==================== mem_access_stage
Fig. 1: mem_access_stage, wiring by layer
Scale bar: 50 um.
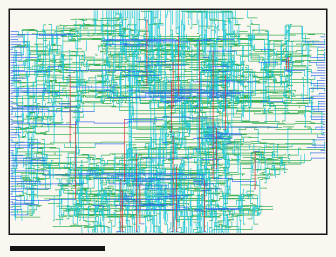

<file path="src/rtl/rv_mem_pkg.sv">
// Shared definitions for the MEM stage: load/store type encodings, the
// access FSM state type and small lane helpers (byte enables, store data
// replication, alignment check).
package rv_mem_pkg;

  localparam logic [2:0] LOAD_LB  = 3'b000;
  localparam logic [2:0] LOAD_LH  = 3'b001;
  localparam logic [2:0] LOAD_LW  = 3'b010;
  localparam logic [2:0] LOAD_LBU = 3'b100;
  localparam logic [2:0] LOAD_LHU = 3'b101;

  localparam logic [1:0] STORE_SB = 2'b00;
  localparam logic [1:0] STORE_SH = 2'b01;
  localparam logic [1:0] STORE_SW = 2'b10;

  typedef enum logic [1:0] {
    ST_IDLE     = 2'b00,
    ST_REQ      = 2'b01,
    ST_WAIT_RSP = 2'b10
  } mem_state_e;

  // Byte enables for a store; store_type 11 falls through to the word case.
  function automatic logic [3:0] store_be(input logic [1:0] st, input logic [1:0] addr_lo);
    case (st)
      STORE_SB: store_be = 4'b0001 << addr_lo;
      STORE_SH: store_be = 4'b0011 << {addr_lo[1], 1'b0};
      default:  store_be = 4'b1111;
    endcase
  endfunction

  // Replicate the store operand across every lane it could land in.
  function automatic logic [31:0] store_wdata(input logic [1:0] st, input logic [31:0] d);
    case (st)
      STORE_SB: store_wdata = {4{d[7:0]}};
      STORE_SH: store_wdata = {2{d[15:0]}};
      default:  store_wdata = d;
    endcase
  endfunction

  // Undefined load types behave as LW, undefined store type as SW.
  function automatic logic is_misaligned(input logic is_store, input logic [2:0] lt,
                                         input logic [1:0] st, input logic [1:0] addr_lo);
    logic mis;
    if (is_store) begin
      case (st)
        STORE_SB: mis = 1'b0;
        STORE_SH: mis = addr_lo[0];
        default:  mis = (addr_lo != 2'b00);
      endcase
    end else begin
      case (lt)
        LOAD_LB, LOAD_LBU: mis = 1'b0;
        LOAD_LH, LOAD_LHU: mis = addr_lo[0];
        default:           mis = (addr_lo != 2'b00);
      endcase
    end
    is_misaligned = mis;
  endfunction

endpackage

</file>
<file path="src/rtl/load_align_ext.sv">
// Selects the addressed byte/half of a read word and sign- or zero-extends it.
// Ports: rdata_i (raw word), addr_lo_i (address bits [1:0]), load_type_i,
//        data_o (extended 32-bit load value). Purely combinational.
module load_align_ext
  import rv_mem_pkg::*;
(
  input  logic [31:0] rdata_i,
  input  logic [1:0]  addr_lo_i,
  input  logic [2:0]  load_type_i,
  output logic [31:0] data_o
);

  logic [7:0]  byte_s;
  logic [15:0] half_s;

  // Lane select followed by extension.
  always_comb begin
    case (addr_lo_i)
      2'b00:   byte_s = rdata_i[7:0];
      2'b01:   byte_s = rdata_i[15:8];
      2'b10:   byte_s = rdata_i[23:16];
      default: byte_s = rdata_i[31:24];
    endcase
    if (addr_lo_i[1]) begin
      half_s = rdata_i[31:16];
    end else begin
      half_s = rdata_i[15:0];
    end
    case (load_type_i)
      LOAD_LB:  data_o = {{24{byte_s[7]}}, byte_s};
      LOAD_LBU: data_o = {24'h000000, byte_s};
      LOAD_LH:  data_o = {{16{half_s[15]}}, half_s};
      LOAD_LHU: data_o = {16'h0000, half_s};
      default:  data_o = rdata_i;
    endcase
  end

endmodule

</file>
<file path="src/rtl/mem_access_stage.sv">
// MEM pipeline stage. Holds the EX/MEM register, runs a req/gnt/rvalid data
// memory transaction for loads and stores, and registers the MEM/WB result.
// Ports: clk/rst_n (sync active-low); *_ex / *_ex_out EX-stage inputs;
//        stall_o, data_forward_mem, rd_mem, wb_reg_file_mem back to EX/hazard;
//        dmem_* memory request/response; wb_* MEM/WB register;
//        misaligned_exc / bus_err single-cycle error pulses.
module mem_access_stage
  import rv_mem_pkg::*;
#(
  parameter int XLEN        = 32,
  parameter int TIMEOUT_CYC = 255
) (
  input  logic            clk,
  input  logic            rst_n,
  input  logic            ex_valid,
  input  logic [XLEN-1:0] alu_result_ex,
  input  logic [XLEN-1:0] rs2_data_for_mem_ex,
  input  logic [4:0]      rd_ex_out,
  input  logic            mem_write_ex_out,
  input  logic            memtoreg_ex_out,
  input  logic [2:0]      mem_load_type_ex_out,
  input  logic [1:0]      mem_store_type_ex_out,
  input  logic            wb_reg_file_ex_out,
  output logic            stall_o,
  output logic [XLEN-1:0] data_forward_mem,
  output logic [4:0]      rd_mem,
  output logic            wb_reg_file_mem,
  output logic            dmem_req,
  output logic            dmem_we,
  output logic [XLEN-1:0] dmem_addr,
  output logic [XLEN-1:0] dmem_wdata,
  output logic [3:0]      dmem_be,
  input  logic            dmem_gnt,
  input  logic            dmem_rvalid,
  input  logic [XLEN-1:0] dmem_rdata,
  output logic            wb_valid,
  output logic [4:0]      wb_rd,
  output logic            wb_we,
  output logic [XLEN-1:0] wb_data,
  output logic            misaligned_exc,
  output logic            bus_err
);

  // Abort fires on the busy cycle that would make the count reach TIMEOUT_CYC.
  localparam logic [7:0] TMO_LAST = 8'(TIMEOUT_CYC - 1);

  mem_state_e state_q, state_d;
  logic [7:0] tmo_q, tmo_d;

  logic            exm_valid_q, exm_valid_d;
  logic [XLEN-1:0] exm_alu_q, exm_alu_d;
  logic [XLEN-1:0] exm_sdata_q, exm_sdata_d;
  logic [4:0]      exm_rd_q, exm_rd_d;
  logic            exm_we_q, exm_we_d;
  logic            exm_ld_q, exm_ld_d;
  logic [2:0]      exm_lt_q, exm_lt_d;
  logic [1:0]      exm_st_q, exm_st_d;
  logic            exm_wbrf_q, exm_wbrf_d;

  logic            wb_valid_q, wb_valid_d;
  logic [4:0]      wb_rd_q, wb_rd_d;
  logic            wb_we_q, wb_we_d;
  logic [XLEN-1:0] wb_data_q, wb_data_d;
  logic            mis_q, mis_d;
  logic            berr_q, berr_d;

  logic            entry_mem_s, entry_mis_s, access_s;
  logic            req_phase_s, wait_phase_s, busy_s;
  logic            done_s, abort_s, finish_s, retire_s;
  logic [XLEN-1:0] load_val_s;

  load_align_ext u_load_align_ext (
    .rdata_i     (dmem_rdata),
    .addr_lo_i   (exm_alu_q[1:0]),
    .load_type_i (exm_lt_q),
    .data_o      (load_val_s)
  );

  // Transaction control: phase decode, completion/abort, stall and next state.
  always_comb begin
    entry_mem_s  = exm_valid_q & (exm_we_q | exm_ld_q);
    entry_mis_s  = entry_mem_s & is_misaligned(exm_we_q, exm_lt_q, exm_st_q, exm_alu_q[1:0]);
    access_s     = entry_mem_s & ~entry_mis_s;
    // A fresh entry in IDLE is already its first request cycle.
    req_phase_s  = access_s & ((state_q == ST_IDLE) | (state_q == ST_REQ));
    wait_phase_s = access_s & (state_q == ST_WAIT_RSP);
    busy_s       = req_phase_s | wait_phase_s;
    // A load granted with rvalid in the same cycle completes immediately.
    done_s       = (req_phase_s & dmem_gnt & (exm_we_q | dmem_rvalid)) |
                   (wait_phase_s & dmem_rvalid);
    abort_s      = busy_s & ~done_s & (tmo_q == TMO_LAST);
    finish_s     = done_s | abort_s;
    stall_o      = busy_s & ~finish_s;
    retire_s     = (exm_valid_q & ~entry_mem_s) | entry_mis_s | finish_s;

    if (~busy_s | finish_s) begin
      tmo_d = 8'd0;
    end else begin
      tmo_d = tmo_q + 8'd1;
    end

    case (state_q)
      ST_IDLE, ST_REQ: begin
        if (~access_s | finish_s) begin
          state_d = ST_IDLE;
        end else if (dmem_gnt) begin
          state_d = ST_WAIT_RSP;
        end else begin
          state_d = ST_REQ;
        end
      end
      ST_WAIT_RSP: begin
        if (~access_s | finish_s) begin
          state_d = ST_IDLE;
        end else begin
          state_d = ST_WAIT_RSP;
        end
      end
      default: state_d = ST_IDLE;
    endcase
  end

  // Memory interface; lanes are gated to zero when no access is pending.
  always_comb begin
    dmem_req  = req_phase_s;
    dmem_we   = req_phase_s & exm_we_q;
    dmem_addr = {exm_alu_q[XLEN-1:2], 2'b00};
    if (access_s & exm_we_q) begin
      dmem_be    = store_be(exm_st_q, exm_alu_q[1:0]);
      dmem_wdata = store_wdata(exm_st_q, exm_sdata_q);
    end else if (access_s) begin
      dmem_be    = 4'b1111;
      dmem_wdata = '0;
    end else begin
      dmem_be    = 4'b0000;
      dmem_wdata = '0;
    end
  end

  // EX/MEM next value: hold while stalled, otherwise capture EX or a bubble.
  always_comb begin
    if (stall_o) begin
      exm_valid_d = exm_valid_q;
      exm_alu_d   = exm_alu_q;
      exm_sdata_d = exm_sdata_q;
      exm_rd_d    = exm_rd_q;
      exm_we_d    = exm_we_q;
      exm_ld_d    = exm_ld_q;
      exm_lt_d    = exm_lt_q;
      exm_st_d    = exm_st_q;
      exm_wbrf_d  = exm_wbrf_q;
    end else if (ex_valid) begin
      exm_valid_d = 1'b1;
      exm_alu_d   = alu_result_ex;
      exm_sdata_d = rs2_data_for_mem_ex;
      exm_rd_d    = rd_ex_out;
      exm_we_d    = mem_write_ex_out;
      exm_ld_d    = memtoreg_ex_out;
      exm_lt_d    = mem_load_type_ex_out;
      exm_st_d    = mem_store_type_ex_out;
      exm_wbrf_d  = wb_reg_file_ex_out;
    end else begin
      exm_valid_d = 1'b0;
      exm_alu_d   = '0;
      exm_sdata_d = '0;
      exm_rd_d    = 5'd0;
      exm_we_d    = 1'b0;
      exm_ld_d    = 1'b0;
      exm_lt_d    = 3'b000;
      exm_st_d    = 2'b00;
      exm_wbrf_d  = 1'b0;
    end
  end

  // MEM/WB next value; errored entries retire with the write suppressed.
  always_comb begin
    wb_valid_d = retire_s;
    wb_rd_d    = exm_rd_q;
    wb_we_d    = retire_s & exm_wbrf_q & (exm_rd_q != 5'd0) & ~entry_mis_s & ~abort_s;
    if (exm_ld_q & ~exm_we_q & done_s) begin
      wb_data_d = load_val_s;
    end else begin
      wb_data_d = exm_alu_q;
    end
    mis_d  = entry_mis_s;
    berr_d = abort_s;
  end

  // All state, synchronous active-low reset.
  always_ff @(posedge clk) begin
    if (!rst_n) begin
      state_q     <= ST_IDLE;
      tmo_q       <= 8'd0;
      exm_valid_q <= 1'b0;
      exm_alu_q   <= '0;
      exm_sdata_q <= '0;
      exm_rd_q    <= 5'd0;
      exm_we_q    <= 1'b0;
      exm_ld_q    <= 1'b0;
      exm_lt_q    <= 3'b000;
      exm_st_q    <= 2'b00;
      exm_wbrf_q  <= 1'b0;
      wb_valid_q  <= 1'b0;
      wb_rd_q     <= 5'd0;
      wb_we_q     <= 1'b0;
      wb_data_q   <= '0;
      mis_q       <= 1'b0;
      berr_q      <= 1'b0;
    end else begin
      state_q     <= state_d;
      tmo_q       <= tmo_d;
      exm_valid_q <= exm_valid_d;
      exm_alu_q   <= exm_alu_d;
      exm_sdata_q <= exm_sdata_d;
      exm_rd_q    <= exm_rd_d;
      exm_we_q    <= exm_we_d;
      exm_ld_q    <= exm_ld_d;
      exm_lt_q    <= exm_lt_d;
      exm_st_q    <= exm_st_d;
      exm_wbrf_q  <= exm_wbrf_d;
      wb_valid_q  <= wb_valid_d;
      wb_rd_q     <= wb_rd_d;
      wb_we_q     <= wb_we_d;
      wb_data_q   <= wb_data_d;
      mis_q       <= mis_d;
      berr_q      <= berr_d;
    end
  end

  assign data_forward_mem = exm_alu_q;
  assign rd_mem           = exm_rd_q;
  assign wb_reg_file_mem  = exm_valid_q & exm_wbrf_q;
  assign wb_valid         = wb_valid_q;
  assign wb_rd            = wb_rd_q;
  assign wb_we            = wb_we_q;
  assign wb_data          = wb_data_q;
  assign misaligned_exc   = mis_q;
  assign bus_err          = berr_q;

endmodule

</file>
<file path="config.mk">
export PLATFORM = sky130hd
export DESIGN_NAME = mem_access_stage
export DESIGN_NICKNAME = d
export VERILOG_FILES = /design/src/rtl/rv_mem_pkg.sv /design/src/rtl/load_align_ext.sv /design/src/rtl/mem_access_stage.sv
export SDC_FILE = /design/constraint.sdc
export NUM_CORES = 1
export LEC_CHECK = 0
export ABC_AREA = 1
export CORE_ASPECT_RATIO = 0.7
export CORE_MARGIN = 2
export CORE_UTILIZATION = 35
export DETAILED_ROUTE_END_ITERATION = 10
export GPL_TIMING_DRIVEN = 0
export PLACE_DENSITY = 0.76
export SYNTH_ARGS = -nofsm -noshare
export SYNTH_HDL_FRONTEND = slang
export SYNTH_SLANG_ARGS = --single-unit
</file>
<file path="constraint.sdc">
create_clock -name clk -period 3.97 [get_ports clk]
set_input_delay 0.9925 -clock clk [delete_from_list [all_inputs] [get_ports clk]]
set_output_delay 0.9925 -clock clk [all_outputs]
set_load 0.005 [all_outputs]
</file>
==================== pc_tx_arbiter
**src/rtl/pc_tx_arbiter.sv**
```systemverilog
// Round-robin arbiter sharing one PC tx framing channel between four package sources.
// Optional per-source completion counters are built when PC_TX_ARB_STAT_EN is defined.
//
// state | meaning
// IDLE  | post-reset settle, moves to ARB after one cycle
// ARB   | pick next eligible source after the last grant
// GRANT | snk_req raised, waiting for framer accept
// XFER  | selected lane steered to the sink stream
// GAP   | inter-frame gap before the next arbitration
module pc_tx_arbiter #(
  parameter int              U_DLY       = 1,
  parameter int              TO_W        = 16,
  parameter logic [TO_W-1:0] TIMEOUT_CYC = 16'd4000,
  parameter logic [3:0]      IFG_CYC     = 4'd4
) (
  input  logic        clk_sys,
  input  logic        rst_n,
  input  logic [3:0]  cfg_src_en,
  input  logic [3:0]  src_req,
  output logic [3:0]  src_ack,
  input  logic [3:0]  src_done,
  input  logic [3:0]  src_en,
  input  logic [31:0] src_data,
  output logic        snk_req,
  input  logic        snk_ack,
  output logic [1:0]  snk_sel,
  output logic        snk_en,
  output logic [7:0]  snk_data,
  output logic        snk_done,
  output logic        err_timeout,
  output logic [1:0]  err_src,
  output logic [63:0] stat_pkg_cnt
);

  typedef enum logic [2:0] {
    IDLE  = 3'd0,
    ARB   = 3'd1,
    GRANT = 3'd2,
    XFER  = 3'd3,
    GAP   = 3'd4
  } state_t;

  state_t          state;
  logic [1:0]      last;
  logic [TO_W-1:0] wd;
  logic [3:0]      gap_cnt;

  logic [3:0] elig;
  logic [1:0] winner;
  logic [1:0] idx;
  logic       any_elig;
  logic       sel_en;
  logic       sel_done;
  logic       wd_expire;
  logic [7:0] lane;

  // U_DLY only shapes simulation delays elsewhere; it has no effect on this netlist.
  if (U_DLY < 0) begin : g_u_dly_range
  end

  always_comb begin
    elig   = src_req & cfg_src_en;
    winner = last;
    idx    = '0;
    // Walk from farthest to nearest so the source right after last wins.
    for (int k = 4; k >= 1; k--) begin
      idx = last + 2'(k);
      if (elig[idx]) winner = idx;
    end
  end

  assign any_elig  = |elig;
  assign sel_en    = src_en[snk_sel];
  assign sel_done  = src_done[snk_sel];
  assign lane      = src_data[{snk_sel, 3'b000} +: 8];
  assign wd_expire = (wd <= TO_W'(1));

  always_ff @(posedge clk_sys or negedge rst_n) begin
    if (!rst_n) begin
      state       <= IDLE;
      last        <= 2'd3;
      wd          <= '0;
      gap_cnt     <= '0;
      src_ack     <= '0;
      snk_req     <= 1'b0;
      snk_sel     <= '0;
      snk_en      <= 1'b0;
      snk_data    <= '0;
      snk_done    <= 1'b0;
      err_timeout <= 1'b0;
      err_src     <= '0;
    end else begin
      snk_en      <= 1'b0;
      snk_done    <= 1'b0;
      err_timeout <= 1'b0;
      case (state)
        IDLE: state <= ARB;
        ARB: begin
          if (any_elig) begin
            snk_sel <= winner;
            last    <= winner;
            snk_req <= 1'b1;
            wd      <= TIMEOUT_CYC;
            state   <= GRANT;
          end
        end
        GRANT: begin
          if (snk_ack) begin
            snk_req <= 1'b0;
            src_ack <= 4'b0001 << snk_sel;
            wd      <= TIMEOUT_CYC;
            state   <= XFER;
          end else if (sel_en) begin
            wd <= TIMEOUT_CYC;
          end else if (wd_expire) begin
            snk_req     <= 1'b0;
            err_timeout <= 1'b1;
            err_src     <= snk_sel;
            gap_cnt     <= IFG_CYC;
            state       <= GAP;
          end else begin
            wd <= wd - TO_W'(1);
          end
        end
        XFER: begin
          snk_en   <= sel_en;
          snk_data <= lane;
          snk_done <= sel_done;
          // A done coinciding with expiry is a normal completion.
          if (sel_done) begin
            src_ack <= '0;
            gap_cnt <= IFG_CYC;
            state   <= GAP;
          end else if (sel_en) begin
            wd <= TIMEOUT_CYC;
          end else if (wd_expire) begin
            snk_done    <= 1'b1;
            err_timeout <= 1'b1;
            err_src     <= snk_sel;
            src_ack     <= '0;
            gap_cnt     <= IFG_CYC;
            state       <= GAP;
          end else begin
            wd <= wd - TO_W'(1);
          end
        end
        GAP: begin
          if (gap_cnt <= 4'd1) state <= ARB;
          else gap_cnt <= gap_cnt - 4'd1;
        end
        default: begin
          snk_req <= 1'b0;
          src_ack <= '0;
          state   <= IDLE;
        end
      endcase
    end
  end

`ifdef PC_TX_ARB_STAT_EN
  logic [3:0][15:0] stat_cnt;

  always_ff @(posedge clk_sys or negedge rst_n) begin
    if (!rst_n) begin
      stat_cnt <= '0;
    end else if (state == XFER && sel_done && stat_cnt[snk_sel] != 16'hFFFF) begin
      stat_cnt[snk_sel] <= stat_cnt[snk_sel] + 16'd1;
    end
  end

  assign stat_pkg_cnt = stat_cnt;
`else
  assign stat_pkg_cnt = 64'd0;
`endif

endmodule

```
**config.mk**
```make
export PLATFORM = sky130hd
export DESIGN_NAME = pc_tx_arbiter
export DESIGN_NICKNAME = d
export VERILOG_FILES = /design/src/rtl/pc_tx_arbiter.sv
export SDC_FILE = /design/constraint.sdc
export NUM_CORES = 1
export LEC_CHECK = 0
export CORE_MARGIN = 4
export CORE_UTILIZATION = 39
export DETAILED_ROUTE_END_ITERATION = 8
export HOLD_SLACK_MARGIN = 0.12
export MAX_ROUTING_LAYER = met4
export PLACE_DENSITY = 0.78
export RECOVER_POWER = 100
export SLEW_MARGIN = 20
export SYNTH_ARGS = -nofsm -noshare
export SYNTH_HDL_FRONTEND = slang
export SYNTH_SLANG_ARGS = --single-unit
```
**constraint.sdc**
```tcl
create_clock -name clk_sys -period 2.68 [get_ports clk_sys]
set_input_delay 0.402 -clock clk_sys [delete_from_list [all_inputs] [get_ports clk_sys]]
set_output_delay 0.402 -clock clk_sys [all_outputs]
set_load 0.005 [all_outputs]
```
Fig. 2: pc_tx_arbiter, where the registers sit
Scale bar: 20 um.
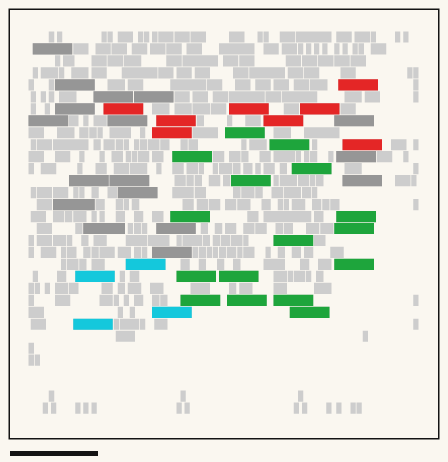
legend:
  wd:
    colour: green
    sequential_cells: 16
  gap_cnt:
    colour: cyan
    sequential_cells: 4
  snk_data:
    colour: red
    sequential_cells: 8
not coloured: 17
fin util: 50.0%
seq pwr: 1.12 mW
Flop area: 1130 sq um

==> reports/summary.txt, pc_tx_arbiter <==
Worst Skew - 3.66 ps
failing checks - max-capacitance violations, max-slew violations
max cap viols - 1
drt drc - 0
DR vias - 2,587
Synth Area in Simple Gates - 13.5%
Critical R2R Launch - wd[0]
Reg-to-Reg End - src_ack[0]
CTS Buf Count - 5
met2 WL - 3.86 mm
yosys cell count - 325
nonclk buf count - 86
Largest register FFs - 16
CP Launch Type - flop
crit path DRT - 2870 ps
fin crit period - 2540 ps
LEAKAGE - 1.69 nW
Largest Register - wd
vias in the first global route - 2,510
setup_tns - 0 ps
Crit. End Element - flop
Synth warnings - 0
Post-synth top cells - buf_4 (64), dfrtp_1 (43), nor2_1 (27)
Signal buf overhead - 20.9%
Final setup viols - 0
min-delay src - err_src[1]
Final Max Tran Viols - 45
routed length on met3 - 436 um
Crit. Startpoint - wd[0]
die area - 9460 sq um
outcome - complete, but fails checks
via density per instance - 5.10
initial antenna violation count - 0
WS Path Type - reg -> reg
Layout area overhead - 24.4%
worst slew pin tran - 2320 ps
most common cell in the synthesized netlist - buf_4
most frequent cells in the layout - conb_1 (64), clkdlybuf4s50_1 (48), dfrtp_1 (43)
Adders+Majority by Area - 1.61%
yosys stat chip area - 3110 sq um
post-synthesis compound-gate area fraction - 16.7%
dominant logic cell type in the layout - conb_1
Post-Synth XOR/XNOR Area - 0%
## pc_tx_arbiter: power breakdown
part,switching [mW],internal [mW],leakage [nW]
clock network,0.232,0.304,0.0585
logic,0.874,0.859,1.08
registers,0.221,0.901,0.550
## pc_tx_arbiter: through the flow
stage	hold WS [ps]	cell area [sq um]	setup WS [ps]
6_report	490	3870	135
2_1_floorplan	106	3340	167
3_3_place_gp	476	3740	36.9
4_1_cts	294	3860	5.45
3_5_place_dp	481	3740	32.4
5_1_grt	526	3870	18.0
## pc_tx_arbiter: timing repair
action,4_1_cts,5_1_grt
setup endpoints to repair,0,11
buffers inserted,0,2
gates resized,0,2
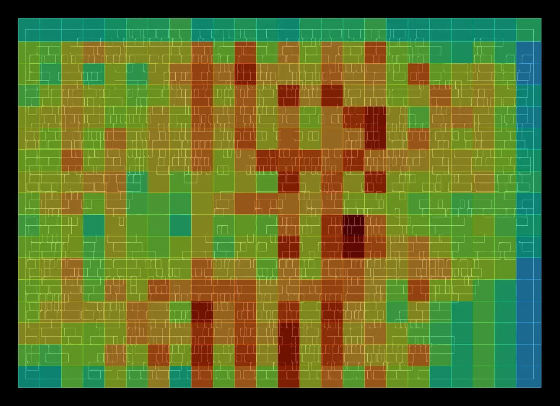
Fig. 3. Routing congestion map (mem_access_stage).
gr busiest metal: met1
met1 Usage GRT: 37.0%
routed len/inst: 17.4 um
fin util: 55.2%

About Fig. 1:
legend:
  met3:
    colour: blue
    wire_length: 2,580 um
  met4:
    colour: red
    wire_length: 651 um
  met1:
    colour: green
    wire_length: 11,900 um
  met2:
    colour: cyan
    wire_length: 10,600 um
total track usage: 25.8%
DR vias: 7,484

==> reports/summary.txt, mem_access_stage <==
mi-comb count - 658
RSZ-0062 raised after global routing - no
synth top area cells - dfxtp_1 (40%), nand3_1 (15%), nand2_1 (11%), nor2_1 (6.4%), a21oi_1 (4.5%)
CP Launch Type - flop
register share after synthesis - 39.8%
crit-path leading delay family - simple AND/OR/NAND/NOR gates
CTS tree - done
outcome - finished, final reports clean
hold_ws - 463 ps
syn avg cell area - 6.86 sq um
met2 WL - 10.6 mm
nonclk buf count - 360
worst hold path cell count - 1
number of clock buffers in the layout - 19
Mapped Cells - 945
yosys cell count - 945
max cap viols - 0
Area leader share - 39.8%
Flop area - 2580 sq um
crit path DRT - 2980 ps
Fin. Hold Viols - 0
==> mem_access_stage: registers in the layout (all words and copies together) (netlist names) <==
register	cells
data_forward_mem	32
wb_we	1
exm_we_q	1
exm_st_q	2
misaligned_exc	1
wb_data	32
tmo_q	8
exm_lt_q	3
state_q	2
exm_wbrf_q	1
exm_ld_q	1
exm_valid_q	1
rd_mem	5
exm_sdata_q	32
wb_valid	1
wb_rd	5
bus_err	1
==> mem_access_stage: report_power, final <==
group          switching [mW]  internal, mW  leakage [nW]
clock                   0.614         0.859         0.259
combinational           0.269         0.276          3.10
sequential             0.0417          1.34          1.05
total                   0.925          2.48          4.42

==> gallery <==
Logic cells by family.
picture 1
Scale bar: 50 um.
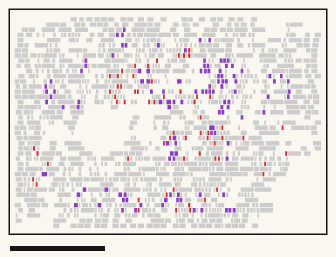
picture 2
Scale bar: 20 um.
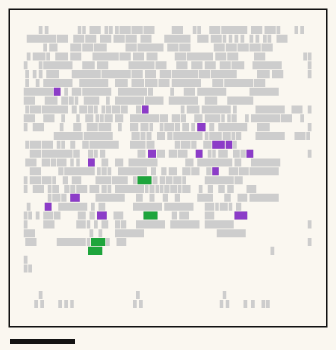
Of these, largest die: picture 1
Of these, most cells: picture 1
Picture 2 comes from pc_tx_arbiter.
Picture 1 comes from mem_access_stage.


==================== shift_ser_ctrl
Fig. 4: shift_ser_ctrl, where the registers sit
Scale bar: 20 um.
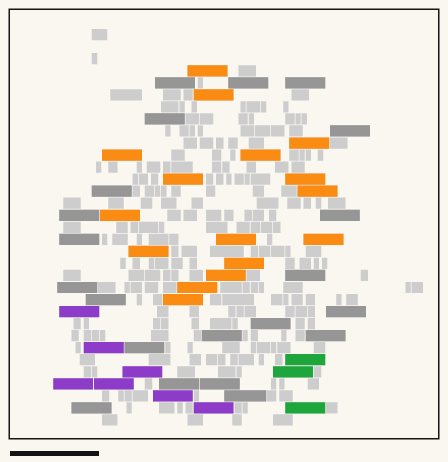

`src/rtl/shift_ser_ctrl.sv`:
```
// shift_ser_ctrl: valid/ready word intake feeding a parallel-in serial-out
// shifter with a programmable bit period (div+1 cycles per bit).
// Optional parity bit after the data bits: define SHIFT_SER_CTRL_PARITY_EN.
//
// state    | meaning
// ---------+---------------------------------------------------------------
// ST_IDLE  | waiting for a word; s_ready=1, line at IDLE_LVL
// ST_SHIFT | frame on the line; baud counter paces each bit
// ST_DONE  | single cycle after the last bit; done pulse, line at IDLE_LVL

module shift_ser_ctrl #(
   parameter int WIDTH     = 8,
   parameter int DIV_W     = 16,
   parameter bit MSB_FIRST = 1'b0,
   parameter bit IDLE_LVL  = 1'b1,
`ifdef SHIFT_SER_CTRL_PARITY_EN
   localparam int IDX_W    = $clog2(WIDTH + 1)
`else
   localparam int IDX_W    = $clog2(WIDTH)
`endif
) (
   input  logic             clk,
   input  logic             rst,
   input  logic             s_valid,
   output logic             s_ready,
   input  logic [WIDTH-1:0] s_data,
   input  logic [DIV_W-1:0] div,
   input  logic             abort,
`ifdef SHIFT_SER_CTRL_PARITY_EN
   input  logic             parity_odd,
`endif
   output logic             serial_out,
   output logic             bit_stb,
   output logic [IDX_W-1:0] bit_idx,
   output logic             busy,
   output logic             done
);

   typedef enum logic [1:0] {
      ST_IDLE  = 2'd0,
      ST_SHIFT = 2'd1,
      ST_DONE  = 2'd2
   } state_t;

   localparam logic [IDX_W-1:0] LAST_IDX = IDX_W'(WIDTH - 1);
`ifdef SHIFT_SER_CTRL_PARITY_EN
   localparam logic [IDX_W-1:0] PAR_IDX  = IDX_W'(WIDTH);
`endif

   state_t             state_q, state_d;
   logic [WIDTH-1:0]   sr_q, sr_d;
   logic [DIV_W-1:0]   div_q, div_d;
   logic [DIV_W-1:0]   cnt_q, cnt_d;
   logic [IDX_W-1:0]   idx_q, idx_d;
   logic               ser_q, ser_d;
   logic               stb_q, stb_d;
   logic               done_q, done_d;
`ifdef SHIFT_SER_CTRL_PARITY_EN
   logic               par_q, par_d;
`endif

   // Advance the shift register by one bit toward the output end.
   function automatic logic [WIDTH-1:0] shift_once(input logic [WIDTH-1:0] v);
      logic [WIDTH-1:0] r;
      if (MSB_FIRST) r = {v[WIDTH-2:0], 1'b0};
      else           r = {1'b0, v[WIDTH-1:1]};
      return r;
   endfunction

   // The bit that goes on the line next is always at the output end.
   function automatic logic head(input logic [WIDTH-1:0] v);
      logic r;
      if (MSB_FIRST) r = v[WIDTH-1];
      else           r = v[0];
      return r;
   endfunction

   // Next-state and registered-output decode; abort outranks every SHIFT move.
   always_comb begin
      state_d = state_q;
      sr_d    = sr_q;
      div_d   = div_q;
      cnt_d   = cnt_q;
      idx_d   = idx_q;
      ser_d   = ser_q;
      stb_d   = 1'b0;
      done_d  = 1'b0;
`ifdef SHIFT_SER_CTRL_PARITY_EN
      par_d   = par_q;
`endif
      case (state_q)
         ST_IDLE: begin
            ser_d = IDLE_LVL;
            if (s_valid) begin
               // Word and period are captured here; later input changes
               // cannot disturb the frame.
               sr_d    = s_data;
               div_d   = div;
               cnt_d   = div;
               idx_d   = '0;
               ser_d   = head(s_data);
               stb_d   = 1'b1;
               state_d = ST_SHIFT;
`ifdef SHIFT_SER_CTRL_PARITY_EN
               par_d   = (^s_data) ^ parity_odd;
`endif
            end
         end
         ST_SHIFT: begin
            if (abort) begin
               state_d = ST_IDLE;
               ser_d   = IDLE_LVL;
               idx_d   = '0;
               cnt_d   = '0;
            end else if (cnt_q != '0) begin
               cnt_d = cnt_q - 1'b1;
            end else if (idx_q < LAST_IDX) begin
               sr_d  = shift_once(sr_q);
               ser_d = head(shift_once(sr_q));
               idx_d = idx_q + 1'b1;
               cnt_d = div_q;
               stb_d = 1'b1;
`ifdef SHIFT_SER_CTRL_PARITY_EN
            end else if (idx_q == LAST_IDX) begin
               ser_d = par_q;
               idx_d = PAR_IDX;
               cnt_d = div_q;
               stb_d = 1'b1;
`endif
            end else begin
               state_d = ST_DONE;
               ser_d   = IDLE_LVL;
               idx_d   = '0;
               done_d  = 1'b1;
            end
         end
         ST_DONE: begin
            state_d = ST_IDLE;
            ser_d   = IDLE_LVL;
            idx_d   = '0;
         end
         default: begin
            state_d = ST_IDLE;
            ser_d   = IDLE_LVL;
            idx_d   = '0;
         end
      endcase
   end

   // State and datapath registers; reset forces the line idle and drops the frame.
   always_ff @(posedge clk or posedge rst) begin
      if (rst) begin
         state_q <= ST_IDLE;
         sr_q    <= '0;
         div_q   <= '0;
         cnt_q   <= '0;
         idx_q   <= '0;
         ser_q   <= IDLE_LVL;
         stb_q   <= 1'b0;
         done_q  <= 1'b0;
`ifdef SHIFT_SER_CTRL_PARITY_EN
         par_q   <= 1'b0;
`endif
      end else begin
         state_q <= state_d;
         sr_q    <= sr_d;
         div_q   <= div_d;
         cnt_q   <= cnt_d;
         idx_q   <= idx_d;
         ser_q   <= ser_d;
         stb_q   <= stb_d;
         done_q  <= done_d;
`ifdef SHIFT_SER_CTRL_PARITY_EN
         par_q   <= par_d;
`endif
      end
   end

   assign s_ready    = (state_q == ST_IDLE);
   assign busy       = (state_q != ST_IDLE);
   assign serial_out = ser_q;
   assign bit_stb    = stb_q;
   assign bit_idx    = idx_q;
   assign done       = done_q;

endmodule
```
`config.mk`:
```
export PLATFORM = sky130hd
export DESIGN_NAME = shift_ser_ctrl
export DESIGN_NICKNAME = d
export VERILOG_FILES = /design/src/rtl/shift_ser_ctrl.sv
export SDC_FILE = /design/constraint.sdc
export NUM_CORES = 1
export LEC_CHECK = 0
export ABC_AREA = 0
export CAP_MARGIN = 25
export CORE_MARGIN = 2
export CORE_UTILIZATION = 30
export CTS_CLUSTER_DIAMETER = 60
export DETAILED_ROUTE_END_ITERATION = 12
export DONT_BUFFER_PORTS = 1
export SLEW_MARGIN = 15
export SYNTH_ARGS = -nofsm -noshare
export SYNTH_HDL_FRONTEND = slang
export SYNTH_SLANG_ARGS = --single-unit
```
`constraint.sdc`:
```
create_clock -name clk -period 2.67 [get_ports clk]
set_input_delay 0.4005 -clock clk [delete_from_list [all_inputs] [get_ports clk]]
set_output_delay 0.4005 -clock clk [all_outputs]
set_load 0.1 [all_outputs]
```
==================== branch_resolve_unit
==> config.mk <==
export PLATFORM = sky130hd
export DESIGN_NAME = branch_resolve_unit
export DESIGN_NICKNAME = d
export VERILOG_FILES = /design/src/rtl/mips_core_pkg.sv /design/src/rtl/branch_fifo.sv /design/src/rtl/branch_resolve_unit.sv
export SDC_FILE = /design/constraint.sdc
export NUM_CORES = 1
export LEC_CHECK = 0
export ABC_AREA = 0
export CAP_MARGIN = 20
export CORE_MARGIN = 2
export CORE_UTILIZATION = 57
export CTS_BUF_LIST = sky130_fd_sc_hd__clkbuf_8
export DETAILED_ROUTE_END_ITERATION = 10
export PLACE_DENSITY_LB_ADDON = 0.3
export SYNTH_ARGS = -nofsm -noshare
export SYNTH_HDL_FRONTEND = slang
export SYNTH_SLANG_ARGS = --single-unit
==> constraint.sdc <==
create_clock -name clk -period 3.85 [get_ports clk]
set_input_delay 0.5775 -clock clk [delete_from_list [all_inputs] [get_ports clk]]
set_output_delay 0.5775 -clock clk [all_outputs]
set_load 0.03 [all_outputs]
==> src/rtl/mips_core_pkg.sv <==
// Shared MIPS core types: branch outcome encoding and the entry recorded
// for each outstanding predicted conditional branch.
package mips_core_pkg;

    // Width of PCs held in the branch queue; top-level ports are cast to it.
    localparam int BQ_ADDR_WIDTH = 32;

    typedef enum logic {
        NOT_TAKEN = 1'b0,
        TAKEN     = 1'b1
    } BranchOutcome;

    typedef struct packed {
        logic [BQ_ADDR_WIDTH-1:0] pc;
        BranchOutcome             prediction;
        logic [BQ_ADDR_WIDTH-1:0] recovery_target;
    } branch_queue_entry_t;

endpackage

==> src/rtl/branch_fifo.sv <==
// Synchronous in-order FIFO of predicted branches. Flush empties the queue
// and wins over a same-cycle push or pop. A push is refused when full even
// if a pop happens in the same cycle.
module branch_fifo
    import mips_core_pkg::*;
#(
    parameter int DEPTH = 4
) (
    input  logic                        clk,
    input  logic                        rst_n,
    input  logic                        push,
    input  branch_queue_entry_t         push_entry,
    input  logic                        pop,
    input  logic                        flush,
    output branch_queue_entry_t         head_entry,
    output logic                        full,
    output logic                        empty,
    output logic [$clog2(DEPTH):0]      count
);

    localparam int PTR_W = $clog2(DEPTH);

    branch_queue_entry_t mem [DEPTH];
    logic [PTR_W-1:0]    head;
    logic [PTR_W-1:0]    tail;
    logic [PTR_W:0]      count_q;
    logic                do_push;
    logic                do_pop;

    assign full       = (count_q == (PTR_W+1)'(DEPTH));
    assign empty      = (count_q == '0);
    assign count      = count_q;
    assign head_entry = mem[head];
    assign do_push    = push & ~full & ~flush;
    assign do_pop     = pop & ~empty & ~flush;

    // Pointer and occupancy bookkeeping; pointers wrap modulo DEPTH.
    always_ff @(posedge clk) begin
        if (!rst_n || flush) begin
            head    <= '0;
            tail    <= '0;
            count_q <= '0;
        end else begin
            if (do_push) tail <= tail + PTR_W'(1);
            if (do_pop)  head <= head + PTR_W'(1);
            case ({do_push, do_pop})
                2'b10:   count_q <= count_q + (PTR_W+1)'(1);
                2'b01:   count_q <= count_q - (PTR_W+1)'(1);
                default: count_q <= count_q;
            endcase
        end
    end

    // Entry storage; contents are meaningless while unoccupied, so no reset.
    always_ff @(posedge clk) begin
        if (do_push) mem[tail] <= push_entry;
    end

endmodule

==> src/rtl/branch_resolve_unit.sv <==
// Execute-side branch resolution: matches each EX resolve against the
// oldest recorded prediction, emits registered predictor feedback, a
// one-cycle redirect on mispredict, and saturating statistics counters.
module branch_resolve_unit
    import mips_core_pkg::*;
#(
    parameter int ADDR_WIDTH = 32,
    parameter int DEPTH      = 4,
    parameter int CNT_WIDTH  = 32
) (
    input  logic                  clk,
    input  logic                  rst_n,
    input  logic                  i_push_valid,
    input  logic [ADDR_WIDTH-1:0] i_push_pc,
    input  logic                  i_push_prediction,
    input  logic [ADDR_WIDTH-1:0] i_push_recovery_target,
    output logic                  o_push_ready,
    input  logic                  i_res_valid,
    input  logic                  i_res_outcome,
    output logic                  o_fb_valid,
    output logic [ADDR_WIDTH-1:0] o_fb_pc,
    output logic                  o_fb_prediction,
    output logic                  o_fb_outcome,
    output logic                  o_redirect_valid,
    output logic [ADDR_WIDTH-1:0] o_redirect_pc,
    output logic [CNT_WIDTH-1:0]  o_branch_count,
    output logic [CNT_WIDTH-1:0]  o_mispredict_count,
    output logic                  o_underflow
);

    localparam int PTR_W = $clog2(DEPTH);

    branch_queue_entry_t   push_entry;
    branch_queue_entry_t   head_entry;
    logic                  fifo_full;
    logic                  fifo_empty;
    logic [PTR_W:0]        fifo_count;
    logic                  res_fire_p0;
    logic                  mispredict_p0;

    logic                  fb_valid_p1;
    logic [ADDR_WIDTH-1:0] fb_pc_p1;
    logic                  fb_prediction_p1;
    logic                  fb_outcome_p1;
    logic                  redirect_valid_p1;
    logic [ADDR_WIDTH-1:0] redirect_pc_p1;
    logic [CNT_WIDTH-1:0]  branch_count_p1;
    logic [CNT_WIDTH-1:0]  mispredict_count_p1;
    logic                  underflow_p1;

    function automatic logic [CNT_WIDTH-1:0] sat_inc(input logic [CNT_WIDTH-1:0] v);
        return (&v) ? v : v + CNT_WIDTH'(1);
    endfunction

    assign push_entry.pc              = BQ_ADDR_WIDTH'(i_push_pc);
    assign push_entry.prediction      = BranchOutcome'(i_push_prediction);
    assign push_entry.recovery_target = BQ_ADDR_WIDTH'(i_push_recovery_target);

    // Stage p0: resolve decision against the head entry, purely from state + i_res_*.
    assign res_fire_p0   = i_res_valid & (fifo_count != '0);
    assign mispredict_p0 = res_fire_p0 & (logic'(head_entry.prediction) != i_res_outcome);
    assign o_push_ready  = ~fifo_full;

    branch_fifo #(
        .DEPTH (DEPTH)
    ) u_fifo (
        .clk        (clk),
        .rst_n      (rst_n),
        .push       (i_push_valid),
        .push_entry (push_entry),
        .pop        (res_fire_p0),
        .flush      (mispredict_p0),
        .head_entry (head_entry),
        .full       (fifo_full),
        .empty      (fifo_empty),
        .count      (fifo_count)
    );

    // Stage p1: predictor feedback, data fields hold between strobes.
    always_ff @(posedge clk) begin
        if (!rst_n) begin
            fb_valid_p1      <= 1'b0;
            fb_pc_p1         <= '0;
            fb_prediction_p1 <= 1'b0;
            fb_outcome_p1    <= 1'b0;
        end else begin
            fb_valid_p1 <= res_fire_p0;
            if (res_fire_p0) begin
                fb_pc_p1         <= ADDR_WIDTH'(head_entry.pc);
                fb_prediction_p1 <= logic'(head_entry.prediction);
                fb_outcome_p1    <= i_res_outcome;
            end
        end
    end

    // Stage p1: one-cycle redirect pulse; target holds after the pulse.
    always_ff @(posedge clk) begin
        if (!rst_n) begin
            redirect_valid_p1 <= 1'b0;
            redirect_pc_p1    <= '0;
        end else begin
            redirect_valid_p1 <= mispredict_p0;
            if (mispredict_p0) redirect_pc_p1 <= ADDR_WIDTH'(head_entry.recovery_target);
        end
    end

    // Stage p1: saturating statistics and the sticky underflow flag.
    always_ff @(posedge clk) begin
        if (!rst_n) begin
            branch_count_p1     <= '0;
            mispredict_count_p1 <= '0;
            underflow_p1        <= 1'b0;
        end else begin
            if (res_fire_p0)                branch_count_p1     <= sat_inc(branch_count_p1);
            if (mispredict_p0)              mispredict_count_p1 <= sat_inc(mispredict_count_p1);
            if (i_res_valid && fifo_empty)  underflow_p1        <= 1'b1;
        end
    end

    assign o_fb_valid         = fb_valid_p1;
    assign o_fb_pc            = fb_pc_p1;
    assign o_fb_prediction    = fb_prediction_p1;
    assign o_fb_outcome       = fb_outcome_p1;
    assign o_redirect_valid   = redirect_valid_p1;
    assign o_redirect_pc      = redirect_pc_p1;
    assign o_branch_count     = branch_count_p1;
    assign o_mispredict_count = mispredict_count_p1;
    assign o_underflow        = underflow_p1;

endmodule

==================== fetch2_bundle_queue
--- src/rtl/fetch2_bundle_queue.sv ---
`default_nettype none
// ============================================================================
// Module      : fetch2_bundle_queue
// Description : Fetch-stage-2 bundle handling.
//               - Picks the lowest-index taken control transfer in the bundle
//                 and truncates the bundle after it.
//               - Raises a fetch redirect when the BTB missed on that slot.
//               - Buffers truncated bundles in a DEPTH-entry FIFO with
//                 valid/ready handshakes on both sides.
// Ports       : clk, reset (async, active-low), flush_i
//               input side : in_valid_i, in_ready_o, pc_i, bundle_i,
//                            is_ctrl_i, ctrl_type_i, pred_i, btb_hit_i,
//                            target_i, ras_addr_i
//               redirect   : redirect_o, redirect_pc_o, redirect_rtr_o,
//                            redirect_call_o, call_pc_o
//               output side: out_valid_o, out_ready_i, out_pc_o,
//                            out_bundle_o, out_mask_o, out_target_o,
//                            out_pred_o, count_o
// Revision    : 1.0 - initial release
// ============================================================================
module fetch2_bundle_queue #(
  parameter int FETCH_WIDTH = 4,
  parameter int INST_W      = 64,
  parameter int PC_W        = 32,
  parameter int INST_BYTES  = 8,
  parameter int DEPTH       = 4
) (
  input  logic                          clk,
  input  logic                          reset,
  input  logic                          flush_i,
  input  logic                          in_valid_i,
  output logic                          in_ready_o,
  input  logic [PC_W-1:0]               pc_i,
  input  logic [FETCH_WIDTH*INST_W-1:0] bundle_i,
  input  logic [FETCH_WIDTH-1:0]        is_ctrl_i,
  input  logic [2*FETCH_WIDTH-1:0]      ctrl_type_i,
  input  logic [FETCH_WIDTH-1:0]        pred_i,
  input  logic [FETCH_WIDTH-1:0]        btb_hit_i,
  input  logic [FETCH_WIDTH*PC_W-1:0]   target_i,
  input  logic [PC_W-1:0]               ras_addr_i,
  output logic                          redirect_o,
  output logic [PC_W-1:0]               redirect_pc_o,
  output logic                          redirect_rtr_o,
  output logic                          redirect_call_o,
  output logic [PC_W-1:0]               call_pc_o,
  output logic                          out_valid_o,
  input  logic                          out_ready_i,
  output logic [PC_W-1:0]               out_pc_o,
  output logic [FETCH_WIDTH*INST_W-1:0] out_bundle_o,
  output logic [FETCH_WIDTH-1:0]        out_mask_o,
  output logic [FETCH_WIDTH*PC_W-1:0]   out_target_o,
  output logic [FETCH_WIDTH-1:0]        out_pred_o,
  output logic [$clog2(DEPTH):0]        count_o
);

  localparam int PTR_W = $clog2(DEPTH);
  localparam int CNT_W = PTR_W + 1;

  localparam logic [1:0] C_TYPE_RET  = 2'b00;
  localparam logic [1:0] C_TYPE_CALL = 2'b01;
  localparam logic [1:0] C_TYPE_COND = 2'b11;

  // --------------------------------------------------------------------------
  // Slot selection and truncation
  // --------------------------------------------------------------------------
  logic [FETCH_WIDTH-1:0]      wTaken;
  logic [FETCH_WIDTH-1:0]      wSelOh;
  logic                        wSelFound;
  logic [FETCH_WIDTH-1:0]      wMask;
  logic [PC_W-1:0]             wSlotPc [FETCH_WIDTH];
  logic [FETCH_WIDTH*PC_W-1:0] wFinalTgt;

  logic [1:0]      wSelType;
  logic            wSelHit;
  logic [PC_W-1:0] wSelPc;
  logic [PC_W-1:0] wSelTgt;

  // Conditional branches are taken only when predicted; every other control
  // transfer is unconditionally taken.
  for (genvar i = 0; i < FETCH_WIDTH; i++) begin : g_slot
    assign wTaken[i]  = is_ctrl_i[i] & (pred_i[i] | (ctrl_type_i[2*i +: 2] != C_TYPE_COND));
    assign wSlotPc[i] = pc_i + PC_W'(i * INST_BYTES);
    // A selected return that missed the BTB takes its target from the RAS.
    assign wFinalTgt[i*PC_W +: PC_W] =
      (wSelOh[i] && (ctrl_type_i[2*i +: 2] == C_TYPE_RET) && !btb_hit_i[i])
        ? ras_addr_i : target_i[i*PC_W +: PC_W];
  end

  // Isolate the lowest set bit: x & -x.
  assign wSelOh    = wTaken & (~wTaken + FETCH_WIDTH'(1));
  assign wSelFound = |wTaken;
  // Ones in slots 0..sel: the one-hot bit plus every bit below it.
  assign wMask     = wSelFound ? (wSelOh | (wSelOh - FETCH_WIDTH'(1))) : '1;

  always_comb begin
    wSelType = '0;
    wSelHit  = 1'b0;
    wSelPc   = '0;
    wSelTgt  = '0;
    for (int i = 0; i < FETCH_WIDTH; i++) begin
      if (wSelOh[i]) begin
        wSelType = ctrl_type_i[2*i +: 2];
        wSelHit  = btb_hit_i[i];
        wSelPc   = wSlotPc[i];
        wSelTgt  = wFinalTgt[i*PC_W +: PC_W];
      end
    end
  end

  // --------------------------------------------------------------------------
  // Handshake and redirect
  // --------------------------------------------------------------------------
  logic [CNT_W-1:0] rCount;
  logic [PTR_W-1:0] rWrPtr;
  logic [PTR_W-1:0] rRdPtr;
  logic             wAcc;
  logic             wDeq;
  logic             wRedir;

  // in_ready depends only on occupancy, never on out_ready_i.
  assign in_ready_o  = (rCount < CNT_W'(DEPTH));
  assign out_valid_o = (rCount != '0);
  assign wAcc        = in_valid_i & in_ready_o & ~flush_i;
  assign wDeq        = out_valid_o & out_ready_i & ~flush_i;

  // Gated by reset so the combinational redirect stays quiet during reset.
  assign wRedir          = reset & wAcc & wSelFound & ~wSelHit;
  assign redirect_o      = wRedir;
  assign redirect_pc_o   = wRedir ? wSelTgt : '0;
  assign redirect_rtr_o  = wRedir & (wSelType == C_TYPE_RET);
  assign redirect_call_o = wRedir & (wSelType == C_TYPE_CALL);
  assign call_pc_o       = wRedir ? wSelPc : '0;

  // --------------------------------------------------------------------------
  // Bundle FIFO
  // --------------------------------------------------------------------------
  logic [PC_W-1:0]               rPcMem     [DEPTH];
  logic [FETCH_WIDTH*INST_W-1:0] rBundleMem [DEPTH];
  logic [FETCH_WIDTH-1:0]        rMaskMem   [DEPTH];
  logic [FETCH_WIDTH*PC_W-1:0]   rTgtMem    [DEPTH];
  logic [FETCH_WIDTH-1:0]        rPredMem   [DEPTH];

  always_ff @(posedge clk or negedge reset) begin
    if (!reset) begin
      rCount <= '0;
      rWrPtr <= '0;
      rRdPtr <= '0;
      for (int e = 0; e < DEPTH; e++) begin
        rPcMem[e]     <= '0;
        rBundleMem[e] <= '0;
        rMaskMem[e]   <= '0;
        rTgtMem[e]    <= '0;
        rPredMem[e]   <= '0;
      end
    end else if (flush_i) begin
      rCount <= '0;
      rWrPtr <= '0;
      rRdPtr <= '0;
    end else begin
      if (wAcc) begin
        rPcMem[rWrPtr]     <= pc_i;
        rBundleMem[rWrPtr] <= bundle_i;
        rMaskMem[rWrPtr]   <= wMask;
        rTgtMem[rWrPtr]    <= wFinalTgt;
        rPredMem[rWrPtr]   <= pred_i;
        rWrPtr             <= rWrPtr + PTR_W'(1);
      end
      if (wDeq) begin
        rRdPtr <= rRdPtr + PTR_W'(1);
      end
      rCount <= rCount + CNT_W'(wAcc) - CNT_W'(wDeq);
    end
  end

  assign out_pc_o     = rPcMem[rRdPtr];
  assign out_bundle_o = rBundleMem[rRdPtr];
  assign out_mask_o   = rMaskMem[rRdPtr];
  assign out_target_o = rTgtMem[rRdPtr];
  assign out_pred_o   = rPredMem[rRdPtr];
  assign count_o      = rCount;

endmodule
`default_nettype wire
--- config.mk ---
export PLATFORM = sky130hd
export DESIGN_NAME = fetch2_bundle_queue
export DESIGN_NICKNAME = d
export VERILOG_FILES = /design/src/rtl/fetch2_bundle_queue.sv
export SDC_FILE = /design/constraint.sdc
export NUM_CORES = 2
export LEC_CHECK = 0
export ABC_CLOCK_PERIOD_IN_PS = 8600
export CAP_MARGIN = 5
export CORE_MARGIN = 2
export CORE_UTILIZATION = 40
export DETAILED_ROUTE_END_ITERATION = 10
export HOLD_SLACK_MARGIN = 0.02
export PLACE_DENSITY = 0.61
export RECOVER_POWER = 50
export SETUP_SLACK_MARGIN = 0.05
export SLEW_MARGIN = 25
export SYNTH_ARGS = -nofsm -noshare
export SYNTH_HDL_FRONTEND = slang
export SYNTH_SLANG_ARGS = --single-unit
--- constraint.sdc ---
create_clock -name clk -period 8.6 [get_ports clk]
set_clock_uncertainty 0.2 [all_clocks]
set_input_delay 1.72 -clock clk [delete_from_list [all_inputs] [get_ports clk]]
set_output_delay 1.72 -clock clk [all_outputs]
set_load 0.02 [all_outputs]
==================== sdram_cmd_sched
==> src/rtl/sdram_cmd_sched.sv <==
// SDRAM command issuer: one abstract command per handshake to registered pins, with inter-command spacing.
// Optional macro CMDGEN_TRAS_EN adds an ACT->PRE/PREA minimum (T_RAS) gate.
module sdram_cmd_sched #(
   parameter int N_CS  = 2,
   parameter int CS_W  = 1,
   parameter int ADD_W = 12,
   parameter int BA_W  = 2,
   parameter int ROW_W = 12,
   parameter int COL_W = 9,
   parameter int T_RCD = 2,
   parameter int T_RP  = 2,
   parameter int T_RFC = 7,
   parameter int T_MRD = 2,
   parameter int T_RAS = 5
) (
   input  logic             clk0,
   input  logic             reset,
   input  logic             cmd_valid,
   output logic             cmd_ready,
   input  logic [2:0]       cmd_op,
   input  logic [CS_W-1:0]  cmd_cs,
   input  logic [BA_W-1:0]  cmd_ba,
   input  logic [ROW_W-1:0] cmd_row,
   input  logic [COL_W-1:0] cmd_col,
   input  logic             cmd_ap,
   output logic [ADD_W-1:0] sadd,
   output logic [BA_W-1:0]  ba,
   output logic [N_CS-1:0]  cs_n,
   output logic             ras_n,
   output logic             cas_n,
   output logic             we_n,
   output logic             cke
);

   typedef enum logic [2:0] {
      OP_BST, OP_ACT, OP_RD, OP_WR, OP_PRE, OP_PREA, OP_REF, OP_LMR
   } op_e;

   // Counters hold T-1, so $clog2 of the largest spacing is wide enough.
   localparam int T_M1  = (T_RCD > T_RP)  ? T_RCD : T_RP;
   localparam int T_M2  = (T_RFC > T_MRD) ? T_RFC : T_MRD;
   localparam int T_M3  = (T_M1 > T_M2)   ? T_M1  : T_M2;
   localparam int T_MAX = (T_M3 > T_RAS)  ? T_M3  : T_RAS;
   localparam int WC_W  = (T_MAX > 1) ? $clog2(T_MAX) : 1;

   op_e              op;
   logic             accept;
   logic [WC_W-1:0]  wait_cnt, nxt_wait;
   logic [ADD_W-1:0] nxt_sadd, row_ext, col_ext;
   logic [BA_W-1:0]  nxt_ba;
   logic [N_CS-1:0]  nxt_cs, cs_one;
   logic [2:0]       nxt_pins;

   assign op     = op_e'(cmd_op);
   assign accept = cmd_valid & cmd_ready;

`ifdef CMDGEN_TRAS_EN
   logic [WC_W-1:0] tras_cnt, nxt_tras;

   always_comb begin
      cmd_ready = (wait_cnt == '0) &&
                  !(((op == OP_PRE) || (op == OP_PREA)) && (tras_cnt != '0));
      nxt_tras  = (tras_cnt != '0) ? tras_cnt - 1'b1 : '0;
      if (accept && (op == OP_ACT)) nxt_tras = WC_W'(T_RAS - 1);
   end

   always_ff @(posedge clk0 or posedge reset) begin
      if (reset) tras_cnt <= '0;
      else       tras_cnt <= nxt_tras;
   end
`else
   assign cmd_ready = (wait_cnt == '0);
`endif

   always_comb begin
      for (int i = 0; i < N_CS; i++) cs_one[i] = (cmd_cs != CS_W'(i));
      row_ext = '0;
      row_ext[ROW_W-1:0] = cmd_row;
      col_ext = '0;
      col_ext[COL_W-1:0] = cmd_col;
      col_ext[10] = cmd_ap;

      nxt_sadd = sadd;
      nxt_ba   = ba;
      nxt_cs   = '1;
      nxt_pins = 3'b111;
      nxt_wait = (wait_cnt != '0) ? wait_cnt - 1'b1 : '0;

      if (accept) begin
         case (op)
            OP_BST: begin
               nxt_pins = 3'b110;
               nxt_cs   = cs_one;
               nxt_wait = '0;
            end
            OP_ACT: begin
               nxt_pins = 3'b011;
               nxt_cs   = cs_one;
               nxt_sadd = row_ext;
               nxt_ba   = cmd_ba;
               nxt_wait = WC_W'(T_RCD - 1);
            end
            OP_RD, OP_WR: begin
               nxt_pins = (op == OP_RD) ? 3'b101 : 3'b100;
               nxt_cs   = cs_one;
               nxt_sadd = col_ext;
               nxt_ba   = cmd_ba;
               nxt_wait = '0;
            end
            OP_PRE: begin
               nxt_pins     = 3'b010;
               nxt_cs       = cs_one;
               nxt_sadd[10] = 1'b0;
               nxt_ba       = cmd_ba;
               nxt_wait     = WC_W'(T_RP - 1);
            end
            OP_PREA: begin
               nxt_pins     = 3'b010;
               nxt_cs       = '0;
               nxt_sadd     = '0;
               nxt_sadd[10] = 1'b1;
               nxt_wait     = WC_W'(T_RP - 1);
            end
            OP_REF: begin
               nxt_pins = 3'b001;
               nxt_cs   = '0;
               nxt_wait = WC_W'(T_RFC - 1);
            end
            OP_LMR: begin
               nxt_pins = 3'b000;
               nxt_cs   = '0;
               nxt_sadd = row_ext;
               nxt_ba   = '0;
               nxt_wait = WC_W'(T_MRD - 1);
            end
            default: nxt_pins = 3'b111;
         endcase
      end
   end

   always_ff @(posedge clk0 or posedge reset) begin
      if (reset) begin
         sadd     <= '0;
         ba       <= '0;
         cs_n     <= '1;
         ras_n    <= 1'b1;
         cas_n    <= 1'b1;
         we_n     <= 1'b1;
         cke      <= 1'b0;
         wait_cnt <= '0;
      end else begin
         sadd     <= nxt_sadd;
         ba       <= nxt_ba;
         cs_n     <= nxt_cs;
         {ras_n, cas_n, we_n} <= nxt_pins;
         cke      <= 1'b1;
         wait_cnt <= nxt_wait;
      end
   end

endmodule

==> config.mk <==
export PLATFORM = sky130hd
export DESIGN_NAME = sdram_cmd_sched
export DESIGN_NICKNAME = d
export VERILOG_FILES = /design/src/rtl/sdram_cmd_sched.sv
export SDC_FILE = /design/constraint.sdc
export NUM_CORES = 1
export LEC_CHECK = 0
export ABC_AREA = 1
export CORE_ASPECT_RATIO = 1.5
export CORE_MARGIN = 1
export CORE_UTILIZATION = 35
export CTS_CLUSTER_SIZE = 20
export DETAILED_ROUTE_END_ITERATION = 6
export PLACE_DENSITY = 0.65
export RECOVER_POWER = 50
export SLEW_MARGIN = 20
export SYNTH_ARGS = -nofsm -noshare
export SYNTH_HDL_FRONTEND = slang
export SYNTH_SLANG_ARGS = --single-unit
==> constraint.sdc <==
create_clock -name clk0 -period 1.37 [get_ports clk0]
set_clock_uncertainty 0.05 [all_clocks]
set_input_delay 0.137 -clock clk0 [delete_from_list [all_inputs] [get_ports clk0]]
set_output_delay 0.137 -clock clk0 [all_outputs]
set_load 0.01 [all_outputs]
Fig. 5: branch_resolve_unit, a small window of the routed layout
Scale bar: 5 um. Window x 74 to 94, y 108 to 128 um. Cells in grey, sequential cells in the stronger grey; small squares are vias.
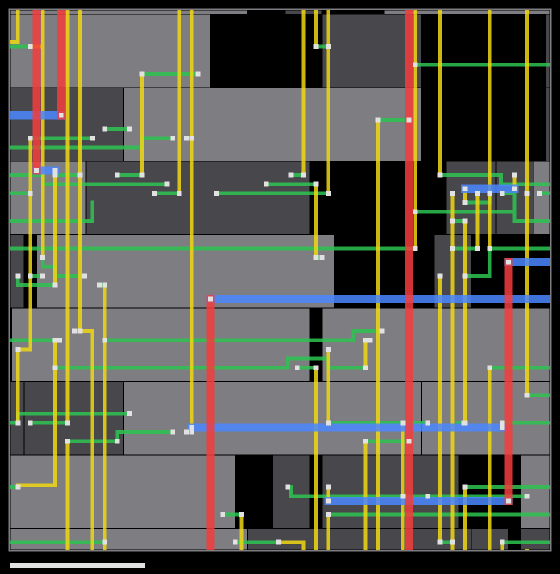
legend:
  met4:
    colour: red
  met3:
    colour: blue
  met2:
    colour: yellow
  met1:
    colour: green
sequential cells in the window: 8
cells with their middle in the window: 17
most frequent: edfxtp_1 (7)
netlist names of flops here include: u_fifo.mem (7), o_fb_pc (1)

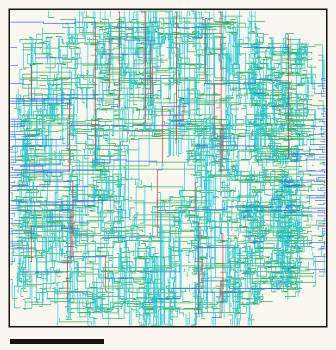
Fig. 6. Wiring by layer (branch_resolve_unit).
Scale bar: 50 um.
legend:
  met3:
    colour: blue
    wire_length: 2,030 um
  met2:
    colour: cyan
    wire_length: 16,900 um
  met1:
    colour: green
    wire_length: 13,500 um
  met4:
    colour: red
    wire_length: 949 um
DR vias: 9,988
total track usage: 23.5%
Routed WL: 33.4 mm

==> reports/summary.txt, branch_resolve_unit <==
worst hold path cell count - 2
Adders+Majority by Area - 0.696%
dpl cell area - 17,900 sq um
Hold Crit Endpoint - o_redirect_pc[7]
RSZ-0062 raised after global routing - no
Clock Power Share - 30.8%
syn nets - 1,171
die area - 28,500 sq um
Buf/Inv on CP - 1
Clock Latency Late Sink - 600 ps
syn avg cell area - 14.1 sq um
tap cells - 341
Signal buf overhead - 11.7%
worst slew pin tran - 992 ps
global route overflow - 0
CTS Buf Count - 61
outcome - finished, final reports clean
core region area - 26,800 sq um
CP max stage cell - mux4_2
WP data arrival - 3050 ps
Synth Register Bits - 402
Synth Area in Simple Gates - 11.2%
nonclk buf count - 223
dominant logic cell type in the layout - edfxtp_1
Sink Count - 402
area-dominant cell class after layout - registers
Final setup viols - 0
cycle use final - 71.8%
P_int - 7.74 mW
post-synthesis compound-gate area fraction - 6.44%
fin crit period - 2770 ps
min-delay src - o_redirect_pc[7]
number of clock buffers in the layout - 74
largest net degree at the start of global routing - 65
mi-comb count - 622
Ant. Diodes - 1
drt drc - 0
met3 GRT Util - 4.72%
Reg-to-Reg End - u_fifo.mem[3][4]
-- branch_resolve_unit: Yosys cell counts, drive strengths merged, types with 24 or more instances --
| cell | number | area [sq um] |
|---|---|---|
| nor2 | 26 | 97.6 |
| nand2 | 172 | 648 |
| edfxtp | 260 | 7810 |
| a21oi | 114 | 571 |
| o21ai | 24 | 120 |
| dfxtp | 142 | 2840 |
| mux4 | 65 | 1460 |
| nand3 | 28 | 140 |
| o31ai | 25 | 193 |
| clkbuf | 34 | 128 |
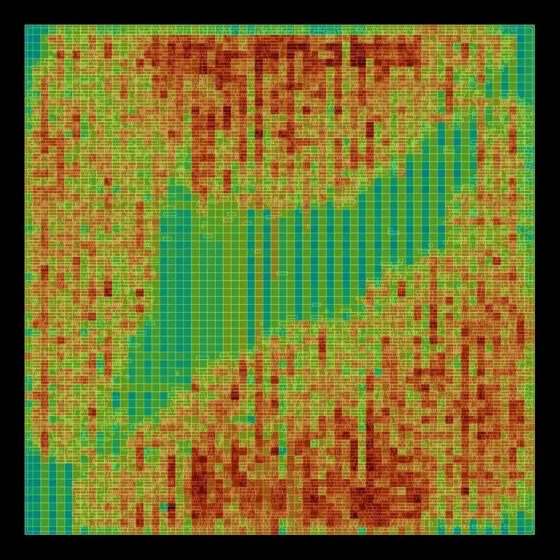
Fig. 7. Routing congestion map (fetch2_bundle_queue).
fin util: 49.5%
met3 GRT Util: 6.52%

==> reports/summary.txt, fetch2_bundle_queue <==
CP Launch Type - primary input
max cap viols - 28
Adders+Majority by Area - 0.188%
total track usage - 26.7%
failing checks - max-capacitance violations, max-slew violations
Buf/Inv on CP - 4
clock tree buffer depth - 3
worst r2r path cells - 6
Cell Type Count - 71
outcome - complete, but fails checks
Place WS - 1010 ps
Final Max Tran Viols - 1,868
dpl cell area - 88,900 sq um
dominant logic cell type in the layout - nand2_1
met1 WL - 103 mm
==> fetch2_bundle_queue: layout make-up <==
type / count / share of cell area (%)
Sequential cell: 1703 / 44.8
Tap cell: 2526 / 3.32
Clock buffer: 285 / 5.82
Timing Repair Buffer: 1069 / 11.3
Inverter: 15 / 0.0592
Antenna cell: 53 / 0.139
Clock inverter: 53 / 0.689
Multi-Input combinational cell: 5634 / 33.9
==> fetch2_bundle_queue: kinds of logic after synthesis <==
group,count (synthesis)
simple gates,4249
flops,1703
compound gates,776
mux,584
buf+inv,567
xor+xnor,14
fa+ha+maj,11
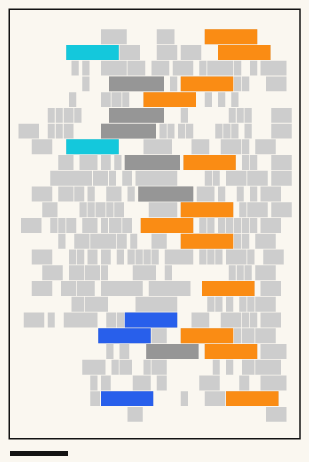
Fig. 8. Where the registers sit (sdram_cmd_sched).
Scale bar: 10 um.
legend:
  wait_cnt:
    colour: blue
    sequential_cells: 3
  sadd:
    colour: orange
    sequential_cells: 12
  ba:
    colour: cyan
    sequential_cells: 2
not coloured: 6
seq pwr: 1.10 mW
sequential share of cell area: 29.7%
Flop area: 582 sq um
fin util: 60.9%

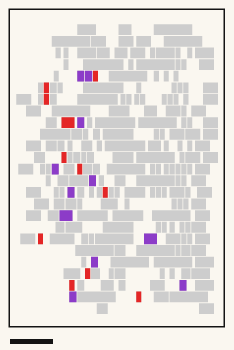
Fig. 9. Logic cells by family (sdram_cmd_sched).
Scale bar: 10 um.
legend:
  inverting AOI/OAI gates:
    colour: purple
    cells: 11
    most_used: o21ai_0
  inverters:
    colour: red
    cells: 11
    most_used: inv_1
dominant logic cell type in the layout: nand2_1
fin cells: 262
combinational share of cell area: 26.6%

==> reports/summary.txt, sdram_cmd_sched <==
CTS tree - done
most frequent cells in the layout - nand2_1 (81), clkdlybuf4s50_1 (35), dfrtp_1 (18)
Cell Type Count - 21
Ant. Diodes - 0
CTS root buf - clkbuf_8
yosys stat chip area - 1210 sq um
CTS Buf Count - 3
cycle use final - 99.4%
worst r2r path cells - 8
layout cell share with drive strength beyond 1 - 19.4%
most common cell in the synthesized netlist - nand2_1
Antenna Nets Post-Route - 0
fin crit period - 1360 ps
P_int - 1.97 mW
critical path cell sequence - nor2_4, nand2_2, buf_6, nor2_4, o21ai_2, buf_12, nand2_1, nand2_1
Critical R2R Launch - wait_cnt[1]
Buf/Inv on CP - 2
WP data arrival - 1470 ps
Top non-seq family - simple AND/OR/NAND/NOR gates
Cell Area, Synth - 1210 sq um
Place WS - -176 ps
Crit. End Element - flop
clk cell area share - 2.30%
Worst path depth - 8
routed length on met3 - 215 um
die area - 3700 sq um
placed cell count - 254
crit path DRT - 1470 ps
Clock Latency Late Sink - 250 ps
hold_ws - 157 ps
vias in the first global route - 1,139
max layer used - met4
syn avg cell area - 7.85 sq um
area-dominant cell class after layout - non-clock buffers
outcome - finished, final reports clean
Crit path largest cell delay - 420 ps
gpl congestion - 0.888
via density per instance - 4.54
met1 Usage GRT - 17.6%
WS Path Type - reg -> reg
Signal buf overhead - 36.5%
LEAKAGE - 1.07 nW
Synth Area in Simple Gates - 36.6%
peak supply drop - 0.764 mV
syn nets - 185
FMAX - 0.734 GHz
met2 WL - 1.44 mm
[sdram_cmd_sched: state kept, by name (all words and copies together) (netlist names)]
register and flops:
sadd 12, we_n 1, cs_n 2, cke 1
wait_cnt 3, ba 2, cas_n 1, ras_n 1
[sdram_cmd_sched: power groups by stage]
stage          logic, mW  registers, mW  clock network, mW
6_report            1.45           1.10              0.404
5_1_grt             1.58           1.13              0.448
3_3_place_gp        1.42           1.09                  0
4_1_cts             1.43           1.09              0.418
2_1_floorplan      0.510           1.21                  0
3_5_place_dp        1.44           1.10                  0
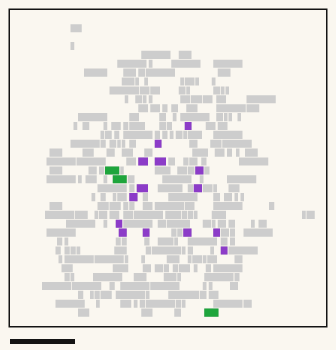
Fig. 10. Logic cells by family (shift_ser_ctrl).
Scale bar: 20 um.
legend:
  AND and OR gates:
    colour: purple
    cells: 14
    where: centre
  adder and majority cells:
    colour: green
    cells: 3
    most_used: ha_1
dominant logic cell type in the layout: dfrtp_1
fin cells: 377

Notes on Fig. 4 above:
legend:
  bit_idx:
    colour: green
    sequential_cells: 3
  cnt_q:
    colour: orange
    sequential_cells: 16
  sr_q:
    colour: purple
    sequential_cells: 7
    where: south-west
Flop area: 1180 sq um
sequential share of cell area: 41.2%
seq pwr: 1.23 mW

==> reports/summary.txt, shift_ser_ctrl <==
max layer used - met4
crit-path leading delay family - AND-OR/OR-AND gates
Buf/Inv on CP - 2
outcome - finished, final reports clean
first-pass GRT wire length - 10.3 mm
Post-Synth XOR/XNOR Area - 2.04%
die area - 9350 sq um
most frequent cells in the layout - dfrtp_1 (46), nor2_1 (30), nand2_1 (23)
initial antenna violation count - 0
Signal buf overhead - 4.46%
via density per instance - 5.26
Post-CTS Hold Buffers - 1
starting density of the core - 31.2%
gpl congestion - 0.786
clock-pin slew on the worst setup and hold paths - 90 ps
CP max stage cell - a211oi_4
Final setup viols - 0
fin area - 2860 sq um
Port Buf Inserts - 0
number of clock buffers in the layout - 6
routed len/inst - 15.8 um
Place WS - 308 ps
worst slew pin tran - 879 ps
Filler cells - 838
shift_ser_ctrl: where the power goes:
part,internal (mW),switching (mW)
clock network,0.212,0.257
registers,0.955,0.278
logic,0.414,0.547
shift_ser_ctrl: worst paths after layout:
path	startpoint	to	slack (ps)	cells past startpoint
max	cnt_q[0]	cnt_q[13]	270	8
min	div[1]	div_q[1]	240	1
max reg2reg	cnt_q[0]	cnt_q[13]	270	8
min reg2reg	div_q[15]	div_q[15]	490	1
max in group asynchronous	rst	serial_out	1560	3
min in group asynchronous	rst	done	540	2


==> layout pictures side by side <==
Wiring by layer.
panel A
Scale bar: 100 um.
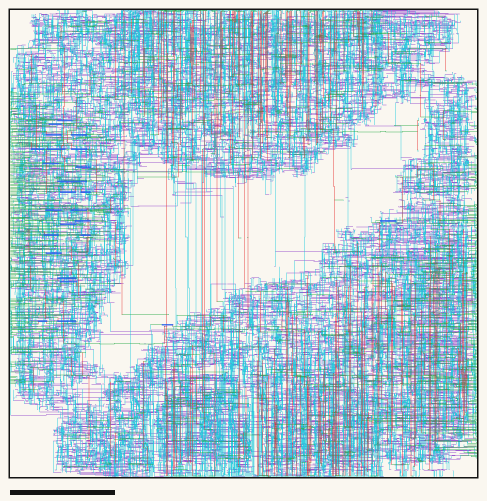
panel B
Scale bar: 10 um.
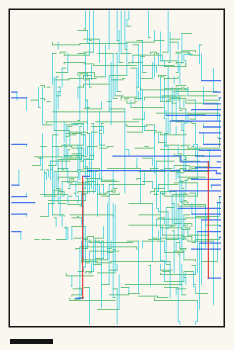
panel C
Scale bar: 20 um.
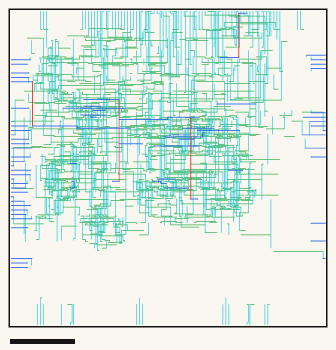
panel D
Scale bar: 20 um.
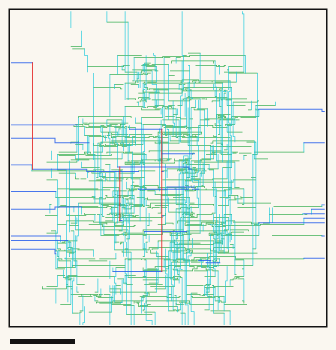
The one with the most wire is panel A.
The one with the largest die is panel A.
Panel A comes from fetch2_bundle_queue.
Panel B comes from sdram_cmd_sched.
Panel D comes from shift_ser_ctrl.
Panel C comes from pc_tx_arbiter.


==> layout pictures side by side <==
Routing congestion map.
(a)
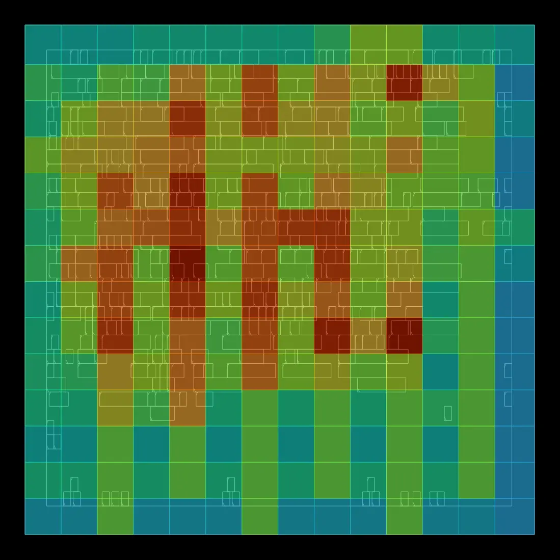
(b)
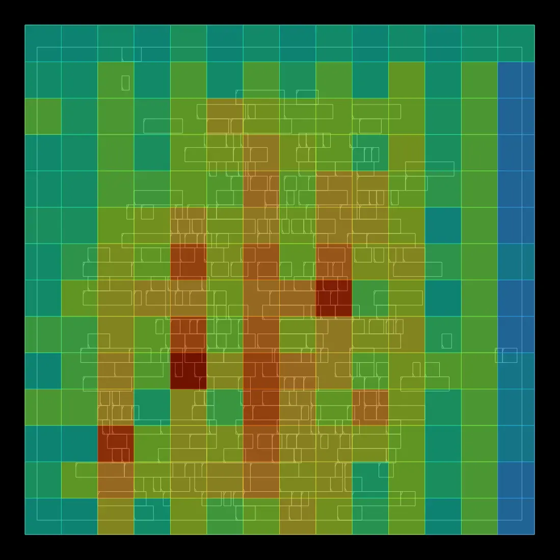
(c)
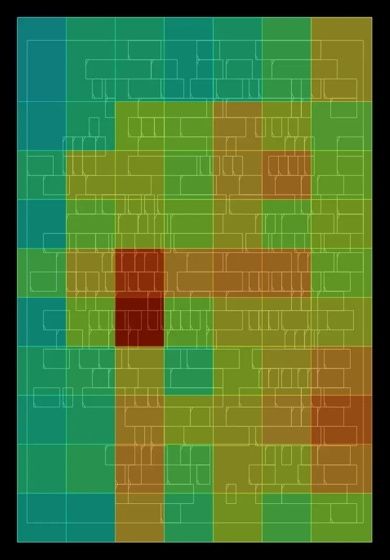
(d)
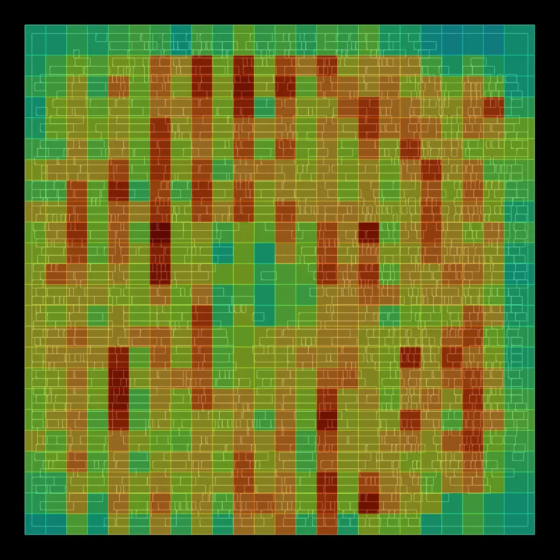
branch_resolve_unit is (d).
sdram_cmd_sched is (c).
shift_ser_ctrl is (b).
pc_tx_arbiter is (a).
Of these, most wire per cell: (d)
Of these, highest track usage: (d)

Power and IR drop assume default switching activity.
